# date_time_set_ctrl

`src/rtl/date_time_set_ctrl.sv`:
```
// Field-by-field date/time setting controller with shadow registers and a single commit strobe.
// Optional LEAP_YEAR_EN: February gets 29 days when the shadow year is a multiple of four.
module date_time_set_ctrl #(
    parameter int unsigned BLINK_DIV = 25_000_000,
    parameter int unsigned TIMEOUT   = 1_500_000_000
) (
    input  logic       clk,
    input  logic       rst_n,
    input  logic       btn_mode,
    input  logic       btn_inc,
    input  logic [5:0] cur_min,
    input  logic [4:0] cur_hour,
    input  logic [4:0] cur_day,
    input  logic [3:0] cur_mon,
    input  logic [6:0] cur_year,
    output logic       set_active,
    output logic [2:0] field_sel,
    output logic       load,
    output logic [5:0] set_min,
    output logic [4:0] set_hour,
    output logic [4:0] set_day,
    output logic [3:0] set_mon,
    output logic [6:0] set_year,
    output logic       blink
);

    typedef enum logic [2:0] {
        RUN      = 3'd0,
        SET_YEAR = 3'd1,
        SET_MON  = 3'd2,
        SET_DAY  = 3'd3,
        SET_HOUR = 3'd4,
        SET_MIN  = 3'd5,
        COMMIT   = 3'd6
    } state_t;

    localparam int TMO_W = (TIMEOUT > 2) ? $clog2(TIMEOUT) : 1;
    localparam int BLK_W = (BLINK_DIV > 2) ? $clog2(BLINK_DIV) : 1;
    localparam logic [TMO_W-1:0] TMO_LAST = TMO_W'(TIMEOUT - 1);
    localparam logic [BLK_W-1:0] BLK_LAST = BLK_W'(BLINK_DIV - 1);

    function automatic logic [4:0] days_in_month(input logic [3:0] mon, input logic [4:0] feb_days);
        case (mon)
            4'd4, 4'd6, 4'd9, 4'd11: days_in_month = 5'd30;
            4'd2:                    days_in_month = feb_days;
            default:                 days_in_month = 5'd31;
        endcase
    endfunction

    state_t           state_q, state_d;
    logic             btn_mode_q, btn_inc_q;
    logic [TMO_W-1:0] tmo_q, tmo_d;
    logic [BLK_W-1:0] blk_cnt_q, blk_cnt_d;
    logic             blink_q, blink_d;
    logic             load_q, load_d;
    logic             set_active_q, set_active_d;
    logic [5:0]       set_min_q, set_min_d;
    logic [4:0]       set_hour_q, set_hour_d;
    logic [4:0]       set_day_q, set_day_d;
    logic [3:0]       set_mon_q, set_mon_d;
    logic [6:0]       set_year_q, set_year_d;

    logic       mode_edge, inc_edge;
    logic       in_set, next_in_set;
    logic [4:0] feb_days, dim;

`ifdef LEAP_YEAR_EN
    assign feb_days = (set_year_q[1:0] == 2'b00) ? 5'd29 : 5'd28;
`else
    assign feb_days = 5'd28;
`endif
    assign dim = days_in_month(set_mon_q, feb_days);

    // A simultaneous mode edge swallows the inc edge.
    assign mode_edge = btn_mode & ~btn_mode_q;
    assign inc_edge  = btn_inc & ~btn_inc_q & ~mode_edge;
    assign in_set    = (state_q inside {SET_YEAR, SET_MON, SET_DAY, SET_HOUR, SET_MIN});

    always_comb begin
        state_d    = state_q;
        set_min_d  = set_min_q;
        set_hour_d = set_hour_q;
        set_day_d  = set_day_q;
        set_mon_d  = set_mon_q;
        set_year_d = set_year_q;
        case (state_q)
            RUN: begin
                if (mode_edge) begin
                    state_d    = SET_YEAR;
                    set_min_d  = cur_min;
                    set_hour_d = cur_hour;
                    set_day_d  = cur_day;
                    set_mon_d  = cur_mon;
                    set_year_d = cur_year;
                end
            end
            COMMIT: state_d = RUN;
            default: begin
                if (mode_edge) begin
                    state_d = state_t'(state_q + 3'd1);
                    if ((state_q == SET_MON || state_q == SET_MIN) && set_day_q > dim)
                        set_day_d = dim;
                end else if (inc_edge) begin
                    case (state_q)
                        SET_YEAR: set_year_d = (set_year_q >= 7'd99) ? 7'd0 : set_year_q + 7'd1;
                        SET_MON:  set_mon_d  = (set_mon_q >= 4'd12) ? 4'd1 : set_mon_q + 4'd1;
                        SET_DAY:  set_day_d  = (set_day_q >= dim) ? 5'd1 : set_day_q + 5'd1;
                        SET_HOUR: set_hour_d = (set_hour_q >= 5'd23) ? 5'd0 : set_hour_q + 5'd1;
                        default:  set_min_d  = (set_min_q >= 6'd59) ? 6'd0 : set_min_q + 6'd1;
                    endcase
                end else if (tmo_q == TMO_LAST) begin
                    state_d = RUN;
                end
            end
        endcase

        next_in_set  = (state_d inside {SET_YEAR, SET_MON, SET_DAY, SET_HOUR, SET_MIN});
        load_d       = (state_d == COMMIT);
        set_active_d = next_in_set;
        tmo_d        = (in_set && !mode_edge && !inc_edge && state_d == state_q)
                       ? tmo_q + TMO_W'(1) : '0;

        // Blink phase restarts whenever an edit session begins or ends.
        blk_cnt_d = '0;
        blink_d   = 1'b0;
        if (in_set && next_in_set) begin
            if (blk_cnt_q == BLK_LAST) begin
                blink_d = ~blink_q;
            end else begin
                blk_cnt_d = blk_cnt_q + BLK_W'(1);
                blink_d   = blink_q;
            end
        end
    end

    always_ff @(posedge clk or negedge rst_n) begin
        if (!rst_n) begin
            state_q      <= RUN;
            btn_mode_q   <= 1'b0;
            btn_inc_q    <= 1'b0;
            tmo_q        <= '0;
            blk_cnt_q    <= '0;
            blink_q      <= 1'b0;
            load_q       <= 1'b0;
            set_active_q <= 1'b0;
            set_min_q    <= 6'd0;
            set_hour_q   <= 5'd0;
            set_day_q    <= 5'd1;
            set_mon_q    <= 4'd1;
            set_year_q   <= 7'd0;
        end else begin
            state_q      <= state_d;
            btn_mode_q   <= btn_mode;
            btn_inc_q    <= btn_inc;
            tmo_q        <= tmo_d;
            blk_cnt_q    <= blk_cnt_d;
            blink_q      <= blink_d;
            load_q       <= load_d;
            set_active_q <= set_active_d;
            set_min_q    <= set_min_d;
            set_hour_q   <= set_hour_d;
            set_day_q    <= set_day_d;
            set_mon_q    <= set_mon_d;
            set_year_q   <= set_year_d;
        end
    end

    assign set_active = set_active_q;
    assign field_sel  = state_q;
    assign load       = load_q;
    assign blink      = blink_q;
    assign set_min    = set_min_q;
    assign set_hour   = set_hour_q;
    assign set_day    = set_day_q;
    assign set_mon    = set_mon_q;
    assign set_year   = set_year_q;

endmodule

```
`config.mk`:
```
export PLATFORM = sky130hd
export DESIGN_NAME = date_time_set_ctrl
export DESIGN_NICKNAME = d
export VERILOG_FILES = /design/src/rtl/date_time_set_ctrl.sv
export SDC_FILE = /design/constraint.sdc
export NUM_CORES = 1
export LEC_CHECK = 0
export ABC_CLOCK_PERIOD_IN_PS = 3500
export CAP_MARGIN = 20
export CORE_MARGIN = 2
export CORE_UTILIZATION = 35
export DETAILED_ROUTE_END_ITERATION = 8
export PLACE_DENSITY = 0.54
export SLEW_MARGIN = 5
export SYNTH_ARGS = -nofsm -noshare
export SYNTH_HDL_FRONTEND = slang
export SYNTH_SLANG_ARGS = --single-unit
export TNS_END_PERCENT = 100
```
`constraint.sdc`:
```
create_clock -name clk -period 3.5 [get_ports clk]
set_clock_uncertainty 0.2 [all_clocks]
set_input_delay 0.35 -clock clk [delete_from_list [all_inputs] [get_ports clk]]
set_output_delay 0.35 -clock clk [all_outputs]
set_load 0.05 [all_outputs]
```
# dsp_pipe_chain

`src/rtl/dsp_pipe_chain.sv`:
```
// -----------------------------------------------------------------------------
// dsp_pipe_chain
//
// Elastic register chain for DSP operand/result paths. It places DEPTH register
// stages between an operand source and the pre-adder/multiplier/post-adder
// stages wherever multi-cycle balancing is needed. Each stage has its own valid
// bit. Words move forward with ready/valid handshakes, and bubbles collapse: a
// stage drains into an empty successor even while the output is stalled.
//
// Parameters
//   WIDTH  data width in bits (>= 1)
//   DEPTH  number of register stages (0..8); 0 = pure combinational bypass
//   CW     width of the occupancy count (derived, minimum 1)
//
// Ports
//   clk        in   1      clock, rising edge
//   rst        in   1      asynchronous active-high reset
//   ce         in   1      clock enable; 0 freezes the chain and blocks transfers
//   clr        in   1      synchronous flush of all stage valid bits
//   in_valid   in   1      upstream word valid
//   in_data    in   WIDTH  upstream word
//   in_ready   out  1      chain accepts in_data this cycle
//   out_valid  out  1      out_data valid
//   out_data   out  WIDTH  word held in the last stage
//   out_ready  in   1      downstream accepts out_data
//   count      out  CW     number of occupied stages (0..DEPTH)
// -----------------------------------------------------------------------------
module dsp_pipe_chain #(
    parameter int WIDTH = 18,
    parameter int DEPTH = 2,
    localparam int CW = (DEPTH < 1) ? 1 : $clog2(DEPTH + 1)
) (
    input  logic             clk,
    input  logic             rst,
    input  logic             ce,
    input  logic             clr,
    input  logic             in_valid,
    input  logic [WIDTH-1:0] in_data,
    output logic             in_ready,
    output logic             out_valid,
    output logic [WIDTH-1:0] out_data,
    input  logic             out_ready,
    output logic [CW-1:0]    count
);

    if (DEPTH > 0) begin : g_pipe

        // Stage k: index 0 sits on the input side, DEPTH-1 on the output side.
        logic [DEPTH-1:0] stage_valid;
        logic [WIDTH-1:0] stage_data [DEPTH];

        // room[k] is high when stage k can accept a word this cycle: it is
        // either empty or handing its own word forward. room[DEPTH] stands for
        // the downstream consumer, so the last stage needs no special case.
        logic [DEPTH:0]   room;
        logic [DEPTH-1:0] stage_move;
        logic [DEPTH-1:0] stage_load;

        logic             in_ready_int;
        logic             in_xfer;
        logic             out_xfer;
        logic [CW-1:0]    count_reg;
        logic [CW-1:0]    count_next;

        // Ready ripples from the output toward the input within one cycle. The
        // loop runs from the output side down, so each room[k+1] is computed
        // before it is read.
        always_comb begin
            room       = '0;
            stage_move = '0;
            room[DEPTH] = out_ready;
            for (int k = DEPTH - 1; k >= 0; k--) begin
                stage_move[k] = ce & stage_valid[k] & room[k + 1];
                room[k]       = ~stage_valid[k] | stage_move[k];
            end
        end

        // A stage loads whenever it has room. A flush overrides every load.
        assign stage_load = {DEPTH{ce & ~clr}} & room[DEPTH-1:0];

        // While reset is held, no word may be accepted, even though the empty
        // chain would otherwise report room.
        assign in_ready_int = stage_load[0] & ~rst;
        assign in_xfer      = in_valid & in_ready_int;
        assign out_xfer     = ce & stage_valid[DEPTH-1] & out_ready;

        for (genvar gi = 0; gi < DEPTH; gi++) begin : g_stage
            logic             src_valid;
            logic [WIDTH-1:0] src_data;
            logic             valid_reg;
            logic [WIDTH-1:0] data_reg;

            if (gi == 0) begin : g_src_in
                assign src_valid = in_valid;
                assign src_data  = in_data;
            end else begin : g_src_prev
                // When this stage loads, its predecessor is moving. The
                // predecessor's valid bit is therefore the valid bit of the
                // word being handed over.
                assign src_valid = stage_valid[gi-1];
                assign src_data  = stage_data[gi-1];
            end

            always_ff @(posedge clk or posedge rst) begin
                if (rst) begin
                    valid_reg <= 1'b0;
                    data_reg  <= '0;
                end else if (clr) begin
                    // The flush drops the words but keeps the data registers,
                    // so out_data does not glitch.
                    valid_reg <= 1'b0;
                end else if (stage_load[gi]) begin
                    valid_reg <= src_valid;
                    // On a bubble, keep the old data to avoid useless toggling.
                    if (src_valid) begin
                        data_reg <= src_data;
                    end
                end
            end

            assign stage_valid[gi] = valid_reg;
            assign stage_data[gi]  = data_reg;
        end

        // Occupancy: a simultaneous accept and emit leaves the count as it was.
        always_comb begin
            count_next = count_reg;
            if (in_xfer && !out_xfer) begin
                count_next = count_reg + CW'(1);
            end else if (out_xfer && !in_xfer) begin
                count_next = count_reg - CW'(1);
            end
        end

        always_ff @(posedge clk or posedge rst) begin
            if (rst) begin
                count_reg <= '0;
            end else if (clr) begin
                count_reg <= '0;
            end else begin
                count_reg <= count_next;
            end
        end

        assign in_ready  = in_ready_int;
        assign out_valid = ce & stage_valid[DEPTH-1];
        assign out_data  = stage_data[DEPTH-1];
        assign count     = count_reg;

    end else begin : g_bypass

        // Zero-depth chain: the handshake passes straight through. Enable and
        // flush still gate the transfers, so the handshake behaves the same as
        // in a registered chain.
        logic unused_bypass;

        assign out_valid     = in_valid & ce;
        assign out_data      = in_data;
        assign in_ready      = out_ready & ce & ~clr;
        assign count         = '0;
        assign unused_bypass = &{1'b0, clk, rst};

    end

endmodule

```
`config.mk`:
```
export PLATFORM = sky130hd
export DESIGN_NAME = dsp_pipe_chain
export DESIGN_NICKNAME = d
export VERILOG_FILES = /design/src/rtl/dsp_pipe_chain.sv
export SDC_FILE = /design/constraint.sdc
export NUM_CORES = 1
export LEC_CHECK = 0
export ABC_AREA = 1
export CAP_MARGIN = 30
export CORE_MARGIN = 2
export CORE_UTILIZATION = 42
export CTS_CLUSTER_SIZE = 28
export DETAILED_ROUTE_END_ITERATION = 6
export HOLD_SLACK_MARGIN = 0.02
export PLACE_DENSITY = 0.76
export REMOVE_ABC_BUFFERS = 1
export SLEW_MARGIN = 40
export SYNTH_ARGS = -nofsm -noshare
export SYNTH_HDL_FRONTEND = slang
export SYNTH_SLANG_ARGS = --single-unit
```
`constraint.sdc`:
```
create_clock -name clk -period 1.1 [get_ports clk]
set_input_delay 0.165 -clock clk [delete_from_list [all_inputs] [get_ports clk]]
set_output_delay 0.165 -clock clk [all_outputs]
set_load 0.01 [all_outputs]
```
# controle_fechadura

`src/rtl/controle_fechadura_pkg.sv`:
```
// -----------------------------------------------------------------------------
// controle_fechadura_pkg
// Shared types and constants for the electronic lock.
//   senhaPac_t          : 20 packed BCD-like digits, digit [0] is the newest
//   DIGITO_*            : special digit codes produced by the keypad decoder
//   estado_fechadura_t  : lock sequencer states
//   max_int             : elaboration-time helper for counter sizing
// -----------------------------------------------------------------------------
package controle_fechadura_pkg;

    localparam int NUM_DIGITOS = 20;
    localparam int SENHA_W     = NUM_DIGITOS * 4;

    typedef logic [NUM_DIGITOS-1:0][3:0] senhaPac_t;

    localparam logic [3:0] DIGITO_VAZIO   = 4'hF;
    localparam logic [3:0] DIGITO_CANCELA = 4'hB;
    localparam logic [3:0] DIGITO_TIMEOUT = 4'hE;

    typedef enum logic [1:0] {
        ESPERA,
        VERIFICA,
        ABERTO,
        BLOQUEIO
    } estado_fechadura_t;

    function automatic int max_int(input int a, input int b);
        return (a > b) ? a : b;
    endfunction

    // True when every digit of the entry equals d (used for the decoder's
    // timeout and cancel markers).
    function automatic logic todos_iguais(input senhaPac_t s, input logic [3:0] d);
        logic r;
        r = 1'b1;
        for (int i = 0; i < NUM_DIGITOS; i++) begin
            if (s[i] != d) r = 1'b0;
        end
        return r;
    endfunction

endpackage

```
`src/rtl/controle_fechadura_comparador.sv`:
```
// -----------------------------------------------------------------------------
// comparador_senha
// Combinational password checker.
//   i_entrada      : latched keypad entry
//   i_master       : master password (always accepted)
//   i_usuarios     : NUM_USUARIOS user passwords, slot i at [80*i +: 80]
//   i_mask         : per-slot enable
//   o_match        : entry equals master or an enabled user password
//   o_comprimento  : count of contiguous non-F digits starting at digit [0]
// -----------------------------------------------------------------------------
module comparador_senha
    import controle_fechadura_pkg::*;
#(
    parameter int NUM_USUARIOS = 4
) (
    input  senhaPac_t                         i_entrada,
    input  senhaPac_t                         i_master,
    input  logic [NUM_USUARIOS*SENHA_W-1:0]   i_usuarios,
    input  logic [NUM_USUARIOS-1:0]           i_mask,
    output logic                              o_match,
    output logic [4:0]                        o_comprimento
);

    logic w_continua;

    always_comb begin
        o_match = (i_entrada == i_master);
        for (int i = 0; i < NUM_USUARIOS; i++) begin
            if (i_mask[i] && (i_entrada == i_usuarios[SENHA_W*i +: SENHA_W])) begin
                o_match = 1'b1;
            end
        end
    end

    // Length stops at the first padding digit; digits beyond a gap never count.
    always_comb begin
        o_comprimento = '0;
        w_continua    = 1'b1;
        for (int i = 0; i < NUM_DIGITOS; i++) begin
            if (w_continua && (i_entrada[i] != DIGITO_VAZIO)) begin
                o_comprimento = o_comprimento + 5'd1;
            end else begin
                w_continua = 1'b0;
            end
        end
    end

endmodule

```
`src/rtl/controle_fechadura.sv`:
```
// -----------------------------------------------------------------------------
// controle_fechadura
// Top-level sequencer of the electronic lock: takes completed keypad entries,
// verifies them, drives the bolt and enforces a lockout after repeated failures.
//   clk, rst       : clock, synchronous active-high reset
//   digitos_value  : entry from the keypad decoder (F-padded)
//   digitos_valid  : one-cycle pulse, entry complete
//   senha_master   : master password
//   senha_usuario  : user passwords, slot i at [80*i +: 80]
//   usuario_ativo  : user slot enable mask
//   porta_fechada  : door sensor, 1 = closed
//   teclado_en     : keypad decoder enable (low also resets the decoder)
//   tranca         : 1 = bolt engaged
//   bloqueado      : lockout indicator
//   bip            : one-cycle pulse on a successful unlock
//   tentativas     : consecutive failed attempts
// -----------------------------------------------------------------------------
module controle_fechadura
    import controle_fechadura_pkg::*;
#(
    parameter  int NUM_USUARIOS   = 4,
    parameter  int MIN_DIGITOS    = 4,
    parameter  int MAX_TENTATIVAS = 3,
    parameter  int T_ABERTO       = 5000,
    parameter  int T_BLOQUEIO     = 30000,
    localparam int TENT_W         = $clog2(MAX_TENTATIVAS + 1)
) (
    input  logic                            clk,
    input  logic                            rst,
    input  senhaPac_t                       digitos_value,
    input  logic                            digitos_valid,
    input  senhaPac_t                       senha_master,
    input  logic [NUM_USUARIOS*SENHA_W-1:0] senha_usuario,
    input  logic [NUM_USUARIOS-1:0]         usuario_ativo,
    input  logic                            porta_fechada,
    output logic                            teclado_en,
    output logic                            tranca,
    output logic                            bloqueado,
    output logic                            bip,
    output logic [TENT_W-1:0]               tentativas
);

    localparam int CNT_W = $clog2(max_int(T_ABERTO, T_BLOQUEIO) + 1);

    estado_fechadura_t r_estado, w_estado_prox;
    senhaPac_t         r_entrada, w_entrada_prox;
    logic [CNT_W-1:0]  r_cnt, w_cnt_prox;
    logic [TENT_W-1:0] r_tent, w_tent_prox, w_tent_inc;
    logic              r_bip, w_bip_prox;
    logic              w_match;
    logic [4:0]        w_comprimento;

    comparador_senha #(
        .NUM_USUARIOS (NUM_USUARIOS)
    ) u_comparador (
        .i_entrada     (r_entrada),
        .i_master      (senha_master),
        .i_usuarios    (senha_usuario),
        .i_mask        (usuario_ativo),
        .o_match       (w_match),
        .o_comprimento (w_comprimento)
    );

    assign w_tent_inc = r_tent + TENT_W'(1);

    always_comb begin
        // NOTE: every signal gets a default before the case so no path can
        // leave one unassigned and infer a latch.
        w_estado_prox  = r_estado;
        w_entrada_prox = r_entrada;
        w_cnt_prox     = '0;
        w_tent_prox    = r_tent;
        w_bip_prox     = 1'b0;

        unique case (r_estado)
            ESPERA: begin
                if (digitos_valid &&
                    !todos_iguais(digitos_value, DIGITO_TIMEOUT) &&
                    !todos_iguais(digitos_value, DIGITO_CANCELA)) begin
                    w_entrada_prox = digitos_value;
                    w_estado_prox  = VERIFICA;
                end
            end

            VERIFICA: begin
                if (w_comprimento < 5'(MIN_DIGITOS)) begin
                    w_estado_prox = ESPERA;
                end else if (w_match) begin
                    w_estado_prox = ABERTO;
                    w_tent_prox   = '0;
                    w_bip_prox    = 1'b1;
                end else begin
                    w_tent_prox   = w_tent_inc;
                    w_estado_prox = (w_tent_inc == TENT_W'(MAX_TENTATIVAS)) ? BLOQUEIO : ESPERA;
                end
            end

            ABERTO: begin
                // Counter parks at its last value while the door is still open.
                if (r_cnt == CNT_W'(T_ABERTO - 1)) begin
                    if (porta_fechada) w_estado_prox = ESPERA;
                    else               w_cnt_prox    = r_cnt;
                end else begin
                    w_cnt_prox = r_cnt + CNT_W'(1);
                end
            end

            BLOQUEIO: begin
                if (r_cnt == CNT_W'(T_BLOQUEIO - 1)) begin
                    w_estado_prox = ESPERA;
                    w_tent_prox   = '0;
                end else begin
                    w_cnt_prox = r_cnt + CNT_W'(1);
                end
            end

            default: w_estado_prox = ESPERA;
        endcase
    end

    always_ff @(posedge clk) begin
        // NOTE: state registers use non-blocking assignments so every register
        // samples the pre-edge values regardless of statement order.
        if (rst) begin
            r_estado  <= ESPERA;
            r_entrada <= '1;
            r_cnt     <= '0;
            r_tent    <= '0;
            r_bip     <= 1'b0;
        end else begin
            r_estado  <= w_estado_prox;
            r_entrada <= w_entrada_prox;
            r_cnt     <= w_cnt_prox;
            r_tent    <= w_tent_prox;
            r_bip     <= w_bip_prox;
        end
    end

    assign teclado_en = (r_estado == ESPERA);
    assign tranca     = (r_estado != ABERTO);
    assign bloqueado  = (r_estado == BLOQUEIO);
    assign bip        = r_bip;
    assign tentativas = r_tent;

endmodule

```
`config.mk`:
```
export PLATFORM = sky130hd
export DESIGN_NAME = controle_fechadura
export DESIGN_NICKNAME = d
export VERILOG_FILES = /design/src/rtl/controle_fechadura_pkg.sv /design/src/rtl/controle_fechadura_comparador.sv /design/src/rtl/controle_fechadura.sv
export SDC_FILE = /design/constraint.sdc
export NUM_CORES = 1
export LEC_CHECK = 0
export ABC_AREA = 0
export CORE_MARGIN = 5
export CORE_UTILIZATION = 30
export CTS_BUF_LIST = sky130_fd_sc_hd__clkbuf_2 sky130_fd_sc_hd__clkbuf_4 sky130_fd_sc_hd__clkbuf_8
export DETAILED_ROUTE_END_ITERATION = 12
export GPL_TIMING_DRIVEN = 1
export MAX_ROUTING_LAYER = met4
export PLACE_DENSITY = 0.6
export RECOVER_POWER = 100
export REMOVE_ABC_BUFFERS = 1
export SLEW_MARGIN = 10
export SYNTH_ARGS = -nofsm -noshare
export SYNTH_HDL_FRONTEND = slang
export SYNTH_SLANG_ARGS = --single-unit
```
`constraint.sdc`:
```
create_clock -name clk -period 14.07 [get_ports clk]
set_clock_uncertainty 0.2 [all_clocks]
set_input_delay 2.1105 -clock clk [delete_from_list [all_inputs] [get_ports clk]]
set_output_delay 2.1105 -clock clk [all_outputs]
set_load 0.01 [all_outputs]
```
# ysyx_25020047_lsu_seq

[src/rtl/ysyx_25020047_lsu_pkg.sv]
// Shared types for the sequential load/store unit: FSM states, access size codes
// and the funct3 field layout.
package ysyx_25020047_lsu_pkg;

    typedef enum logic [1:0] {
        ST_IDLE = 2'd0,
        ST_REQ  = 2'd1,
        ST_WAIT = 2'd2,
        ST_RESP = 2'd3
    } lsu_state_e;

    localparam logic [1:0] SZ_B = 2'd0;
    localparam logic [1:0] SZ_H = 2'd1;
    localparam logic [1:0] SZ_W = 2'd2;
    localparam logic [1:0] SZ_D = 2'd3;

    localparam int F3_SIZE_LO = 0;
    localparam int F3_SIZE_HI = 1;
    localparam int F3_UNS     = 2;

    function automatic int unsigned size_bytes(input logic [1:0] size);
        return 32'd1 << size;
    endfunction

endpackage

[src/rtl/ysyx_25020047_lsu_align.sv]
// Combinational lane steering: byte strobes and shifted store data for the bus,
// extracted and sign/zero-extended load data for the core.
module ysyx_25020047_lsu_align
    import ysyx_25020047_lsu_pkg::*;
#(
    parameter int DATA_W = 32
) (
    input  logic [1:0]                   size,
    input  logic                         uns,
    input  logic [$clog2(DATA_W/8)-1:0]  offset,
    input  logic [DATA_W-1:0]            wdata_raw,
    input  logic [DATA_W-1:0]            rdata_raw,
    output logic [DATA_W/8-1:0]          strb,
    output logic [DATA_W-1:0]            wdata_sh,
    output logic [DATA_W-1:0]            rdata_ext
);
    localparam int STRB_W = DATA_W / 8;
    localparam int OFF_W  = $clog2(STRB_W);

    logic [STRB_W-1:0] base;
    logic [DATA_W-1:0] shifted;
    logic [OFF_W+2:0]  sh_amt;
    int unsigned       nbytes;
    int                nbits;
    logic              sign;

    always_comb begin
        nbytes = size_bytes(size);
        nbits  = int'(nbytes) * 8;
        sh_amt = {offset, 3'b000};
        for (int i = 0; i < STRB_W; i++) begin
            base[i] = (i < int'(nbytes));
        end
        strb     = base << offset;
        wdata_sh = wdata_raw << sh_amt;
        shifted  = rdata_raw >> sh_amt;
        case (size)
            SZ_B:    sign = shifted[7];
            SZ_H:    sign = shifted[15];
            SZ_W:    sign = shifted[31];
            default: sign = shifted[DATA_W-1];
        endcase
        // Bits above the access width are filled with the extension bit; a full-width access passes through.
        for (int i = 0; i < DATA_W; i++) begin
            rdata_ext[i] = (i < nbits) ? shifted[i] : (sign & ~uns);
        end
    end

endmodule

[src/rtl/ysyx_25020047_lsu_seq.sv]
// Multi-cycle load/store unit: one request at a time, one aligned bus transaction.
// YSYX_LSU_MISALIGN_TRAP_EN: fault misaligned accesses instead of aligning them down.
//
// state   | meaning
// IDLE    | ready for a core request
// REQ     | bus request presented, waiting for mem_req_ready
// WAIT    | waiting for bus response, timeout counter running
// RESP    | response presented, waiting for resp_ready
module ysyx_25020047_lsu_seq
    import ysyx_25020047_lsu_pkg::*;
#(
    parameter int DATA_W  = 32,
    parameter int ADDR_W  = 32,
    parameter int TIMEOUT = 255
) (
    input  logic                 clk,
    input  logic                 rst_n,
    input  logic                 req_valid,
    output logic                 req_ready,
    input  logic                 req_we,
    input  logic [2:0]           req_funct3,
    input  logic [ADDR_W-1:0]    req_addr,
    input  logic [DATA_W-1:0]    req_wdata,
    output logic                 resp_valid,
    input  logic                 resp_ready,
    output logic [DATA_W-1:0]    resp_rdata,
    output logic                 resp_err,
    output logic                 mem_req_valid,
    input  logic                 mem_req_ready,
    output logic                 mem_we,
    output logic [ADDR_W-1:0]    mem_addr,
    output logic [DATA_W-1:0]    mem_wdata,
    output logic [DATA_W/8-1:0]  mem_wstrb,
    input  logic                 mem_rsp_valid,
    input  logic [DATA_W-1:0]    mem_rsp_rdata,
    input  logic                 mem_rsp_err
);
    localparam int STRB_W = DATA_W / 8;
    localparam int OFF_W  = $clog2(STRB_W);
    localparam int CNT_W  = $clog2(TIMEOUT + 1);

    lsu_state_e        state;
    logic              we_q;
    logic [1:0]        size_q;
    logic              uns_q;
    logic [OFF_W-1:0]  off_q;
    logic [CNT_W-1:0]  cnt;

    logic [1:0]        req_size;
    logic              req_uns;
    logic [OFF_W-1:0]  low_mask;
    logic [OFF_W-1:0]  eff_off;
    logic              illegal;
    logic              misalign;

    logic [1:0]        a_size;
    logic              a_uns;
    logic [OFF_W-1:0]  a_off;
    logic [STRB_W-1:0] a_strb;
    logic [DATA_W-1:0] a_wdata;
    logic [DATA_W-1:0] a_rdata;

    always_comb begin
        req_size = req_funct3[F3_SIZE_HI:F3_SIZE_LO];
        req_uns  = req_funct3[F3_UNS];
        low_mask = OFF_W'(size_bytes(req_size) - 1);
        illegal  = ((req_size == SZ_D) && (DATA_W == 32)) || (req_we && req_uns);
`ifdef YSYX_LSU_MISALIGN_TRAP_EN
        misalign = (req_addr[OFF_W-1:0] & low_mask) != '0;
        eff_off  = req_addr[OFF_W-1:0];
`else
        misalign = 1'b0;
        eff_off  = req_addr[OFF_W-1:0] & ~low_mask;
`endif
        // Store data is steered from the live request; load data from the latched access.
        a_size = (state == ST_IDLE) ? req_size : size_q;
        a_uns  = (state == ST_IDLE) ? req_uns  : uns_q;
        a_off  = (state == ST_IDLE) ? eff_off  : off_q;
    end

    ysyx_25020047_lsu_align #(
        .DATA_W (DATA_W)
    ) u_align (
        .size      (a_size),
        .uns       (a_uns),
        .offset    (a_off),
        .wdata_raw (req_wdata),
        .rdata_raw (mem_rsp_rdata),
        .strb      (a_strb),
        .wdata_sh  (a_wdata),
        .rdata_ext (a_rdata)
    );

    assign req_ready     = (state == ST_IDLE);
    assign resp_valid    = (state == ST_RESP);
    assign mem_req_valid = (state == ST_REQ);

    always_ff @(posedge clk) begin
        if (!rst_n) begin
            state      <= ST_IDLE;
            cnt        <= '0;
            we_q       <= 1'b0;
            size_q     <= SZ_B;
            uns_q      <= 1'b0;
            off_q      <= '0;
            resp_rdata <= '0;
            resp_err   <= 1'b0;
            mem_we     <= 1'b0;
            mem_addr   <= '0;
            mem_wdata  <= '0;
            mem_wstrb  <= '0;
        end else begin
            case (state)
                ST_IDLE: begin
                    if (req_valid) begin
                        we_q   <= req_we;
                        size_q <= req_size;
                        uns_q  <= req_uns;
                        off_q  <= eff_off;
                        if (illegal || misalign) begin
                            state      <= ST_RESP;
                            resp_err   <= 1'b1;
                            resp_rdata <= '0;
                        end else begin
                            state     <= ST_REQ;
                            mem_we    <= req_we;
                            mem_addr  <= {req_addr[ADDR_W-1:OFF_W], {OFF_W{1'b0}}};
                            mem_wdata <= req_we ? a_wdata : '0;
                            mem_wstrb <= req_we ? a_strb : '0;
                        end
                    end
                end
                ST_REQ: begin
                    if (mem_req_ready) begin
                        state <= ST_WAIT;
                        cnt   <= '0;
                    end
                end
                ST_WAIT: begin
                    if (mem_rsp_valid) begin
                        state      <= ST_RESP;
                        resp_err   <= mem_rsp_err;
                        resp_rdata <= (we_q || mem_rsp_err) ? '0 : a_rdata;
                    end else if (cnt == CNT_W'(TIMEOUT - 1)) begin
                        state      <= ST_RESP;
                        resp_err   <= 1'b1;
                        resp_rdata <= '0;
                    end else begin
                        cnt <= cnt + 1'b1;
                    end
                end
                ST_RESP: begin
                    if (resp_ready) begin
                        state      <= ST_IDLE;
                        resp_err   <= 1'b0;
                        resp_rdata <= '0;
                    end
                end
                default: state <= ST_IDLE;
            endcase
        end
    end

endmodule

[config.mk]
export PLATFORM = sky130hd
export DESIGN_NAME = ysyx_25020047_lsu_seq
export DESIGN_NICKNAME = d
export VERILOG_FILES = /design/src/rtl/ysyx_25020047_lsu_pkg.sv /design/src/rtl/ysyx_25020047_lsu_align.sv /design/src/rtl/ysyx_25020047_lsu_seq.sv
export SDC_FILE = /design/constraint.sdc
export NUM_CORES = 1
export LEC_CHECK = 0
export CAP_MARGIN = 20
export CORE_MARGIN = 2
export CORE_UTILIZATION = 40
export DETAILED_ROUTE_END_ITERATION = 16
export HOLD_SLACK_MARGIN = 0.1
export PLACE_DENSITY = 0.86
export SETUP_SLACK_MARGIN = 0.2
export SLEW_MARGIN = 10
export SYNTH_ARGS = -nofsm -noshare
export SYNTH_HDL_FRONTEND = slang
export SYNTH_SLANG_ARGS = --single-unit
export TNS_END_PERCENT = 50
[constraint.sdc]
create_clock -name clk -period 2.4 [get_ports clk]
set_input_delay 0.24 -clock clk [delete_from_list [all_inputs] [get_ports clk]]
set_output_delay 0.24 -clock clk [all_outputs]
set_load 0.05 [all_outputs]
==> controle_fechadura/port_nets.png <==
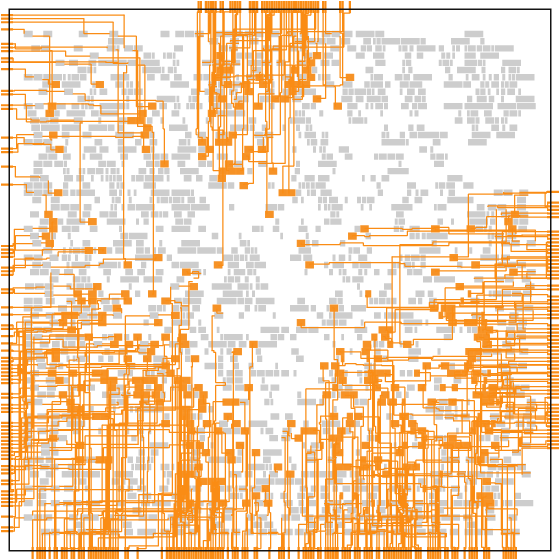
| colour | port | direction | edge | end cells | wire |
|---|---|---|---|---|---|
| orange | senha_usuario | input | 138 bottom, 72 left, 63 right, 47 top | 348 | 18,700 um |

==> metrics.yaml, controle_fechadura <==
status: "complete, but fails checks"
violations: "capacitance limit, slew limit"
detailed_place.area_sq_mm: 0.0165
rsz0062_at_grt: "false"
topCellsByArea: "dfxtp_1 18%, xor2_1 14%, xnor2_1 11%, a211o_1 6.3%, inv_1 5.5%"
period_used_pct: 88.0
tightestPinTransition_ps: 4100
comb_power_share_pct: 50.5
yosys.cell_types.count: 80
rrSetupSlack_ps: 1680
ys_area_sq_mm: 0.0112
cts_resized: 0
slew_viol_final: 258
cpLargestDelayFamily: "adder cells"
critPathCapture: "tentativas[0]$_SDFFE_PP0P_"
crit_slowest_cell: "dfxtp_1"
flop_cell: "dfxtp_1"
diodes: 6
comb_share_pct: 48.7
power_frac_seq_pct: 30.2
core-area_sq_mm: 0.0368
synthArstFlopShare_pct: 0
hold_slack_ps: 338
ys_ff: 100
cap_violations: 4
p_int_w: 0.000696
die_h_um: 204
syn_inst: 1468
cp_slowest_stage_delay_ps: 720
syn2layout_area_growth_pct: 48.4
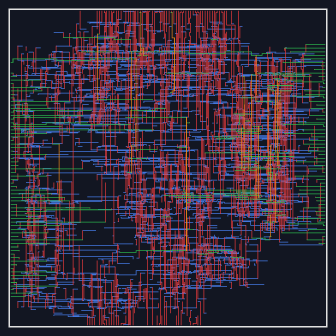
(ysyx_25020047_lsu_seq/metal_stack.png)
| colour | layer | wire length |
|---|---|---|
| blue | met1 | 7,270 um |
| orange | met4 | 519 um |
| red | met2 | 8,820 um |
| green | met3 | 1,880 um |
Detailed Route WL: 18.5 mm
vias post-DR: 5,713
Routed wire per std cell: 17.7 um
GRT Overall Usage: 24.8%

==> metrics.yaml, ysyx_25020047_lsu_seq <==
status: "finished clean"
core-area_sq_mm: 0.0133
die_h_um: 121
synthArstFlopShare_pct: 0
p_leak_nw: 3.25
fin_area_sq_mm: 0.00868
drtAntennaViolNets: 0
fill_cells: 1040
period_minus_slack_ps: 2120
yosys.area.top_type_share_pct: 42.4
nets: 967
place_hpwl_mm: 13.1
routabilityCongestion: 0.918
tritoncts: "built"
cap_violations: 0
cts_setup_buffers: 3
tightestPinTransition_ps: 728
worst_ir_drop_vdd_v: 0.000561
mux_area_share_pct: 6.76
swShare_pct: 36.0
p_int_w: 0.00494
grt_pass1_vias: 5575
rsz0062_at_grt: "true"
period_used_pct: 88.5
flop_cell: "dfxtp_1"
worstReg2RegEnd: "resp_rdata[8]$_SDFFE_PN0P_"
synth-simple-area-share_pct: 20.9
comb_share_pct: 34.6
syn2layout_area_growth_pct: 58.4
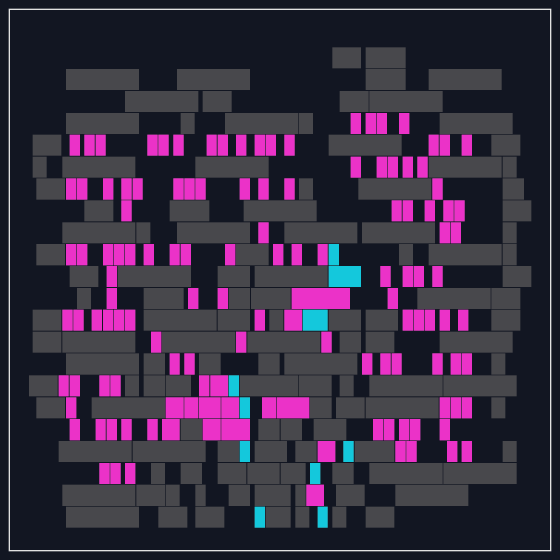
(dsp_pipe_chain/gate_families.png)
| colour | family | cells |
|---|---|---|
| cyan | inverters | 10 |
| magenta | NAND gates | 129 |
Layout Cells excl Fill: 310
logic share of the area: 25.9%
most numerous logic cell after layout: nand2_1

==> dsp_pipe_chain/final_clocks.png <==
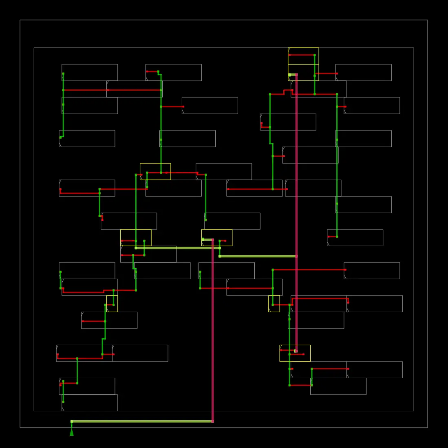
CTS buffer count: 5
Clock group: 0.000985 W

==> metrics.yaml, dsp_pipe_chain <==
status: "complete, but fails checks"
slew_viol_final: 0
fp-utilization_pct: 44.7
setup_viol_count_final: 41
dp_slack_ps: -571
drtAntennaViolNets: 0
flop_area_sq_mm: 0.00100
clk-insertion-delay-late_ps: 290
largestClassByArea: "flip-flops and latches"
violations: "setup timing"
detailed_place.area_sq_mm: 0.00227
ys_sh_aoi_pct: 0.972
critPathCapture: "out_valid"
arrival_ps: 1080
top_layer: "met4"
p_sw_w: 0.00110
grtUsageMet2_pct: 31.2
finalHoldViolations: 0
cp_slowest_stage_delay_ps: 400
syn_area_per_cell_sq_um: 8.72
tritoncts: "built"
required_ps: 940
met3_length_um: 163
syn2layout_area_growth_pct: 41.7
seq_share_pct: 42.2
inverters: 10
drtPass1Iterations: 4
grt_first_pass_wirelength_mm: 5.89
startpoint_type: "flip-flop"
fin_ws_ps: -143
drt-initial-drc-count: 77
cts_root_buffer: "clkbuf_8"
wl_met2_mm: 1.85
nets: 285
comb_power_w: 0.000888
hold_slack_ps: 327
crit_chain: "buf_4 -> nand2_2 -> inv_2 -> buf_2"
==> date_time_set_ctrl/clock_map.png <==
The bar under the picture is 50 um long.
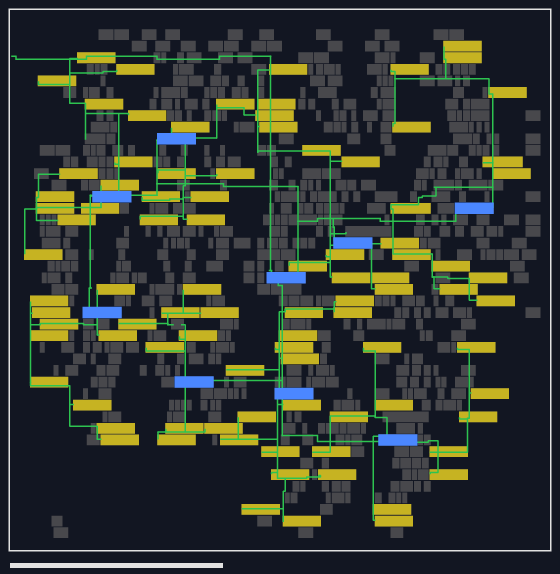
[yellow] flip-flops | count: 91
[blue] cells driving clock nets | count: 9
[green] clock wires | length: 1,290 um
flops lie: widely spread

==> metrics.yaml, date_time_set_ctrl <==
status: "finished clean"
top_layer: "met4"
grt_use_total_pct: 16.2
die_h_um: 127
comb_power_share_pct: 49.5
die-area_sq_mm: 0.0161
hold_path_depth: 1
wl_met2_mm: 5.91
fin_tns_setup_ps: 0
fill_cells: 1442
common_cells: "89 x dfrtp_1, 72 x nand2_1, 63 x nor2_1, 36 x nand3_1, 34 x nor3_1"
syn_inst: 591
final_core_util_pct: 44.3
p_leak_nw: 2.66
syn2layout_area_growth_pct: 23.0

# gf16_mul_sqsc_dom_flat

[config.mk]
export PLATFORM = sky130hd
export DESIGN_NAME = gf16_mul_sqsc_dom_flat
export DESIGN_NICKNAME = d
export VERILOG_FILES = /design/src/rtl/gf16_pkg.sv /design/src/rtl/gf16_mul_sqsc_dom_if.sv /design/src/rtl/gf16_dom_cell.sv /design/src/rtl/gf16_mul_sqsc_dom.sv /design/src/flat_wrapper.sv
export SDC_FILE = /design/constraint.sdc
export NUM_CORES = 1
export LEC_CHECK = 0
export CORE_MARGIN = 10
export CORE_UTILIZATION = 53
export CTS_CLUSTER_SIZE = 8
export DETAILED_ROUTE_END_ITERATION = 10
export GPL_TIMING_DRIVEN = 0
export PLACE_DENSITY = 0.78
export SYNTH_ARGS = -nofsm -noshare
export SYNTH_HDL_FRONTEND = slang
export SYNTH_SLANG_ARGS = --single-unit
[constraint.sdc]
create_clock -name clk -period 1 [get_ports clk]
set_clock_uncertainty 0.05 [all_clocks]
set_input_delay 0.15 -clock clk [delete_from_list [all_inputs] [get_ports clk]]
set_output_delay 0.15 -clock clk [all_outputs]
set_load 0.01 [all_outputs]
[src/rtl/gf16_pkg.sv]
// GF(2^4) arithmetic shared by the masked S-box datapath.
// Polynomial basis, reduction polynomial x^4+x+1.
package gf16_pkg;

  typedef logic [3:0] gf16_t;

  localparam logic [4:0] GF16_POLY = 5'b10011;

  function automatic gf16_t gf16_mul(input gf16_t a, input gf16_t b);
    logic [6:0] p;
    p = '0;
    for (int i = 0; i < 4; i++) begin
      if (b[i]) p = p ^ (7'(a) << i);
    end
    for (int i = 6; i >= 4; i--) begin
      if (p[i]) p = p ^ (7'(GF16_POLY) << (i - 4));
    end
    return p[3:0];
  endfunction

  // Squaring is linear over GF(2): x^4 = x+1, x^6 = x^3+x^2.
  function automatic gf16_t gf16_sq(input gf16_t a);
    return {a[3], a[1] ^ a[3], a[2], a[0] ^ a[2]};
  endfunction

  function automatic gf16_t gf16_scale(input gf16_t a, input gf16_t nu);
    return gf16_mul(a, nu);
  endfunction

  // Row-major index of share pair (i,j), i<j.
  function automatic int rnd_idx(input int i, input int j, input int shares);
    return i * shares - (i * (i + 1)) / 2 + (j - i - 1);
  endfunction

endpackage

[src/rtl/gf16_mul_sqsc_dom_if.sv]
// Operand/result bundle of the masked GF(16) multiply-square-scale unit.
interface gf16_mul_sqsc_dom_if #(
  parameter int SHARES = 2
);
  localparam int NPAIR = SHARES * (SHARES - 1) / 2;

  logic                    in_valid;
  logic [4*SHARES-1:0]     a_sh;
  logic [4*SHARES-1:0]     b_sh;
  logic [4*NPAIR-1:0]      rnd;
  logic                    out_valid;
  logic [4*SHARES-1:0]     q_sh;

  modport master (
    output in_valid, a_sh, b_sh, rnd,
    input  out_valid, q_sh
  );

  modport slave (
    input  in_valid, a_sh, b_sh, rnd,
    output out_valid, q_sh
  );

endinterface

[src/rtl/gf16_dom_cell.sv]
// One registered DOM product term R[i][j]; the inner cell also adds the
// per-share square-scale term, cross cells are blinded by their random word.
module gf16_dom_cell
  import gf16_pkg::*;
#(
  parameter bit    INNER = 1'b0,
  parameter gf16_t NU    = 4'hC
) (
  input  logic  clk,
  input  logic  rst,
  input  logic  en,
  input  gf16_t a_i,
  input  gf16_t b_j,
  input  gf16_t r_k,
  output gf16_t r_o
);

  gf16_t r_d;
  gf16_t r_q;

  always_comb begin
    r_d = r_q;
    if (en) begin
      if (INNER) begin
        r_d = gf16_mul(a_i, b_j) ^ gf16_scale(gf16_sq(a_i ^ b_j), NU) ^ r_k;
      end else begin
        r_d = gf16_mul(a_i, b_j) ^ r_k;
      end
    end
  end

  always_ff @(posedge clk or posedge rst) begin
    if (rst) begin
      r_q <= '0;
    end else begin
      r_q <= r_d;
    end
  end

  assign r_o = r_q;

endmodule

[src/rtl/gf16_mul_sqsc_dom.sv]
// Masked Q = A*B ^ NU*(A^B)^2 over GF(16), DOM-indep with SHARES shares.
// Define GF16_MSQ_OUTREG_EN to register the compressed output (latency 2).
module gf16_mul_sqsc_dom
  import gf16_pkg::*;
#(
  parameter int    SHARES = 2,
  parameter gf16_t NU     = 4'hC
) (
  input  logic                      clk,
  input  logic                      rst,
  gf16_mul_sqsc_dom_if.slave        bus
);

  gf16_t               dom_r [SHARES][SHARES];
  logic [4*SHARES-1:0] q_comb;
  logic                v1_d;
  logic                v1_q;

  for (genvar gi = 0; gi < SHARES; gi++) begin : g_row
    for (genvar gj = 0; gj < SHARES; gj++) begin : g_col
      localparam int LO = (gi < gj) ? gi : gj;
      localparam int HI = (gi < gj) ? gj : gi;
      gf16_t r_word;

      // Inner domain takes no randomness; cross pairs (i,j) and (j,i) share word k.
      if (gi == gj) begin : g_inner
        assign r_word = '0;
      end else begin : g_cross
        assign r_word = bus.rnd[4*rnd_idx(LO, HI, SHARES) +: 4];
      end

      gf16_dom_cell #(
        .INNER (gi == gj),
        .NU    (NU)
      ) u_cell (
        .clk (clk),
        .rst (rst),
        .en  (bus.in_valid),
        .a_i (bus.a_sh[4*gi +: 4]),
        .b_j (bus.b_sh[4*gj +: 4]),
        .r_k (r_word),
        .r_o (dom_r[gi][gj])
      );
    end
  end

  // Compression reads registered terms only.
  always_comb begin
    q_comb = '0;
    for (int i = 0; i < SHARES; i++) begin
      for (int j = 0; j < SHARES; j++) begin
        q_comb[4*i +: 4] = q_comb[4*i +: 4] ^ dom_r[i][j];
      end
    end
  end

  assign v1_d = bus.in_valid;

  always_ff @(posedge clk or posedge rst) begin
    if (rst) begin
      v1_q <= 1'b0;
    end else begin
      v1_q <= v1_d;
    end
  end

`ifdef GF16_MSQ_OUTREG_EN
  logic [4*SHARES-1:0] q_out_d;
  logic [4*SHARES-1:0] q_out_q;
  logic                v2_d;
  logic                v2_q;

  always_comb begin
    q_out_d = q_out_q;
    if (v1_q) q_out_d = q_comb;
    v2_d = v1_q;
  end

  always_ff @(posedge clk or posedge rst) begin
    if (rst) begin
      q_out_q <= '0;
      v2_q    <= 1'b0;
    end else begin
      q_out_q <= q_out_d;
      v2_q    <= v2_d;
    end
  end

  assign bus.q_sh      = q_out_q;
  assign bus.out_valid = v2_q;
`else
  assign bus.q_sh      = q_comb;
  assign bus.out_valid = v1_q;
`endif

endmodule
[src/flat_wrapper.sv]
// flat-port wrapper written by rule: the top's interface ports become plain ports
module gf16_mul_sqsc_dom_flat import gf16_pkg::*;
#(
  parameter int    SHARES = 2,
  parameter gf16_t NU     = 4'hC
)
  (clk, rst, bus_in_valid, bus_a_sh, bus_b_sh, bus_rnd, bus_out_valid, bus_q_sh);
  gf16_mul_sqsc_dom_if #(.SHARES(SHARES)) bus_i ();
  input  logic clk;
  input  logic rst;
  input wire logic [$bits(bus_i.in_valid)-1:0] bus_in_valid;
  input wire logic [$bits(bus_i.a_sh)-1:0] bus_a_sh;
  input wire logic [$bits(bus_i.b_sh)-1:0] bus_b_sh;
  input wire logic [$bits(bus_i.rnd)-1:0] bus_rnd;
  output wire logic [$bits(bus_i.out_valid)-1:0] bus_out_valid;
  output wire logic [$bits(bus_i.q_sh)-1:0] bus_q_sh;
  assign bus_i.in_valid = bus_in_valid;
  assign bus_i.a_sh = bus_a_sh;
  assign bus_i.b_sh = bus_b_sh;
  assign bus_i.rnd = bus_rnd;
  assign bus_out_valid = bus_i.out_valid;
  assign bus_q_sh = bus_i.q_sh;
  gf16_mul_sqsc_dom #(.SHARES(SHARES), .NU(NU)) u_core (.clk(clk), .rst(rst), .bus(bus_i));
endmodule
# sd_clk_sel_ctrl

`src/rtl/sd_clk_sel_ctrl.sv`:
```
// sd_clk_sel_ctrl: break-before-make sequencer for the one-hot SD clock mux enables.
// Define SD_CLK_SEL_CAP_EN to add the I_CAP_MASK card-capability filter.
module sd_clk_sel_ctrl #(
    parameter int GAP_CYC    = 128,
    parameter int SETTLE_CYC = 128,
    parameter int RST_SEL    = 0
) (
    input  logic       CLK_25M,
    input  logic       SYS_RST,
    input  logic       I_SPD_REQ,
    input  logic [2:0] I_SPD_SEL,
`ifdef SD_CLK_SEL_CAP_EN
    input  logic [4:0] I_CAP_MASK,
`endif
    output logic       O_SPD_BUSY,
    output logic       O_SPD_ACK,
    output logic       O_SPD_ERR,
    output logic [2:0] O_SPD_CUR,
    output logic       O_EN_400K,
    output logic       O_EN_25M,
    output logic       O_EN_50M,
    output logic       O_EN_100M,
    output logic       O_EN_200M
);
    localparam int CW = $clog2((GAP_CYC > SETTLE_CYC ? GAP_CYC : SETTLE_CYC) + 1);
    if (GAP_CYC < 1 || GAP_CYC > 1023 || SETTLE_CYC < 1 || SETTLE_CYC > 1023 ||
        RST_SEL < 0 || RST_SEL > 4) begin : g_param_err
        $error("sd_clk_sel_ctrl: parameter out of range");
    end
    typedef enum logic [1:0] {IDLE, OFF, ON, DONE} state_t;
    state_t state, state_nx;
    logic [CW-1:0] cnt, cnt_nx;
    logic [2:0] tgt, tgt_nx, cur, cur_nx;
    logic [4:0] en, en_nx;
    logic [7:0] mask;
    logic ok, err_nx;
`ifdef SD_CLK_SEL_CAP_EN
    assign mask = {3'b000, I_CAP_MASK};
`else
    assign mask = 8'h1f;
`endif
    // codes 5..7 index the zero-padded top bits, so they are rejected too
    assign ok = mask[I_SPD_SEL];
    always_comb begin
        state_nx = state;
        cnt_nx   = cnt;
        tgt_nx   = tgt;
        en_nx    = en;
        cur_nx   = cur;
        err_nx   = 1'b0;
        case (state)
            IDLE: if (I_SPD_REQ) begin
                tgt_nx = I_SPD_SEL;
                if (!ok) begin
                    state_nx = DONE;
                    err_nx   = 1'b1;
                end else if (I_SPD_SEL == cur) begin
                    state_nx = DONE;
                end else begin
                    state_nx = OFF;
                    en_nx    = '0;
                    cnt_nx   = CW'(GAP_CYC - 1);
                end
            end
            OFF: if (cnt == '0) begin
                state_nx = ON;
                en_nx    = 5'b00001 << tgt;
                cur_nx   = tgt;
                cnt_nx   = CW'(SETTLE_CYC - 1);
            end else begin
                cnt_nx = cnt - 1'b1;
            end
            ON: if (cnt == '0) begin
                state_nx = DONE;
            end else begin
                cnt_nx = cnt - 1'b1;
            end
            default: begin
                state_nx = IDLE;
                cnt_nx   = '0;
            end
        endcase
    end
    always_ff @(posedge CLK_25M or posedge SYS_RST) begin
        if (SYS_RST) begin
            state      <= IDLE;
            cnt        <= '0;
            tgt        <= 3'(RST_SEL);
            cur        <= 3'(RST_SEL);
            en         <= 5'b00001 << RST_SEL;
            O_SPD_BUSY <= 1'b0;
            O_SPD_ACK  <= 1'b0;
            O_SPD_ERR  <= 1'b0;
        end else begin
            state      <= state_nx;
            cnt        <= cnt_nx;
            tgt        <= tgt_nx;
            cur        <= cur_nx;
            en         <= en_nx;
            O_SPD_BUSY <= state_nx != IDLE;
            O_SPD_ACK  <= state_nx == DONE;
            O_SPD_ERR  <= err_nx;
        end
    end
    assign O_SPD_CUR = cur;
    assign {O_EN_200M, O_EN_100M, O_EN_50M, O_EN_25M, O_EN_400K} = en;
endmodule
```
`config.mk`:
```
export PLATFORM = sky130hd
export DESIGN_NAME = sd_clk_sel_ctrl
export DESIGN_NICKNAME = d
export VERILOG_FILES = /design/src/rtl/sd_clk_sel_ctrl.sv
export SDC_FILE = /design/constraint.sdc
export NUM_CORES = 1
export LEC_CHECK = 0
export ABC_CLOCK_PERIOD_IN_PS = 2300
export CORE_AREA = 2 2 53 55
export DETAILED_ROUTE_END_ITERATION = 8
export DIE_AREA = 0 0 55 57
export PLACE_DENSITY = 0.82
export SYNTH_ARGS = -nofsm -noshare
export SYNTH_HDL_FRONTEND = slang
export SYNTH_SLANG_ARGS = --single-unit
```
`constraint.sdc`:
```
create_clock -name CLK_25M -period 2.3 [get_ports CLK_25M]
set_clock_uncertainty 0.05 [all_clocks]
set_input_delay 0.345 -clock CLK_25M [delete_from_list [all_inputs] [get_ports CLK_25M]]
set_output_delay 0.345 -clock CLK_25M [all_outputs]
set_load 0.01 [all_outputs]
```
# spi_frame_rx

<file path="config.mk">
export PLATFORM = sky130hd
export DESIGN_NAME = spi_frame_rx
export DESIGN_NICKNAME = d
export VERILOG_FILES = /design/src/rtl/spi_frame_rx.sv
export SDC_FILE = /design/constraint.sdc
export NUM_CORES = 1
export LEC_CHECK = 0
export CAP_MARGIN = 0
export CORE_MARGIN = 2
export CORE_UTILIZATION = 54
export CTS_CLUSTER_DIAMETER = 60
export DETAILED_ROUTE_END_ITERATION = 10
export PLACE_DENSITY = 0.78
export SETUP_SLACK_MARGIN = 0.4
export SYNTH_ARGS = -nofsm -noshare
export SYNTH_HDL_FRONTEND = slang
export SYNTH_SLANG_ARGS = --single-unit
</file>
<file path="constraint.sdc">
create_clock -name clk -period 2.5 [get_ports clk]
set_input_delay 0.5 -clock clk [delete_from_list [all_inputs] [get_ports clk]]
set_output_delay 0.5 -clock clk [all_outputs]
set_load 0.005 [all_outputs]
</file>
<file path="src/rtl/spi_frame_rx.sv">
// SPI mode-0 slave front end: oversamples sck/sdi/cs_n in the clk domain and
// assembles MSB-first 24-bit frames (command, databyte1, databyte2).
// Each complete frame is presented on held registers with a one-cycle spi_done.
// A partial frame cut short by cs_n release raises a one-cycle frame_err.
module spi_frame_rx #(
  parameter int SYNC_STAGES = 2
) (
  input  logic       clk,
  input  logic       reset,
  input  logic       sck,
  input  logic       sdi,
  input  logic       cs_n,
  output logic [7:0] command,
  output logic [7:0] databyte1,
  output logic [7:0] databyte2,
  output logic       spi_done,
  output logic       frame_err,
  output logic       busy
);

  typedef enum logic {IDLE = 1'b0, SHIFT = 1'b1} state_t;

  // The three pins use identical chains so that they stay time-aligned.
  logic [SYNC_STAGES-1:0] sck_sync_q, sck_sync_d;
  logic [SYNC_STAGES-1:0] sdi_sync_q, sdi_sync_d;
  logic [SYNC_STAGES-1:0] cs_n_sync_q, cs_n_sync_d;
  logic                   sck_prev_q, sck_prev_d;

  state_t      state_q, state_d;
  logic [22:0] shift_q, shift_d;
  logic [4:0]  bitcnt_q, bitcnt_d;
  logic [23:0] frame_q, frame_d;
  logic        spi_done_q, spi_done_d;
  logic        frame_err_q, frame_err_d;
  logic        busy_q, busy_d;

  logic sck_s, sdi_s, cs_n_s, rise;

  assign sck_s  = sck_sync_q[SYNC_STAGES-1];
  assign sdi_s  = sdi_sync_q[SYNC_STAGES-1];
  assign cs_n_s = cs_n_sync_q[SYNC_STAGES-1];
  assign rise   = sck_s & ~sck_prev_q;

  // Synchronizer chains shift the raw pin in at bit 0.
  always_comb begin
    sck_sync_d  = {sck_sync_q[SYNC_STAGES-2:0], sck};
    sdi_sync_d  = {sdi_sync_q[SYNC_STAGES-2:0], sdi};
    cs_n_sync_d = {cs_n_sync_q[SYNC_STAGES-2:0], cs_n};
    sck_prev_d  = sck_s;
  end

  // All state registers; synchronizers reset to the idle pin levels.
  always_ff @(posedge clk or posedge reset) begin
    if (reset) begin
      sck_sync_q  <= '0;
      sdi_sync_q  <= '0;
      cs_n_sync_q <= '1;
      sck_prev_q  <= 1'b0;
      state_q     <= IDLE;
      shift_q     <= '0;
      bitcnt_q    <= '0;
      frame_q     <= '0;
      spi_done_q  <= 1'b0;
      frame_err_q <= 1'b0;
      busy_q      <= 1'b0;
    end else begin
      sck_sync_q  <= sck_sync_d;
      sdi_sync_q  <= sdi_sync_d;
      cs_n_sync_q <= cs_n_sync_d;
      sck_prev_q  <= sck_prev_d;
      state_q     <= state_d;
      shift_q     <= shift_d;
      bitcnt_q    <= bitcnt_d;
      frame_q     <= frame_d;
      spi_done_q  <= spi_done_d;
      frame_err_q <= frame_err_d;
      busy_q      <= busy_d;
    end
  end

  // Next state: chip select alone decides IDLE vs SHIFT.
  always_comb begin
    state_d = state_q;
    case (state_q)
      IDLE:    if (!cs_n_s) state_d = SHIFT;
      SHIFT:   if (cs_n_s)  state_d = IDLE;
      default: state_d = IDLE;
    endcase
  end

  // Datapath and strobes; a 24th rise wins over a simultaneous cs_n release.
  always_comb begin
    shift_d     = shift_q;
    bitcnt_d    = bitcnt_q;
    frame_d     = frame_q;
    spi_done_d  = 1'b0;
    frame_err_d = 1'b0;
    busy_d      = ~cs_n_s;
    case (state_q)
      IDLE: begin
        bitcnt_d = 5'd0;
      end
      SHIFT: begin
        if (rise && (bitcnt_q == 5'd23)) begin
          frame_d    = {shift_q, sdi_s};
          spi_done_d = 1'b1;
          bitcnt_d   = 5'd0;
        end else if (cs_n_s) begin
          frame_err_d = (bitcnt_q != 5'd0);
          bitcnt_d    = 5'd0;
        end else if (rise) begin
          shift_d  = {shift_q[21:0], sdi_s};
          bitcnt_d = bitcnt_q + 5'd1;
        end
      end
      default: bitcnt_d = 5'd0;
    endcase
  end

  assign command   = frame_q[23:16];
  assign databyte1 = frame_q[15:8];
  assign databyte2 = frame_q[7:0];
  assign spi_done  = spi_done_q;
  assign frame_err = frame_err_q;
  assign busy      = busy_q;

endmodule

</file>

==> screenshots <==
Clock distribution.
The bar under the picture is 20 um long.
Plate I
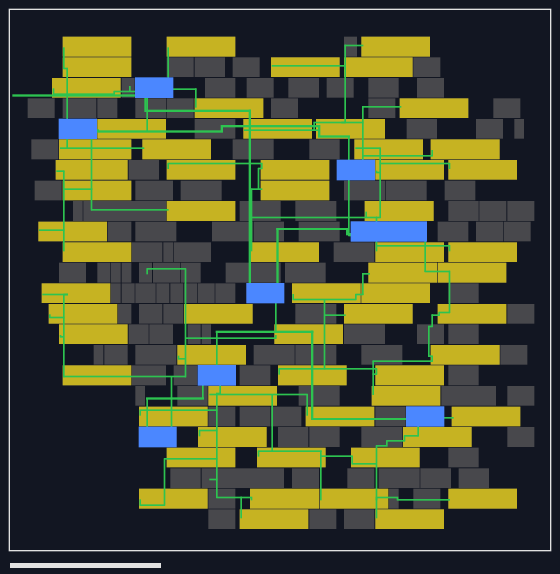
Plate II
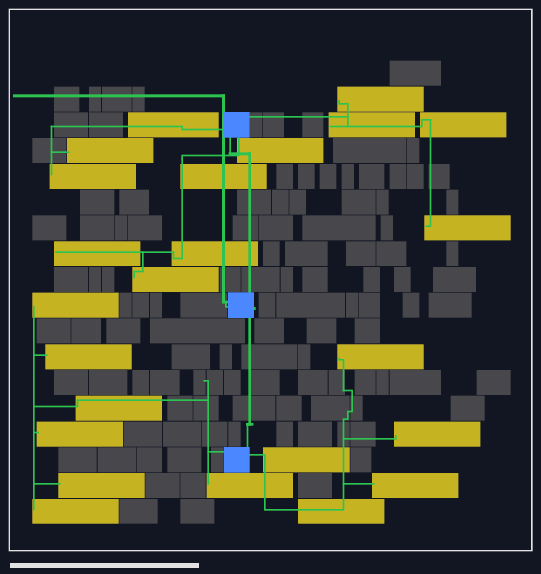
Plate III
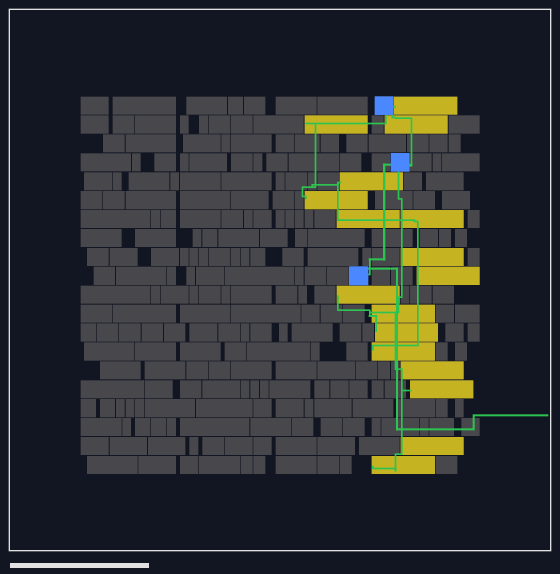
For spi_frame_rx, see Plate I.
For sd_clk_sel_ctrl, see Plate II.
For gf16_mul_sqsc_dom_flat, see Plate III.
The one with the most sequential cells is Plate I.
The one with the fewest sequential cells is Plate III.

==> sd_clk_sel_ctrl/metal_stack.png <==
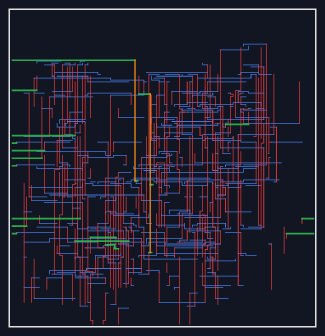
| colour | layer | wire length |
|---|---|---|
| red | met2 | 1,490 um |
| orange | met4 | 50.3 um |
| green | met3 | 96.6 um |
| blue | met1 | 1,130 um |

==> metrics.yaml, sd_clk_sel_ctrl <==
status: "finished clean"
ys_ff: 24
enable_flop_cells: 0
yosys.cell_count.top_type: "dfrtp_1"
met3_length_um: 96
startpoint_type: "input port"
clock_power_w: 0.000192
fin_tns_setup_ps: 0
core-area_sq_mm: 0.00262
cp_slowest_stage_delay_ps: 550
crit_slowest_cell: "or4b_4"
grtUsageMet2_pct: 35.5
die_h_um: 57
yosys.cell_types.count: 46
p_sw_w: 0.000798
rsz0062_at_grt: "false"
topCellsByArea: "dfrtp_1 44%, mux2_1 4.3%, nand2_1 2.6%, nor2_1 2.6%, a21oi_1 2.3%"
antenna_found_initial: 0
critPathKind: "input port to flip-flop"
==> spi_frame_rx/port_nets.png <==
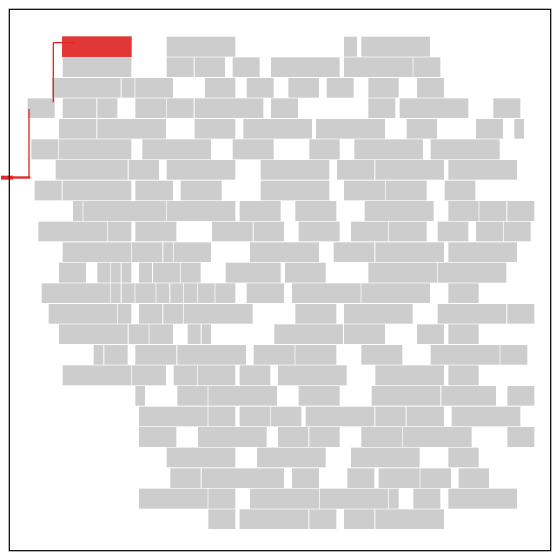
| colour | port | direction | edge | end cells | wire |
|---|---|---|---|---|---|
| red | sdi | input | left | 1 | 21.7 um |
port bufs: 31
I/O pins: 32

==> metrics.yaml, spi_frame_rx <==
met3_length_um: 189
totalPowerFinal_w: 0.00210
drive_above_1_share_pct: 32.8
ys_area_sq_mm: 0.00246
top_usage_layer: "met2"
antenna_found_initial: 0
largest-register: "frame_q"
seq-power_w: 0.00108
critPathCapture: "shift_q[12]$_DFFE_PP0P_"
vias_per_cell: 5.41
topCellsByArea: "dfrtp_1 61%, mux2_4 12%, mux2_2 7.8%, mux2_1 4.6%, dfstp_2 2.1%"
comb_power_share_pct: 4.9
syn_area_per_cell_sq_um: 16.7
tightestPinTransition_ps: 495
dp_slack_ps: 475
grtUsageMet2_pct: 28.0
crit_fanout: 17
status: "finished clean"
drtPass1Iterations: 4
worst_ir_drop_vdd_v: 0.000556
fp.dieW_um: 71.5
largest_area_cell: "dfrtp_1"
final_cell_mix: "60 x dfrtp_1, 31 x clkdlybuf4s50_1, 20 x mux2_4, 17 x mux2_2, 10 x mux2_1"
comb_cells: 76
routabilityCongestion: 0.905
slew_viol_final: 0
yosys.cell_count.top_type: "dfrtp_1"
period_used_pct: 77.3
grt_max_degree: 39
reg2reg_from: "bitcnt_q[0]$_DFFE_PP0P_"
critPathBufInv: 1
==> gf16_mul_sqsc_dom_flat/gate_families.png <==
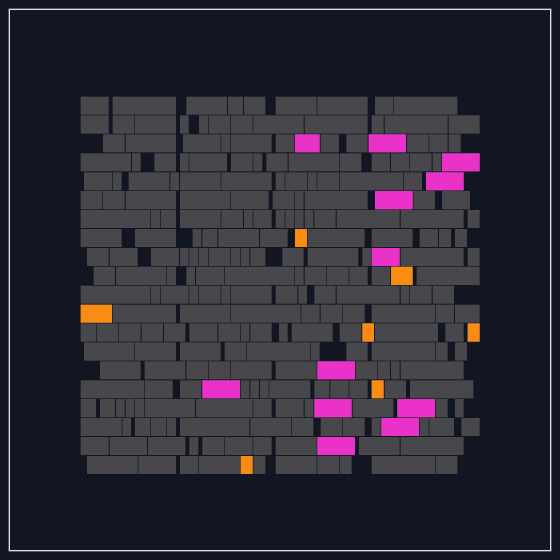
| colour | family | cells | most used |
|---|---|---|---|
| magenta | multiplexers | 12 | mux2_4 |
| orange | inverting AOI/OAI gates | 7 | a21oi_1 |

==> gf16_mul_sqsc_dom_flat/port_nets.png <==
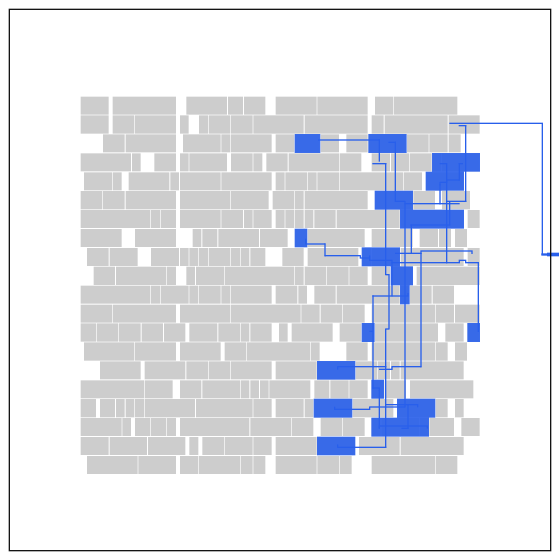
| colour | port | direction | edge | end cells | wire |
|---|---|---|---|---|---|
| blue | bus_in_valid | input | right | 22 | 335 um |

==> metrics.yaml, gf16_mul_sqsc_dom_flat <==
dp.cells: 272
final_common_cell: "nand2_1"
crit_fanout: 2
largest_area_cell: "dfrtp_1"
p_clk_share_pct: 8.7
min-delay-start: "bus_in_valid"
place_hpwl_mm: 3.18
fp-utilization_pct: 56.4
top_usage_layer: "met2"
ctsHoldBuffers: 0
fin_ws_ps: -309
setup_viol_count_final: 23
largest_reg_flops: 16
syn2layout_area_growth_pct: 64.8
drcViolationCount: 0
wl_per_cell_um: 22.9
grtUsageMet2_pct: 28.0
violations: "setup timing"
status: "complete, but fails checks"
yosys_cells: 205
ys_ff: 17
mux_area_share_pct: 7.59
yosysWarnings: 0
nonClockBufferCount: 61
crit_slowest_cell: "ha_4"
grt_max_degree: 18
syn_area_per_cell_sq_um: 8.60
power_frac_seq_pct: 26.9
cp-end-kind: "flip-flop"
final_cell_count_no_fill: 300
m1WireLength_mm: 2.55
slew_viol_final: 0
crit_top_cell: "xnor2_1"
flop_cell: "dfrtp_1"
seq-power_w: 0.00116
via_count: 1673

# bit_encoder_stream

--- src/rtl/bit_encoder_stream_pkg.sv ---
// Shared types and sizes for the set-bit index streamer.
// The state enum, vector/index widths and a one-hot mask helper live here.
package bit_encoder_stream_pkg;

    localparam int N_BITS = 8;
    localparam int IDX_W  = 3;

    typedef enum logic {
        IDLE = 1'b0,
        EMIT = 1'b1
    } state_t;

    function automatic logic [N_BITS-1:0] bitMask(input logic [IDX_W-1:0] idx);
        logic [N_BITS-1:0] mask;
        mask = '0;
        mask[idx] = 1'b1;
        return mask;
    endfunction

endpackage

--- src/rtl/bit_encoder_stream_prio_enc8.sv ---
// Combinational 8-bit priority encoder with selectable search direction.
// o_any flags a non-empty vector; o_idx is 0 when the vector is empty.
module prio_enc8
    import bit_encoder_stream_pkg::*;
(
    input  logic [N_BITS-1:0] i_vec,
    input  logic              i_lsb_first,
    output logic [IDX_W-1:0]  o_idx,
    output logic              o_any
);

    // Scan so that the winning bit is the last one assigned.
    always_comb begin
        o_idx = '0;
        o_any = |i_vec;
        for (int i = 0; i < N_BITS; i++) begin
            if (i_lsb_first) begin
                if (i_vec[N_BITS-1-i]) begin
                    o_idx = IDX_W'(N_BITS-1-i);
                end
            end else begin
                if (i_vec[i]) begin
                    o_idx = IDX_W'(i);
                end
            end
        end
    end

endmodule

--- src/rtl/bit_encoder_stream.sv ---
// Captures a request vector and streams out the index of each set bit in
// priority order over a valid/ready handshake; all outputs are registered.
module bit_encoder_stream
    import bit_encoder_stream_pkg::*;
#(
    parameter bit LSB_FIRST = 1'b1
)
(
    input  logic              clk,
    input  logic              rst,
    input  logic [N_BITS-1:0] req,
    input  logic              load,
    input  logic              out_ready,
    output logic [IDX_W-1:0]  idx,
    output logic              out_valid,
    output logic              busy,
    output logic              done,
    output logic              zero_err
);

    state_t             r_state;
    logic [N_BITS-1:0]  r_pending;
    logic [IDX_W-1:0]   r_idx;
    logic               r_out_valid;
    logic               r_busy;
    logic               r_done;
    logic               r_zero_err;

    logic [N_BITS-1:0]  w_next_pending;
    logic [IDX_W-1:0]   w_enc_idx;
    logic               w_enc_any;
    logic               w_lsb_first;

    assign w_lsb_first = LSB_FIRST;

    // The encoder looks at next cycle's pending bits so idx can be registered.
    always_comb begin
        w_next_pending = r_pending;
        if (r_state == IDLE) begin
            if (load && (req != '0)) begin
                w_next_pending = req;
            end
        end else if (out_ready) begin
            w_next_pending = r_pending & ~bitMask(r_idx);
        end
    end

    prio_enc8 u_prio_enc8 (
        .i_vec       (w_next_pending),
        .i_lsb_first (w_lsb_first),
        .o_idx       (w_enc_idx),
        .o_any       (w_enc_any)
    );

    always_ff @(posedge clk) begin
        if (rst) begin
            r_state     <= IDLE;
            r_pending   <= '0;
            r_idx       <= '0;
            r_out_valid <= 1'b0;
            r_busy      <= 1'b0;
            r_done      <= 1'b0;
            r_zero_err  <= 1'b0;
        end else begin
            r_done     <= 1'b0;
            r_zero_err <= 1'b0;
            case (r_state)
                IDLE: begin
                    if (load) begin
                        if (req != '0) begin
                            r_pending   <= w_next_pending;
                            r_idx       <= w_enc_idx;
                            r_out_valid <= 1'b1;
                            r_busy      <= 1'b1;
                            r_state     <= EMIT;
                        end else begin
                            r_zero_err <= 1'b1;
                        end
                    end
                end
                EMIT: begin
                    // load is deliberately not examined while emitting.
                    if (out_ready) begin
                        r_pending <= w_next_pending;
                        if (w_enc_any) begin
                            r_idx <= w_enc_idx;
                        end else begin
                            r_idx       <= '0;
                            r_out_valid <= 1'b0;
                            r_busy      <= 1'b0;
                            r_done      <= 1'b1;
                            r_state     <= IDLE;
                        end
                    end
                end
            endcase
        end
    end

    assign idx       = r_idx;
    assign out_valid = r_out_valid;
    assign busy      = r_busy;
    assign done      = r_done;
    assign zero_err  = r_zero_err;

endmodule

--- config.mk ---
export PLATFORM = sky130hd
export DESIGN_NAME = bit_encoder_stream
export DESIGN_NICKNAME = d
export VERILOG_FILES = /design/src/rtl/bit_encoder_stream_pkg.sv /design/src/rtl/bit_encoder_stream_prio_enc8.sv /design/src/rtl/bit_encoder_stream.sv
export SDC_FILE = /design/constraint.sdc
export NUM_CORES = 1
export LEC_CHECK = 0
export CORE_ASPECT_RATIO = 1.5
export CORE_MARGIN = 1
export CORE_UTILIZATION = 25
export CTS_CLUSTER_DIAMETER = 120
export CTS_CLUSTER_SIZE = 12
export DETAILED_ROUTE_END_ITERATION = 16
export SKIP_CTS_REPAIR_TIMING = 1
export SLEW_MARGIN = 20
export SYNTH_ARGS = -nofsm -noshare
export SYNTH_HDL_FRONTEND = slang
export SYNTH_SLANG_ARGS = --single-unit
export TNS_END_PERCENT = 5
--- constraint.sdc ---
create_clock -name clk -period 2.6 [get_ports clk]
set_input_delay 0.52 -clock clk [delete_from_list [all_inputs] [get_ports clk]]
set_output_delay 0.52 -clock clk [all_outputs]
set_load 0.1 [all_outputs]
# dac_slew_ctrl

`src/rtl/dac_slew_ctrl.sv`:
```
`default_nettype none
// +--------------------------------------------------------------------------+
// | Module      : dac_slew_ctrl                                              |
// | Description : Two-channel DAC setpoint slew limiter with cmd-bus regs.   |
// | Revision    : 1.0 - initial release                                      |
// +--------------------------------------------------------------------------+
module dac_slew_ctrl #(
  parameter logic signed [15:0] CODE_MIN = 16'sh8000,
  parameter logic signed [15:0] CODE_MAX = 16'sh7FFF,
  parameter logic        [15:0] STEP_RST = 16'd1,
  parameter logic        [15:0] RATE_RST = 16'd0
) (
  input  logic               clkD,
  input  logic               rst_in,
  input  logic               cmd_trig_in,
  input  logic        [15:0] cmd_addr_in,
  input  logic        [15:0] cmd_data_in,
  output logic        [15:0] cmd_data_out,
  output logic signed [15:0] DAC0_out,
  output logic signed [15:0] DAC1_out,
  output logic        [1:0]  busy_out,
  output logic               tick_out
);

  localparam logic signed [17:0] c_max18 = {{2{CODE_MAX[15]}}, CODE_MAX};
  localparam logic signed [17:0] c_min18 = {{2{CODE_MIN[15]}}, CODE_MIN};

  logic        w_hit22, w_wr, w_rd, w_tick;
  logic [7:0]  w_off;
  logic [1:0]  w_wr_tgt, w_wr_step, w_busy;
  logic signed [15:0] w_wdata_sat;
  logic [15:0] w_rdata;
  logic [1:0][15:0] w_out, w_tgt, w_step;

  logic [15:0] r_rate, r_cnt, r_dout;
  logic [2:0]  r_ctrl;
  logic        r_tick;

  assign w_hit22   = cmd_trig_in && (cmd_addr_in[15:8] == 8'h22);
  assign w_off     = cmd_addr_in[7:0];
  assign w_wr      = w_hit22 && !cmd_addr_in[7];
  assign w_rd      = w_hit22 && cmd_addr_in[7];
  assign w_wr_tgt  = {w_wr && (w_off == 8'h01), w_wr && (w_off == 8'h00)};
  assign w_wr_step = {w_wr && (w_off == 8'h03), w_wr && (w_off == 8'h02)};
  assign w_tick    = (r_cnt == r_rate);

  always_comb begin
    w_wdata_sat = $signed(cmd_data_in);
    if ($signed(cmd_data_in) > CODE_MAX)      w_wdata_sat = CODE_MAX;
    else if ($signed(cmd_data_in) < CODE_MIN) w_wdata_sat = CODE_MIN;
  end

  // Prescaler, rate/ctrl registers and the registered tick strobe
  always_ff @(posedge clkD or posedge rst_in) begin
    if (rst_in) begin
      r_rate <= RATE_RST;
      r_cnt  <= '0;
      r_ctrl <= 3'b000;
      r_tick <= 1'b0;
    end else begin
      r_tick <= w_tick;
      if (w_wr && (w_off == 8'h04)) begin
        r_rate <= cmd_data_in;
        r_cnt  <= '0;
      end else if (w_tick) begin
        r_cnt  <= '0;
      end else begin
        r_cnt  <= r_cnt + 16'd1;
      end
      if (w_wr && (w_off == 8'h05)) r_ctrl <= cmd_data_in[2:0];
    end
  end

  for (genvar gi = 0; gi < 2; gi++) begin : g_ch
    typedef enum logic [1:0] {S_HOLD = 2'd0, S_UP = 2'd1, S_DN = 2'd2} state_t;
    state_t             r_state, w_state_nxt;
    logic signed [15:0] r_tgt, r_out, w_tgt_nxt, w_out_nxt, w_sat;
    logic        [15:0] r_step;
    logic signed [16:0] w_diff;
    logic        [16:0] w_mag;
    logic signed [17:0] w_out18, w_step18, w_sum;

    always_ff @(posedge clkD or posedge rst_in) begin
      if (rst_in) begin
        r_state <= S_HOLD;
        r_tgt   <= '0;
        r_out   <= '0;
        r_step  <= STEP_RST;
      end else begin
        r_state <= w_state_nxt;
        r_tgt   <= w_tgt_nxt;
        r_out   <= w_out_nxt;
        if (w_wr_step[gi]) r_step <= cmd_data_in;
      end
    end

    always_comb begin
      w_tgt_nxt   = r_tgt;
      w_out_nxt   = r_out;
      w_state_nxt = r_state;
      w_diff   = {r_tgt[15], r_tgt} - {r_out[15], r_out};
      w_mag    = w_diff[16] ? (17'd0 - w_diff) : w_diff;
      w_out18  = {{2{r_out[15]}}, r_out};
      w_step18 = {2'b00, r_step};
      w_sum    = (r_state == S_DN) ? (w_out18 - w_step18) : (w_out18 + w_step18);
      if (w_sum > c_max18)      w_sat = CODE_MAX;
      else if (w_sum < c_min18) w_sat = CODE_MIN;
      else                      w_sat = w_sum[15:0];

      if (w_tick && r_ctrl[gi] && (r_state != S_HOLD)) begin
        if (w_mag <= {1'b0, r_step}) w_out_nxt = r_tgt;
        else                         w_out_nxt = w_sat;
      end
      // A jump load takes priority over the slew step of the same cycle
      if (w_wr_tgt[gi]) begin
        w_tgt_nxt = w_wdata_sat;
        if (r_ctrl[2]) w_out_nxt = w_wdata_sat;
      end

      if (w_out_nxt == w_tgt_nxt)     w_state_nxt = S_HOLD;
      else if (w_out_nxt < w_tgt_nxt) w_state_nxt = S_UP;
      else                            w_state_nxt = S_DN;
    end

    assign w_out[gi]  = r_out;
    assign w_tgt[gi]  = r_tgt;
    assign w_step[gi] = r_step;
    assign w_busy[gi] = (r_out != r_tgt);
  end

  always_comb begin
    w_rdata = 16'h0000;
    case (w_off)
      8'h80: w_rdata = w_tgt[0];
      8'h81: w_rdata = w_tgt[1];
      8'h82: w_rdata = w_step[0];
      8'h83: w_rdata = w_step[1];
      8'h84: w_rdata = r_rate;
      8'h85: w_rdata = {13'd0, r_ctrl};
      8'h86: w_rdata = w_out[0];
      8'h87: w_rdata = w_out[1];
      8'h88: w_rdata = {14'd0, w_busy};
      default: w_rdata = 16'h0000;
    endcase
  end

  always_ff @(posedge clkD or posedge rst_in) begin
    if (rst_in)    r_dout <= '0;
    else if (w_rd) r_dout <= w_rdata;
  end

  assign cmd_data_out = r_dout;
  assign DAC0_out     = w_out[0];
  assign DAC1_out     = w_out[1];
  assign busy_out     = w_busy;
  assign tick_out     = r_tick;

endmodule
`default_nettype wire

```
`config.mk`:
```
export PLATFORM = sky130hd
export DESIGN_NAME = dac_slew_ctrl
export DESIGN_NICKNAME = d
export VERILOG_FILES = /design/src/rtl/dac_slew_ctrl.sv
export SDC_FILE = /design/constraint.sdc
export NUM_CORES = 1
export LEC_CHECK = 0
export CORE_MARGIN = 3
export CORE_UTILIZATION = 55
export CTS_CLUSTER_DIAMETER = 100
export DETAILED_ROUTE_END_ITERATION = 12
export GPL_TIMING_DRIVEN = 0
export PLACE_DENSITY_LB_ADDON = 0.05
export SLEW_MARGIN = 20
export SYNTH_ARGS = -nofsm -noshare
export SYNTH_HDL_FRONTEND = slang
export SYNTH_SLANG_ARGS = --single-unit
export TNS_END_PERCENT = 100
```
`constraint.sdc`:
```
create_clock -name clkD -period 16.9 [get_ports clkD]
set_input_delay 1.69 -clock clkD [delete_from_list [all_inputs] [get_ports clkD]]
set_output_delay 1.69 -clock clkD [all_outputs]
set_load 0.1 [all_outputs]
```
# matrix_frame_painter

--- src/rtl/matrix_frame_painter.sv ---
// Wishbone pipelined write master that paints animated 8x8 RGB test patterns
// into the matrix driver's row registers, one full frame per frame period.
module matrix_frame_painter #(
    parameter int WB_DATA_WIDTH = 32,
    parameter int WB_ADDR_WIDTH = 3,
    parameter int WB_SEL_WIDTH  = 4,
    parameter int FRAME_TICKS   = 1_000_000,
    parameter int ACK_TIMEOUT   = 16
) (
    input  logic                     clk,
    input  logic                     reset,
    input  logic                     i_enable,
    input  logic [1:0]               i_pattern,
    output logic                     o_wb_cyc,
    output logic                     o_wb_stb,
    output logic                     o_wb_we,
    output logic [WB_ADDR_WIDTH-1:0] o_wb_addr,
    output logic [WB_SEL_WIDTH-1:0]  o_wb_sel,
    output logic [WB_DATA_WIDTH-1:0] o_wb_wdata,
    input  logic                     i_wb_ack,
    input  logic                     i_wb_stall,
    output logic                     o_busy,
    output logic                     o_frame_done,
    output logic                     o_err
);

    localparam int TW = $clog2(FRAME_TICKS);
    localparam int AW = $clog2(ACK_TIMEOUT + 1);

    typedef enum logic [2:0] {
        S_IDLE = 3'd0,
        S_STB  = 3'd1,
        S_ACK  = 3'd2,
        S_DONE = 3'd3,
        S_WAIT = 3'd4
    } state_t;

    // Row word for pattern pat at row r of frame f; column 0 lands in the top nibble.
    function automatic logic [31:0] row_word(input logic [1:0] pat,
                                             input logic [2:0] r,
                                             input logic [7:0] f);
        logic [31:0] w;
        logic [2:0]  k;
        logic [2:0]  c;
        logic [3:0]  n;
        w = 32'h0;
        k = f[2:0];
        for (int i = 0; i < 8; i++) begin
            c = 3'(i);
            case (pat)
                2'd0:    n = {1'b0, k};
                2'd1:    n = (c == 3'(r + k)) ? 4'h7 : 4'h0;
                2'd2:    n = (r[0] ^ c[0] ^ f[0]) ? 4'h4 : 4'h1;
                2'd3:    n = {1'b0, 3'(c + k)};
                default: n = 4'h0;
            endcase
            w[31 - 4*i -: 4] = n;
        end
        return w;
    endfunction

    state_t                     state_q, state_d;
    logic [1:0]                 pat_q, pat_d;
    logic [2:0]                 r_q, r_d;
    logic [7:0]                 f_q, f_d;
    logic [TW-1:0]              timer_q, timer_d;
    logic [AW-1:0]              ack_cnt_q, ack_cnt_d;
    logic                       cyc_q, cyc_d;
    logic                       stb_q, stb_d;
    logic [WB_DATA_WIDTH-1:0]   wdata_q, wdata_d;
    logic                       busy_q, busy_d;
    logic                       done_q, done_d;
    logic                       err_q, err_d;
    logic                       start_frame;

    // Next-state and next-output computation for the frame sequencer.
    always_comb begin
        state_d     = state_q;
        pat_d       = pat_q;
        r_d         = r_q;
        f_d         = f_q;
        ack_cnt_d   = ack_cnt_q;
        cyc_d       = cyc_q;
        stb_d       = stb_q;
        busy_d      = busy_q;
        done_d      = 1'b0;
        err_d       = err_q;
        start_frame = 1'b0;
        // The frame timer runs freely from each frame start and parks at zero.
        timer_d     = (timer_q != '0) ? timer_q - TW'(1) : '0;

        case (state_q)
            S_IDLE: begin
                if (i_enable) begin
                    start_frame = 1'b1;
                end else begin
                    state_d = S_IDLE;
                end
            end
            S_STB: begin
                if (!i_wb_stall) begin
                    stb_d     = 1'b0;
                    ack_cnt_d = '0;
                    state_d   = S_ACK;
                end else begin
                    stb_d = 1'b1;
                end
            end
            S_ACK: begin
                if (i_wb_ack) begin
                    if (r_q != 3'd7) begin
                        r_d     = r_q + 3'd1;
                        stb_d   = 1'b1;
                        state_d = S_STB;
                    end else begin
                        cyc_d   = 1'b0;
                        busy_d  = 1'b0;
                        done_d  = 1'b1;
                        state_d = S_DONE;
                    end
                end else if (ack_cnt_q == AW'(ACK_TIMEOUT - 1)) begin
                    cyc_d   = 1'b0;
                    busy_d  = 1'b0;
                    err_d   = 1'b1;
                    state_d = S_WAIT;
                end else begin
                    ack_cnt_d = ack_cnt_q + AW'(1);
                end
            end
            S_DONE: begin
                f_d     = f_q + 8'd1;
                state_d = S_WAIT;
            end
            S_WAIT: begin
                if (timer_q == '0) begin
                    if (i_enable) begin
                        start_frame = 1'b1;
                    end else begin
                        state_d = S_IDLE;
                    end
                end else begin
                    state_d = S_WAIT;
                end
            end
            default: begin
                state_d = S_IDLE;
                cyc_d   = 1'b0;
                stb_d   = 1'b0;
                busy_d  = 1'b0;
            end
        endcase

        if (start_frame) begin
            pat_d   = i_pattern;
            r_d     = 3'd0;
            timer_d = TW'(FRAME_TICKS - 1);
            cyc_d   = 1'b1;
            stb_d   = 1'b1;
            busy_d  = 1'b1;
            state_d = S_STB;
        end else begin
            start_frame = 1'b0;
        end

        // Bus data is registered from next-cycle row/frame so it appears with stb.
        wdata_d = stb_d ? WB_DATA_WIDTH'(row_word(pat_d, r_d, f_d)) : '0;
    end

    // State and output registers with synchronous reset.
    always_ff @(posedge clk) begin
        if (reset) begin
            state_q   <= S_IDLE;
            pat_q     <= 2'd0;
            r_q       <= 3'd0;
            f_q       <= 8'd0;
            timer_q   <= '0;
            ack_cnt_q <= '0;
            cyc_q     <= 1'b0;
            stb_q     <= 1'b0;
            wdata_q   <= '0;
            busy_q    <= 1'b0;
            done_q    <= 1'b0;
            err_q     <= 1'b0;
        end else begin
            state_q   <= state_d;
            pat_q     <= pat_d;
            r_q       <= r_d;
            f_q       <= f_d;
            timer_q   <= timer_d;
            ack_cnt_q <= ack_cnt_d;
            cyc_q     <= cyc_d;
            stb_q     <= stb_d;
            wdata_q   <= wdata_d;
            busy_q    <= busy_d;
            done_q    <= done_d;
            err_q     <= err_d;
        end
    end

    assign o_wb_cyc     = cyc_q;
    assign o_wb_stb     = stb_q;
    assign o_wb_we      = stb_q;
    assign o_wb_addr    = WB_ADDR_WIDTH'(r_q);
    assign o_wb_sel     = {WB_SEL_WIDTH{stb_q}};
    assign o_wb_wdata   = wdata_q;
    assign o_busy       = busy_q;
    assign o_frame_done = done_q;
    assign o_err        = err_q;

endmodule

--- config.mk ---
export PLATFORM = sky130hd
export DESIGN_NAME = matrix_frame_painter
export DESIGN_NICKNAME = d
export VERILOG_FILES = /design/src/rtl/matrix_frame_painter.sv
export SDC_FILE = /design/constraint.sdc
export NUM_CORES = 1
export LEC_CHECK = 0
export ABC_AREA = 1
export ABC_CLOCK_PERIOD_IN_PS = 3300
export CORE_MARGIN = 4
export CORE_UTILIZATION = 45
export DETAILED_ROUTE_END_ITERATION = 7
export PLACE_DENSITY = 0.7
export SYNTH_ARGS = -nofsm -noshare
export SYNTH_HDL_FRONTEND = slang
export SYNTH_SLANG_ARGS = --single-unit
--- constraint.sdc ---
create_clock -name clk -period 3.3 [get_ports clk]
set_input_delay 0.825 -clock clk [delete_from_list [all_inputs] [get_ports clk]]
set_output_delay 0.825 -clock clk [all_outputs]
set_load 0.05 [all_outputs]
# prm_skid_buffer

File: src/rtl/prm_pkg.sv
// Shared definitions for the prm skid buffer: FSM state encodings and the
// state-to-occupancy mapping.
package prm_pkg;

  typedef enum logic [1:0] {
    ST_EMPTY = 2'd0,
    ST_FULL  = 2'd1,
    ST_SKID  = 2'd2
  } state_t;

  function automatic logic [1:0] state_count(input state_t s);
    logic [1:0] c;
    c = 2'd0;
    case (s)
      ST_FULL: c = 2'd1;
      ST_SKID: c = 2'd2;
      default: c = 2'd0;
    endcase
    return c;
  endfunction

endpackage

File: src/rtl/prm_register_sce.sv
// Payload register with synchronous active-low reset and clear (clear wins
// over write enable).
module prm_register_sce #(
  parameter int WIDTH = 8
) (
  input  logic             clk,
  input  logic             rst_n,
  input  logic             clr_n,
  input  logic             we,
  input  logic [WIDTH-1:0] d,
  output logic [WIDTH-1:0] q
);

  logic [WIDTH-1:0] r_q;

  always_ff @(posedge clk) begin
    if (!rst_n) begin
      r_q <= '0;
    end else if (!clr_n) begin
      r_q <= '0;
    end else if (we) begin
      r_q <= d;
    end
  end

  assign q = r_q;

endmodule

File: src/rtl/prm_skid_buffer.sv
// Two-entry skid buffer: registered output stage plus a skid slot so that
// in_ready never depends combinationally on out_ready.
//
//   state    | meaning
//   ---------+---------------------------------------------
//   ST_EMPTY | nothing buffered, count 0
//   ST_FULL  | main register valid, count 1
//   ST_SKID  | main and skid valid, upstream stalled, count 2
module prm_skid_buffer
  import prm_pkg::*;
#(
  parameter int WIDTH = 8
) (
  input  logic             clk,
  input  logic             rst_n,
  input  logic             clr_n,
  input  logic             in_valid,
  output logic             in_ready,
  input  logic [WIDTH-1:0] in_data,
  output logic             out_valid,
  input  logic             out_ready,
  output logic [WIDTH-1:0] out_data,
  output logic [1:0]       count
);

  state_t           r_state;
  state_t           w_state_nxt;
  logic             w_in_xfer;
  logic             w_out_xfer;
  logic             w_main_we;
  logic             w_skid_we;
  logic [WIDTH-1:0] w_main_d;
  logic [WIDTH-1:0] w_main_q;
  logic [WIDTH-1:0] w_skid_q;

  assign in_ready   = (r_state != ST_SKID) && rst_n && clr_n;
  assign out_valid  = (r_state == ST_FULL) || (r_state == ST_SKID);
  assign w_in_xfer  = in_valid && in_ready;
  assign w_out_xfer = out_valid && out_ready;

  always_ff @(posedge clk) begin
    if (!rst_n) begin
      r_state <= ST_EMPTY;
    end else begin
      r_state <= w_state_nxt;
    end
  end

  always_comb begin
    w_state_nxt = r_state;
    w_main_we   = 1'b0;
    w_skid_we   = 1'b0;
    w_main_d    = in_data;
    case (r_state)
      ST_EMPTY: begin
        if (w_in_xfer) begin
          w_main_we   = 1'b1;
          w_state_nxt = ST_FULL;
        end
      end
      ST_FULL: begin
        if (w_in_xfer && w_out_xfer) begin
          w_main_we = 1'b1;
        end else if (w_out_xfer) begin
          w_state_nxt = ST_EMPTY;
        end else if (w_in_xfer) begin
          w_skid_we   = 1'b1;
          w_state_nxt = ST_SKID;
        end
      end
      ST_SKID: begin
        if (w_out_xfer) begin
          w_main_we   = 1'b1;
          w_main_d    = w_skid_q;
          w_state_nxt = ST_FULL;
        end
      end
      default: w_state_nxt = ST_EMPTY;
    endcase
    // Flush: the registers clear themselves on clr_n, only the FSM needs forcing.
    if (!clr_n) begin
      w_state_nxt = ST_EMPTY;
    end
  end

  prm_register_sce #(.WIDTH(WIDTH)) u_main (
    .clk   (clk),
    .rst_n (rst_n),
    .clr_n (clr_n),
    .we    (w_main_we),
    .d     (w_main_d),
    .q     (w_main_q)
  );

  prm_register_sce #(.WIDTH(WIDTH)) u_skid (
    .clk   (clk),
    .rst_n (rst_n),
    .clr_n (clr_n),
    .we    (w_skid_we),
    .d     (in_data),
    .q     (w_skid_q)
  );

  assign out_data = w_main_q;
  assign count    = state_count(r_state);

endmodule

File: config.mk
export PLATFORM = sky130hd
export DESIGN_NAME = prm_skid_buffer
export DESIGN_NICKNAME = d
export VERILOG_FILES = /design/src/rtl/prm_pkg.sv /design/src/rtl/prm_register_sce.sv /design/src/rtl/prm_skid_buffer.sv
export SDC_FILE = /design/constraint.sdc
export NUM_CORES = 1
export LEC_CHECK = 0
export ABC_AREA = 0
export CORE_ASPECT_RATIO = 0.75
export CORE_MARGIN = 3
export CORE_UTILIZATION = 41
export DETAILED_ROUTE_END_ITERATION = 10
export GPL_ROUTABILITY_DRIVEN = 0
export PLACE_DENSITY_LB_ADDON = 0.15
export REMOVE_ABC_BUFFERS = 1
export SLEW_MARGIN = 20
export SYNTH_ARGS = -nofsm -noshare
export SYNTH_HDL_FRONTEND = slang
export SYNTH_SLANG_ARGS = --single-unit
File: constraint.sdc
create_clock -name clk -period 1.6 [get_ports clk]
set_input_delay 0.48 -clock clk [delete_from_list [all_inputs] [get_ports clk]]
set_output_delay 0.48 -clock clk [all_outputs]
set_load 0.03 [all_outputs]
# m_seq_multiplier

<file path="src/rtl/m_seq_multiplier_pkg.sv">
// Shared definitions for the sequential Booth multiplier: FSM encoding and default width.
package m_seq_multiplier_pkg;

    localparam int unsigned DEFAULT_WIDTH = 8;

    typedef enum logic [1:0] {
        StIdle = 2'd0,
        StRun  = 2'd1,
        StFin  = 2'd2
    } state_t;

endpackage

</file>
<file path="src/rtl/m_booth_step.sv">
// One radix-2 Booth iteration: conditional add/sub of the multiplicand into the accumulator,
// then an arithmetic right shift of the combined {A, Q, q-1} register.
module m_booth_step
    import m_seq_multiplier_pkg::*;
#(
    parameter int unsigned WIDTH = DEFAULT_WIDTH
) (
    input  logic [WIDTH:0]   acc,
    input  logic [WIDTH:0]   mcand,
    input  logic [WIDTH-1:0] mplier,
    input  logic             q_m1,
    output logic [WIDTH:0]   acc_nxt,
    output logic [WIDTH-1:0] mplier_nxt,
    output logic             q_m1_nxt
);

    logic [WIDTH:0] sum;

    always_comb begin
        sum = acc;
        case ({mplier[0], q_m1})
            2'b10:   sum = acc - mcand;
            2'b01:   sum = acc + mcand;
            default: sum = acc;
        endcase
    end

    // Sign bit of the accumulator is replicated into the vacated top position.
    assign {acc_nxt, mplier_nxt, q_m1_nxt} = {sum[WIDTH], sum, mplier};

endmodule

</file>
<file path="src/rtl/m_seq_multiplier.sv">
// Multi-cycle signed multiplier: WIDTH Booth steps per operation, full product, truncated
// ALU result and signed-overflow flag, all registered and held until the next completion.
module m_seq_multiplier
    import m_seq_multiplier_pkg::*;
#(
    parameter int unsigned WIDTH = DEFAULT_WIDTH
) (
    input  logic                 CLK,
    input  logic                 RESET_N,
    input  logic                 START,
    input  logic [WIDTH-1:0]     DATA1,
    input  logic [WIDTH-1:0]     DATA2,
    output logic                 BUSY,
    output logic                 DONE,
    output logic [2*WIDTH-1:0]   PRODUCT,
    output logic [WIDTH-1:0]     OUTPUT,
    output logic                 OVERFLOW
);

    localparam int unsigned CW = $clog2(WIDTH + 1);
    localparam logic [CW-1:0] LAST_STEP = CW'(WIDTH - 1);

    state_t            state_q;
    logic [WIDTH:0]    acc_q;
    logic [WIDTH:0]    mcand_q;
    logic [WIDTH-1:0]  mplier_q;
    logic              q_m1_q;
    logic [CW-1:0]     cnt_q;

    logic [WIDTH:0]     acc_d;
    logic [WIDTH-1:0]   mplier_d;
    logic               q_m1_d;
    logic [2*WIDTH-1:0] prod_d;
    logic               ovf_d;

    m_booth_step #(
        .WIDTH (WIDTH)
    ) u_step (
        .acc        (acc_q),
        .mcand      (mcand_q),
        .mplier     (mplier_q),
        .q_m1       (q_m1_q),
        .acc_nxt    (acc_d),
        .mplier_nxt (mplier_d),
        .q_m1_nxt   (q_m1_d)
    );

    // The accumulator's extra guard bit is dropped; the product fits in 2*WIDTH bits.
    assign prod_d = {acc_d[WIDTH-1:0], mplier_d};
    assign ovf_d  = ~((&prod_d[2*WIDTH-1:WIDTH-1]) | ~(|prod_d[2*WIDTH-1:WIDTH-1]));

    always_ff @(posedge CLK or negedge RESET_N) begin
        if (!RESET_N) begin
            state_q  <= StIdle;
            acc_q    <= '0;
            mcand_q  <= '0;
            mplier_q <= '0;
            q_m1_q   <= 1'b0;
            cnt_q    <= '0;
            BUSY     <= 1'b0;
            DONE     <= 1'b0;
            PRODUCT  <= '0;
            OUTPUT   <= '0;
            OVERFLOW <= 1'b0;
        end else begin
            case (state_q)
                StIdle, StFin: begin
                    DONE <= 1'b0;
                    if (START) begin
                        state_q  <= StRun;
                        mcand_q  <= {DATA1[WIDTH-1], DATA1};
                        mplier_q <= DATA2;
                        acc_q    <= '0;
                        q_m1_q   <= 1'b0;
                        cnt_q    <= '0;
                        BUSY     <= 1'b1;
                    end else begin
                        state_q <= StIdle;
                        BUSY    <= 1'b0;
                    end
                end
                StRun: begin
                    acc_q    <= acc_d;
                    mplier_q <= mplier_d;
                    q_m1_q   <= q_m1_d;
                    cnt_q    <= cnt_q + CW'(1);
                    if (cnt_q == LAST_STEP) begin
                        state_q  <= StFin;
                        BUSY     <= 1'b0;
                        DONE     <= 1'b1;
                        PRODUCT  <= prod_d;
                        OUTPUT   <= prod_d[WIDTH-1:0];
                        OVERFLOW <= ovf_d;
                    end
                end
                default: begin
                    state_q <= StIdle;
                    BUSY    <= 1'b0;
                    DONE    <= 1'b0;
                end
            endcase
        end
    end

endmodule

</file>
<file path="config.mk">
export PLATFORM = sky130hd
export DESIGN_NAME = m_seq_multiplier
export DESIGN_NICKNAME = d
export VERILOG_FILES = /design/src/rtl/m_seq_multiplier_pkg.sv /design/src/rtl/m_booth_step.sv /design/src/rtl/m_seq_multiplier.sv
export SDC_FILE = /design/constraint.sdc
export NUM_CORES = 1
export LEC_CHECK = 0
export ABC_CLOCK_PERIOD_IN_PS = 3800
export CORE_MARGIN = 4
export CORE_UTILIZATION = 53
export CTS_CLUSTER_DIAMETER = 50
export DETAILED_ROUTE_END_ITERATION = 7
export PLACE_DENSITY = 0.76
export SYNTH_ARGS = -nofsm -noshare
export SYNTH_HDL_FRONTEND = slang
export SYNTH_SLANG_ARGS = --single-unit
</file>
<file path="constraint.sdc">
create_clock -name CLK -period 3.8 [get_ports CLK]
set_clock_uncertainty 0.15 [all_clocks]
set_input_delay 0.57 -clock CLK [delete_from_list [all_inputs] [get_ports CLK]]
set_output_delay 0.57 -clock CLK [all_outputs]
set_load 0.01 [all_outputs]
</file>

## Gallery

The clock network.
(a)
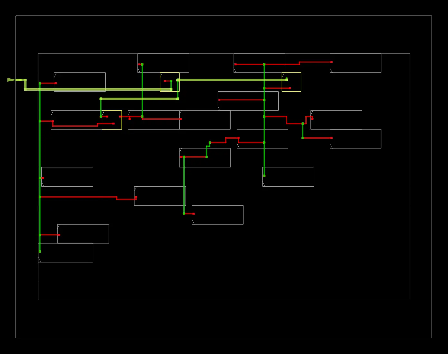
(b)
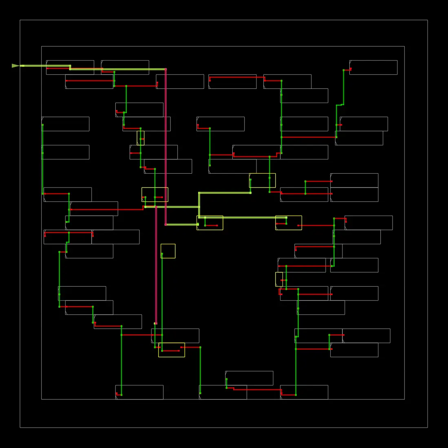
(c)
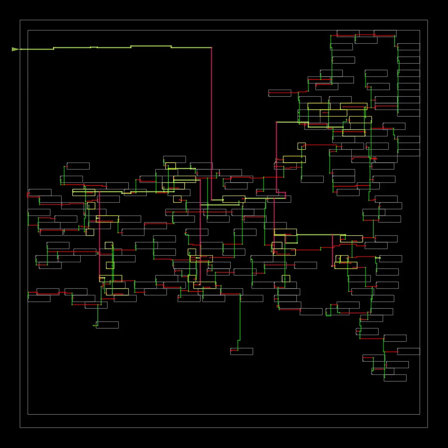
(d)
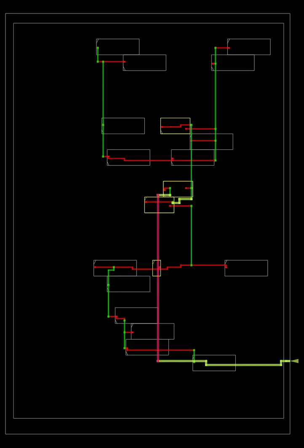
(e)
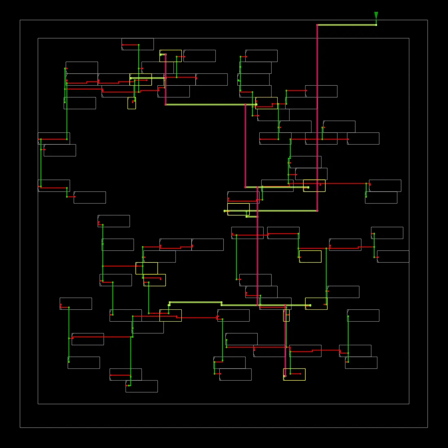
(c): dac_slew_ctrl
(e): matrix_frame_painter
(d): bit_encoder_stream
(b): m_seq_multiplier
(a): prm_skid_buffer

==> dac_slew_ctrl/port_nets.png <==
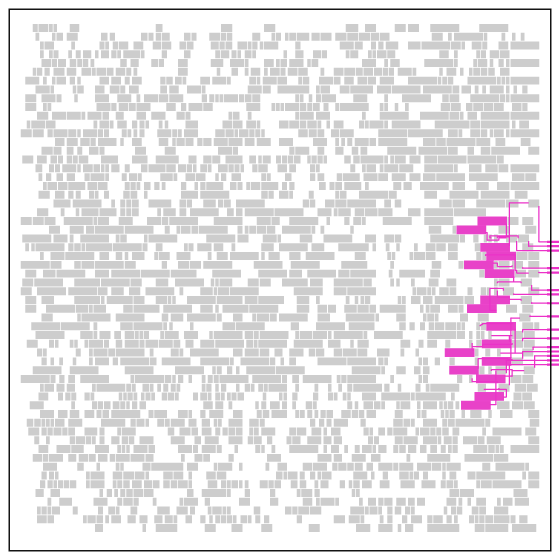
| colour | port | direction | edge | end cells | wire |
|---|---|---|---|---|---|
| magenta | cmd_data_out | output | right | 16 | 386 um |

==> dac_slew_ctrl/gate_families.png <==
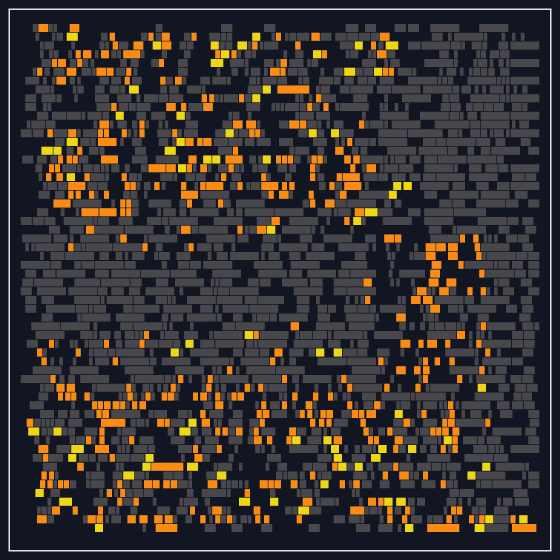
| colour | family | cells | most used | where |
|---|---|---|---|---|
| orange | inverting AOI/OAI gates | 384 | a21oi_1 | widely spread |
| yellow | AND-OR and OR-AND gates | 79 | a21o_1 | widely spread |
Layout Cells excl Fill: 2,104
logic share of the area: 59.6%
most numerous logic cell after layout: dfrtp_1

==> metrics.yaml, dac_slew_ctrl <==
status: "finished clean"
ys_sh_aoi_pct: 22.0
syn2layout_area_growth_pct: 13.3
largest_area_cell: "dfrtp_1"
nonClockBufferCount: 143
place_hpwl_mm: 39.5
final_cell_mix: "150 x dfrtp_1, 144 x inv_1, 135 x ha_1, 125 x nor2_1, 123 x nand2_1"
cap_violations: 0
mux_area_share_pct: 8.36
drtAntennaViolNets: 0
topCellsByArea: "dfrtp_1 26%, ha_1 12%, xnor2_1 5.7%, a21oi_1 4.2%, inv_1 3.8%"
warnings: 26
yosys_cells: 1656
row_count: 58
comb_area_sq_mm: 0.00968
fp.dieW_um: 167
rsz0062_at_grt: "false"
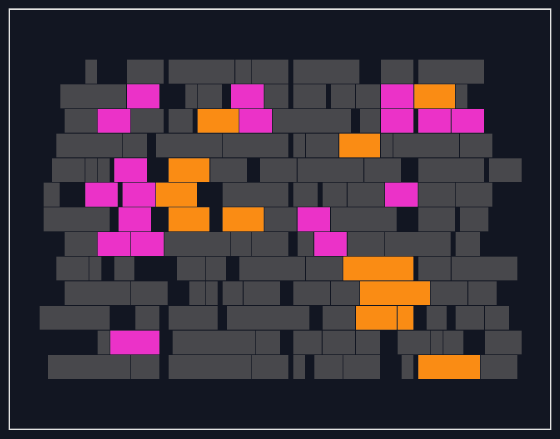
(prm_skid_buffer/gate_families.png)
| colour | family | cells | most used |
|---|---|---|---|
| orange | inverting AOI/OAI gates | 12 | a211oi_2 |
| magenta | multiplexers | 18 | mux2i_1 |

==> prm_skid_buffer/metal_stack.png <==
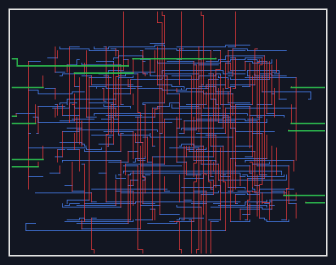
| colour | layer | wire length |
|---|---|---|
| green | met3 | 101 um |
| red | met2 | 1,290 um |
| blue | met1 | 1,340 um |
Routed wire per std cell: 17.4 um
GRT Overall Usage: 20.9%
vias post-DR: 844

==> metrics.yaml, prm_skid_buffer <==
fill_cells: 107
final_cell_mix: "17 x mux2i_1, 16 x dfxtp_1, 13 x buf_6, 10 x nor2_1, 10 x buf_4"
grt_first_pass_wirelength_mm: 4.17
use_met1_pct: 27.1
top_logic_kind: "multiplexers"
cap_violations: 0
ys_ff: 18
fp.dieW_um: 59.7
enable_flop_cells: 0
required_ps: 1120
syn_area_sq_um: 886
ys_area_sq_um: 886
path_depth: 4
synth-simple-area-share_pct: 16.8
drcViolationCount: 0
warnings: 31
mux_area_share_pct: 20.5
comb_area_sq_um: 683
status: "complete, but fails checks"
setup_viol_count_final: 13
m1WireLength_mm: 1.34
tightestPinTransition_ps: 342
place_hpwl_mm: 1.62
tritoncts: "built"
detailed_place.area_sq_mm: 0.00124
crit_fanout: 4
fin_ws_ps: -160
flop_cell: "dfxtp_1"
vias_per_cell: 5.38
syn2layout_area_growth_pct: 75.6
tap_cells: 22
period_used_pct: 110
violations: "setup timing"
startpoint_type: "flip-flop"
worstReg2RegEnd: "r_state[0]$_SDFFE_PN0P_"
cpLargestDelayFamily: "flip-flops"
==> bit_encoder_stream/port_nets.png <==
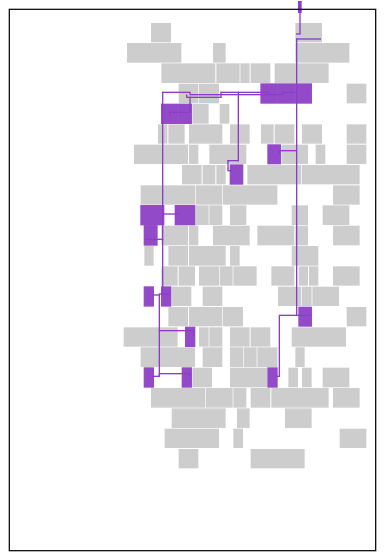
| colour | port | direction | edge | end cells | wire |
|---|---|---|---|---|---|
| purple | rst | input | top | 17 | 164 um |

==> metrics.yaml, bit_encoder_stream <==
numCtsBuffers: 3
top_usage_layer: "met2"
grt_overflow: 0
synth-simple-area-share_pct: 30.8
critical_path.startpoint: "out_ready"
inverters: 4
status: "finished clean"
drive_above_1_share_pct: 24.2
relSlewSlack_pct: 64.9
diodes: 0
clkSinkCount: 15
via_count: 813
period_used_pct: 95.1
ys_area_sq_um: 826
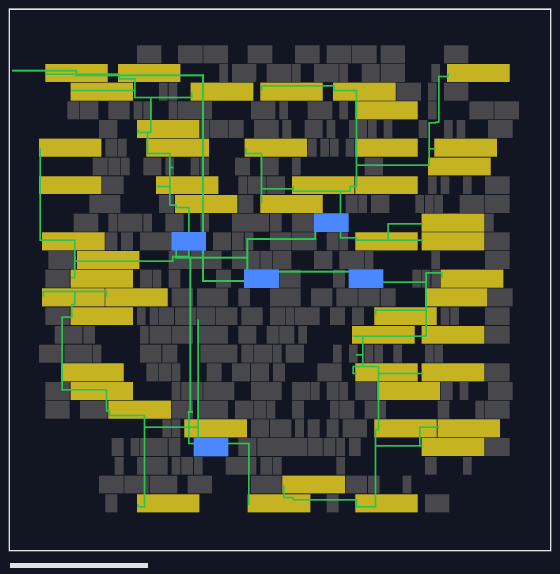
(m_seq_multiplier/clock_map.png)
The bar under the picture is 20 um long.
[yellow] flip-flops | count: 49
[blue] cells driving clock nets | count: 5
[green] clock wires | length: 569 um
flops lie: widely spread
routed clock nets: 6

==> m_seq_multiplier/gate_families.png <==
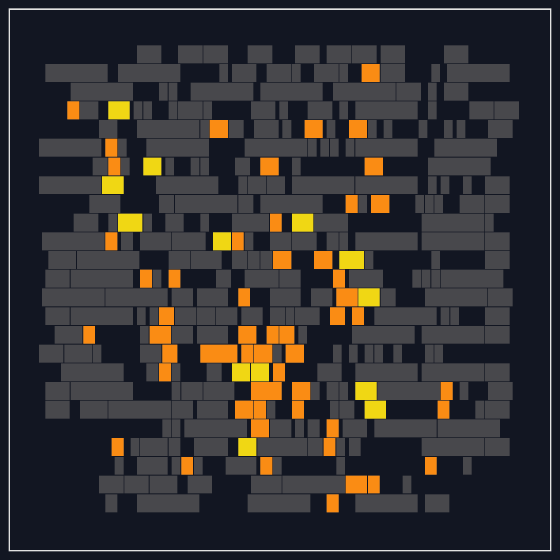
| colour | family | cells |
|---|---|---|
| yellow | AND-OR and OR-AND gates | 13 |
| orange | inverting AOI/OAI gates | 53 |
logic share of the area: 40.5%
most numerous logic cell after layout: nand2_1
Layout Cells excl Fill: 383

==> metrics.yaml, m_seq_multiplier <==
mux_area_share_pct: 4.65
m1WireLength_mm: 2.54
crit_fanout: 8
crit_slowest_cell: "fa_1"
cap_violations: 0
largest_reg_flops: 16
flop_area_sq_mm: 0.00123
flop_cell: "dfrtp_1"
grt_pass1_vias: 1954
status: "finished clean"
critPathBufInv: 1
yosys_cells: 281
die-area_sq_mm: 0.00616
top_layer: "met4"
drcViolationCount: 0
cts_root_buffer: "clkbuf_8"
fa_ha_area_share_pct: 5.98
cts_max_level: 2
ys_seq_share_pct: 46.5
tritoncts: "built"
wl_per_cell_um: 13.7
fmax_mhz: 297
comb_cells: 206
cp_slowest_stage_delay_ps: 470
==> matrix_frame_painter/port_nets.png <==
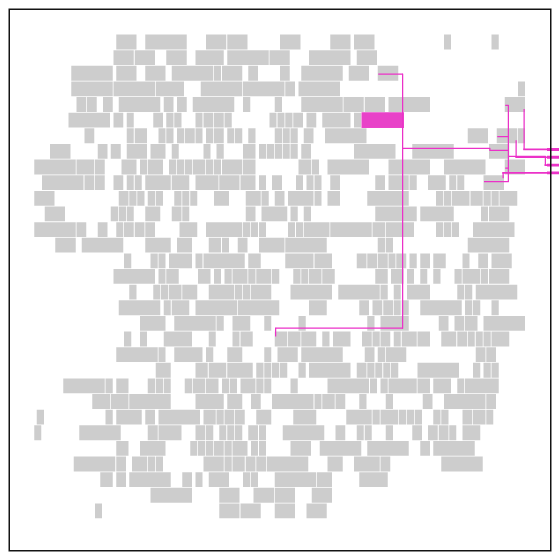
| colour | port | direction | edge | end cells | wire |
|---|---|---|---|---|---|
| magenta | o_wb_sel | output | right | 1 | 146 um |

==> metrics.yaml, matrix_frame_painter <==
status: "finished clean"
nonClockBufferCount: 58
mux_area_share_pct: 0
grt_max_degree: 26
use_met1_pct: 20.4
hp-class: "flip-flop to flip-flop"
die_h_um: 94.0
syn2layout_area_growth_pct: 21.0
period_used_pct: 92.6
comb_area_sq_mm: 0.00170
critPathKind: "input port to flip-flop"
met3_length_um: 345
cts_setup_buffers: 0
min-delay-start: "o_err$_SDFFE_PP0P_"
clkSinkCount: 64
yosys.cell_count.top_type: "nand2_1"
row_count: 31
setup_viol_count_final: 0
port_buffers: 43
ys_ff: 64
drt-initial-drc-count: 95
numCtsBuffers: 9
cts_root_buffer: "clkbuf_8"
cp-end-kind: "flip-flop"
fp.dieW_um: 94.0
critPathCapture: "o_wb_wdata[9]$_SDFF_PP0_"
grt_use_total_pct: 17.0
tightestPinTransition_ps: 520
diodes: 0
clk_share_pct: 3.98
inverters: 57
syn_inst: 443

# mii_tx_arbiter

==> mii_tx_arbiter/clock_map.png <==
The bar under the picture is 20 um long.
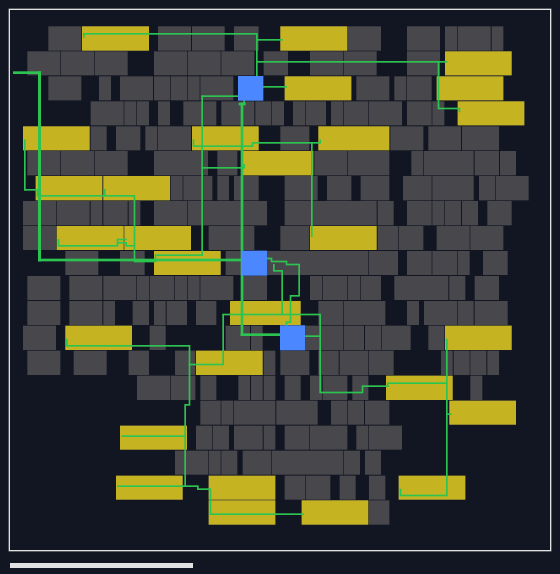
==> mii_tx_arbiter/port_nets.png <==
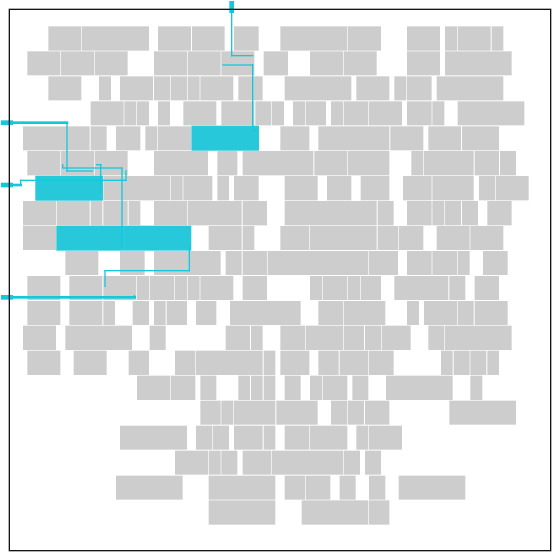
### src/rtl/mii_tx_arbiter.sv
// Two-source MII transmit arbiter: per-frame round-robin grant, preamble/SFD generation,
// low-nibble-first serialisation, inter-frame gap, and underflow error/flush handling.
module mii_tx_arbiter #(
    parameter int IPG_NIBBLES      = 24,
    parameter int PREAMBLE_NIBBLES = 15
) (
    input  logic        mac_mii_txc,
    input  logic        rstn,
    input  logic [1:0]  req_valid,
    input  logic [15:0] req_data,
    input  logic [1:0]  req_last,
    input  logic [1:0]  req_err,
    output logic [1:0]  req_ready,
    output logic        mac_mii_txen,
    output logic        mac_mii_txer,
    output logic [3:0]  mac_mii_txd,
    output logic [1:0]  grant,
    output logic        underflow
);

    typedef enum logic [2:0] {
        S_IDLE, S_PRE, S_SFD, S_DLO, S_DHI, S_FLUSH, S_IPG
    } state_t;

    localparam logic [7:0] PRE_LOAD = 8'(PREAMBLE_NIBBLES - 1);
    localparam logic [7:0] IPG_LOAD = 8'(IPG_NIBBLES - 1);

    state_t      state_q, state_d;
    logic [7:0]  cnt_q, cnt_d;
    logic [1:0]  grant_q, grant_d;
    logic        last_grant_q, last_grant_d;
    logic [7:0]  byte_q, byte_d;
    logic        blast_q, blast_d;
    logic        berr_q, berr_d;
    logic        txen_q, txen_d;
    logic        txer_q, txer_d;
    logic [3:0]  txd_q, txd_d;
    logic        uf_q, uf_d;

    logic        gidx;
    logic        own_valid;
    logic        own_last;
    logic        own_err;
    logic [7:0]  own_data;
    logic        any_req;
    logic        winner;

    assign gidx      = grant_q[1];
    assign own_valid = gidx ? req_valid[1] : req_valid[0];
    assign own_last  = gidx ? req_last[1]  : req_last[0];
    assign own_err   = gidx ? req_err[1]   : req_err[0];
    assign own_data  = gidx ? req_data[15:8] : req_data[7:0];
    assign any_req   = |req_valid;
    // On a tie the source that did not win last time goes next.
    assign winner    = (&req_valid) ? ~last_grant_q : req_valid[1];

    always_ff @(posedge mac_mii_txc) begin
        if (!rstn) begin
            state_q      <= S_IDLE;
            cnt_q        <= '0;
            grant_q      <= '0;
            last_grant_q <= 1'b1;
            byte_q       <= '0;
            blast_q      <= 1'b0;
            berr_q       <= 1'b0;
            txen_q       <= 1'b0;
            txer_q       <= 1'b0;
            txd_q        <= '0;
            uf_q         <= 1'b0;
        end else begin
            state_q      <= state_d;
            cnt_q        <= cnt_d;
            grant_q      <= grant_d;
            last_grant_q <= last_grant_d;
            byte_q       <= byte_d;
            blast_q      <= blast_d;
            berr_q       <= berr_d;
            txen_q       <= txen_d;
            txer_q       <= txer_d;
            txd_q        <= txd_d;
            uf_q         <= uf_d;
        end
    end

    always_comb begin
        logic do_arb;
        logic take;
        do_arb       = 1'b0;
        take         = 1'b0;
        state_d      = state_q;
        cnt_d        = cnt_q;
        grant_d      = grant_q;
        last_grant_d = last_grant_q;
        byte_d       = byte_q;
        blast_d      = blast_q;
        berr_d       = berr_q;
        uf_d         = 1'b0;
        case (state_q)
            S_IDLE: do_arb = any_req;
            S_PRE: begin
                if (cnt_q == 8'd0) state_d = S_SFD;
                else               cnt_d   = cnt_q - 8'd1;
            end
            S_SFD: begin
                if (own_valid) take = 1'b1;
                else begin
                    uf_d    = 1'b1;
                    state_d = S_FLUSH;
                end
            end
            S_DLO: state_d = S_DHI;
            S_DHI: begin
                if (blast_q) begin
                    state_d = S_IPG;
                    grant_d = '0;
                    cnt_d   = IPG_LOAD;
                end else if (own_valid) begin
                    take = 1'b1;
                end else begin
                    uf_d    = 1'b1;
                    state_d = S_FLUSH;
                end
            end
            S_FLUSH: begin
                if (own_valid && own_last) begin
                    state_d = S_IPG;
                    grant_d = '0;
                    cnt_d   = IPG_LOAD;
                end
            end
            S_IPG: begin
                if (cnt_q == 8'd0) begin
                    do_arb = any_req;
                    if (!any_req) state_d = S_IDLE;
                end else begin
                    cnt_d = cnt_q - 8'd1;
                end
            end
            default: state_d = S_IDLE;
        endcase
        if (take) begin
            byte_d  = own_data;
            blast_d = own_last;
            berr_d  = own_err;
            state_d = S_DLO;
        end
        if (do_arb) begin
            state_d      = S_PRE;
            cnt_d        = PRE_LOAD;
            grant_d      = winner ? 2'b10 : 2'b01;
            last_grant_d = winner;
        end
    end

    // Pin values are computed from the next state so they appear with that state, registered.
    always_comb begin
        txen_d    = 1'b0;
        txer_d    = 1'b0;
        txd_d     = 4'h0;
        req_ready = 2'b00;
        if (uf_d) begin
            txen_d = 1'b1;
            txer_d = 1'b1;
        end else begin
            case (state_d)
                S_PRE: begin
                    txen_d = 1'b1;
                    txd_d  = 4'h5;
                end
                S_SFD: begin
                    txen_d = 1'b1;
                    txd_d  = 4'hD;
                end
                S_DLO: begin
                    txen_d = 1'b1;
                    txd_d  = byte_d[3:0];
                    txer_d = berr_d;
                end
                S_DHI: begin
                    txen_d = 1'b1;
                    txd_d  = byte_d[7:4];
                    txer_d = berr_d;
                end
                default: ;
            endcase
        end
        case (state_q)
            S_SFD, S_FLUSH: req_ready = grant_q;
            S_DHI:          req_ready = blast_q ? 2'b00 : grant_q;
            default:        req_ready = 2'b00;
        endcase
    end

    assign mac_mii_txen = txen_q;
    assign mac_mii_txer = txer_q;
    assign mac_mii_txd  = txd_q;
    assign grant        = grant_q;
    assign underflow    = uf_q;

endmodule

### config.mk
export PLATFORM = sky130hd
export DESIGN_NAME = mii_tx_arbiter
export DESIGN_NICKNAME = d
export VERILOG_FILES = /design/src/rtl/mii_tx_arbiter.sv
export SDC_FILE = /design/constraint.sdc
export NUM_CORES = 1
export LEC_CHECK = 0
export CAP_MARGIN = 15
export CORE_UTILIZATION = 50
export CTS_CLUSTER_DIAMETER = 150
export DETAILED_ROUTE_END_ITERATION = 12
export PLACE_DENSITY = 0.82
export SLEW_MARGIN = 40
export SYNTH_ARGS = -nofsm -noshare
export SYNTH_HDL_FRONTEND = slang
export SYNTH_SLANG_ARGS = --single-unit
### constraint.sdc
create_clock -name mac_mii_txc -period 2.5 [get_ports mac_mii_txc]
set_input_delay 0.25 -clock mac_mii_txc [delete_from_list [all_inputs] [get_ports mac_mii_txc]]
set_output_delay 0.25 -clock mac_mii_txc [all_outputs]
set_load 0.005 [all_outputs]
==> metrics.yaml <==
status: "finished clean"
clk-insertion-delay-late_ps: 350
path_depth: 9
use_met1_pct: 36.7
via_count: 1573
topCellsByArea: "dfxtp_1 35%, mux2i_1 7.4%, nor2_1 4.6%, nand2_1 3.9%, o21ai_0 3.4%"
die_h_um: 58.9
core-area_sq_mm: 0.00305
fin_area_sq_mm: 0.00213
comb_power_w: 0.000397
worstReg2RegEnd: "mac_mii_txd[2]$_SDFF_PP0_"
ctsLongestPathBuffers: 2
top_layer: "met4"
tritoncts: "built"
clkSinkCount: 28
fin_tns_setup_ps: 0
syn_nets: 211
dp_slack_ps: 25.5
cp_slowest_stage_delay_ps: 380
critPathBufInv: 2
syn_area_sq_mm: 0.00162
synth-simple-area-share_pct: 25.9
p_int_w: 0.000847
syn_inst: 185
drtPass1Iterations: 4
swShare_pct: 31.8
mux_area_share_pct: 8.82
rrSetupSlack_ps: 140
grt_use_met3_pct: 4.18
slew_viol_final: 0
ys_ff: 28
drt-initial-drc-count: 111
tap_cells: 44
period_minus_slack_ps: 2360
common_cells: "28 x dfxtp_1, 20 x nor2_1, 17 x nand2_1, 12 x mux2i_1, 11 x o21ai_0"
worst_ir_drop_vdd_v: 0.000363
clk_share_pct: 2.46
critPathCapture: "mac_mii_txd[2]$_SDFF_PP0_"
## Picture notes: mii_tx_arbiter/clock_map.png
[green] clock wires | length: 388 um
[yellow] flip-flops | count: 28
[blue] cells driving clock nets | count: 3
flops lie: widely spread
routed clock nets: 4

## Picture notes: mii_tx_arbiter/port_nets.png
| colour | port | direction | edge | end cells | wire |
|---|---|---|---|---|---|
| cyan | mac_mii_txd | output | 3 left, 1 top | 4 | 91.0 um |



==> layout pictures side by side <==
Gate-type map.
shot_01.png
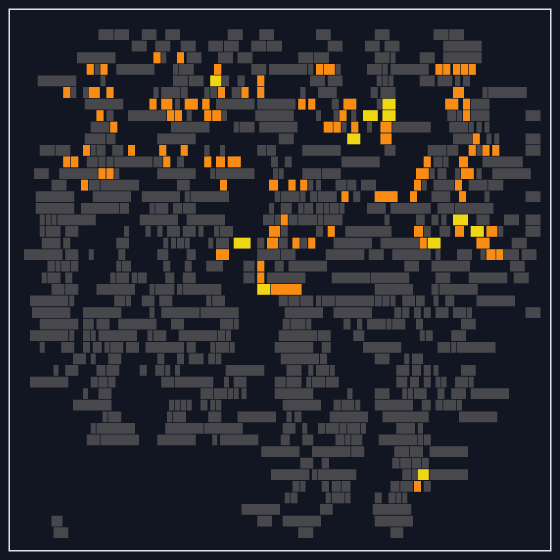
shot_02.png
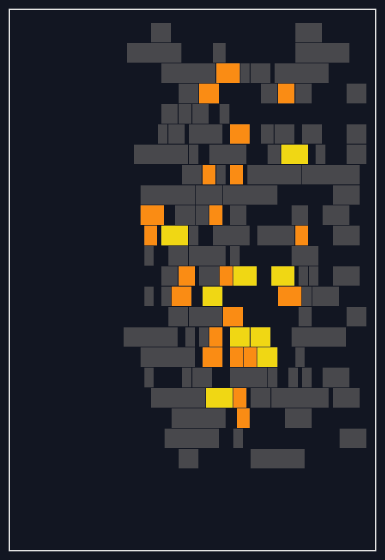
shot_03.png
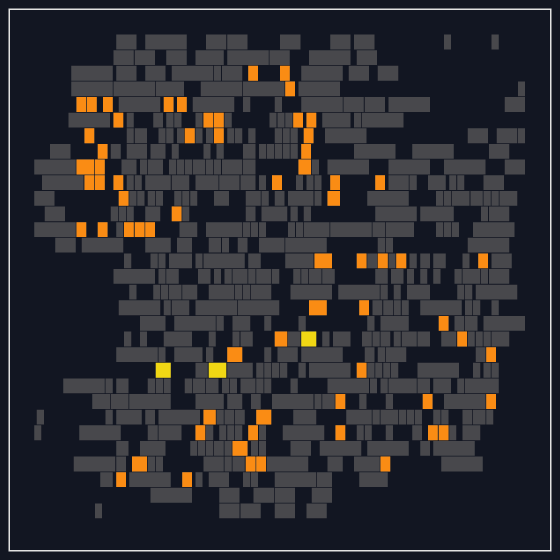
shot_04.png
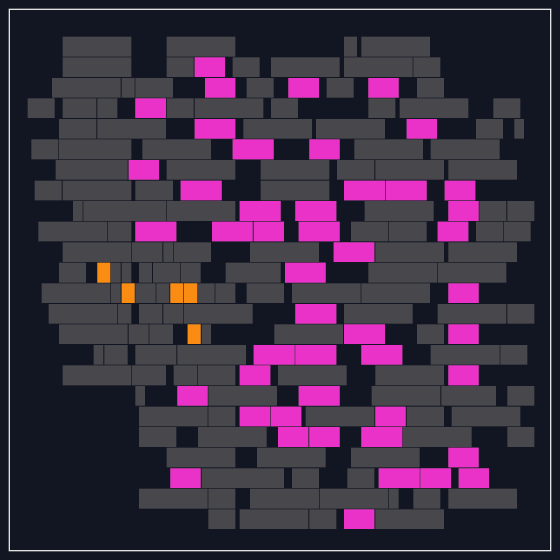
shot_05.png
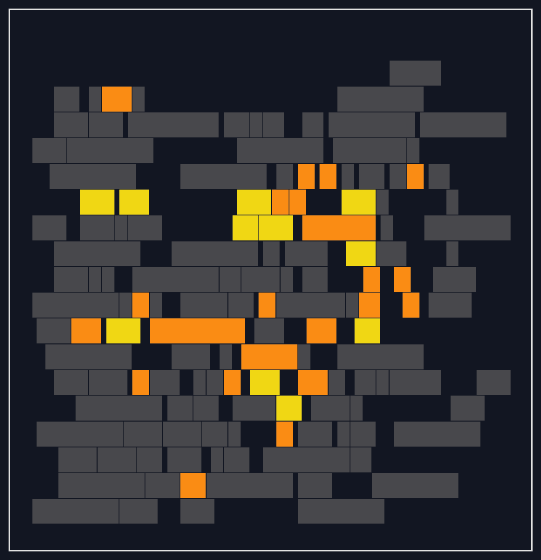
shot_06.png
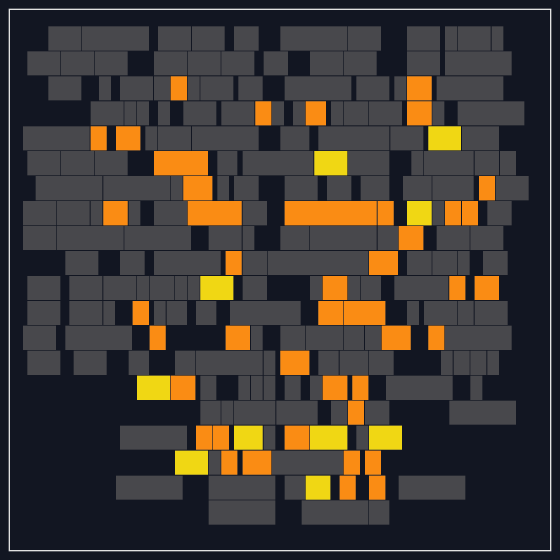
matrix_frame_painter: shot_03.png
bit_encoder_stream: shot_02.png
sd_clk_sel_ctrl: shot_05.png
mii_tx_arbiter: shot_06.png
date_time_set_ctrl: shot_01.png
spi_frame_rx: shot_04.png

Key to shot_02.png:
| colour | family | cells | most used |
|---|---|---|---|
| yellow | AND-OR and OR-AND gates | 9 | o21a_1 |
| orange | inverting AOI/OAI gates | 21 | o21ai_0 |


==> gallery <==
The clock network.
image #1
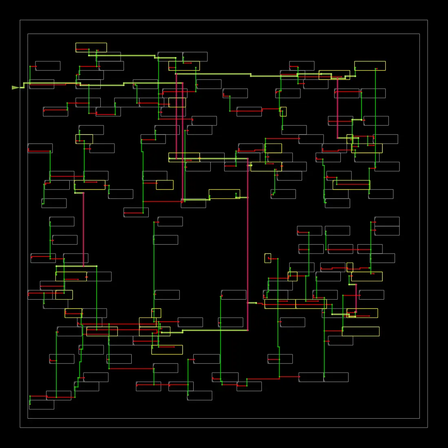
image #2
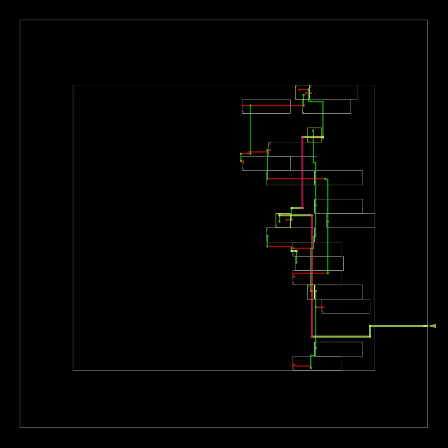
image #3
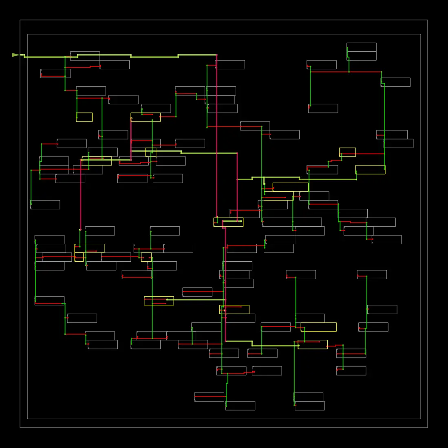
image #4
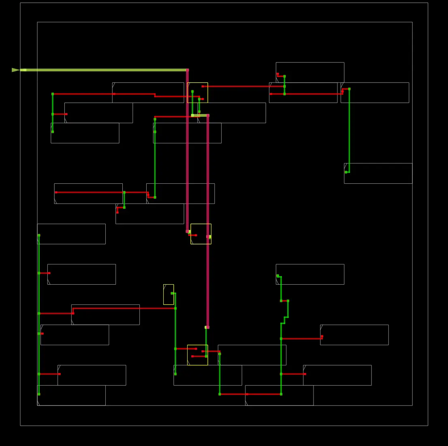
image #5
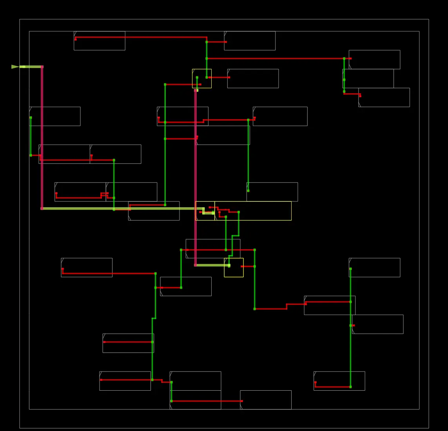
image #6
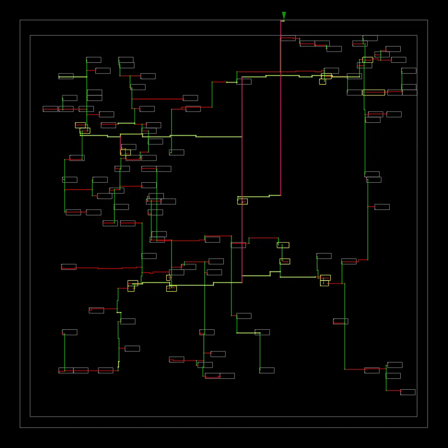
- fewest sequential cells: image #2
Image #4 comes from sd_clk_sel_ctrl.
Image #3 comes from date_time_set_ctrl.
Image #1 comes from ysyx_25020047_lsu_seq.
Image #5 comes from mii_tx_arbiter.
Image #6 comes from controle_fechadura.
Image #2 comes from gf16_mul_sqsc_dom_flat.

No activity file was given, so power comes from the tool's default toggle rates.
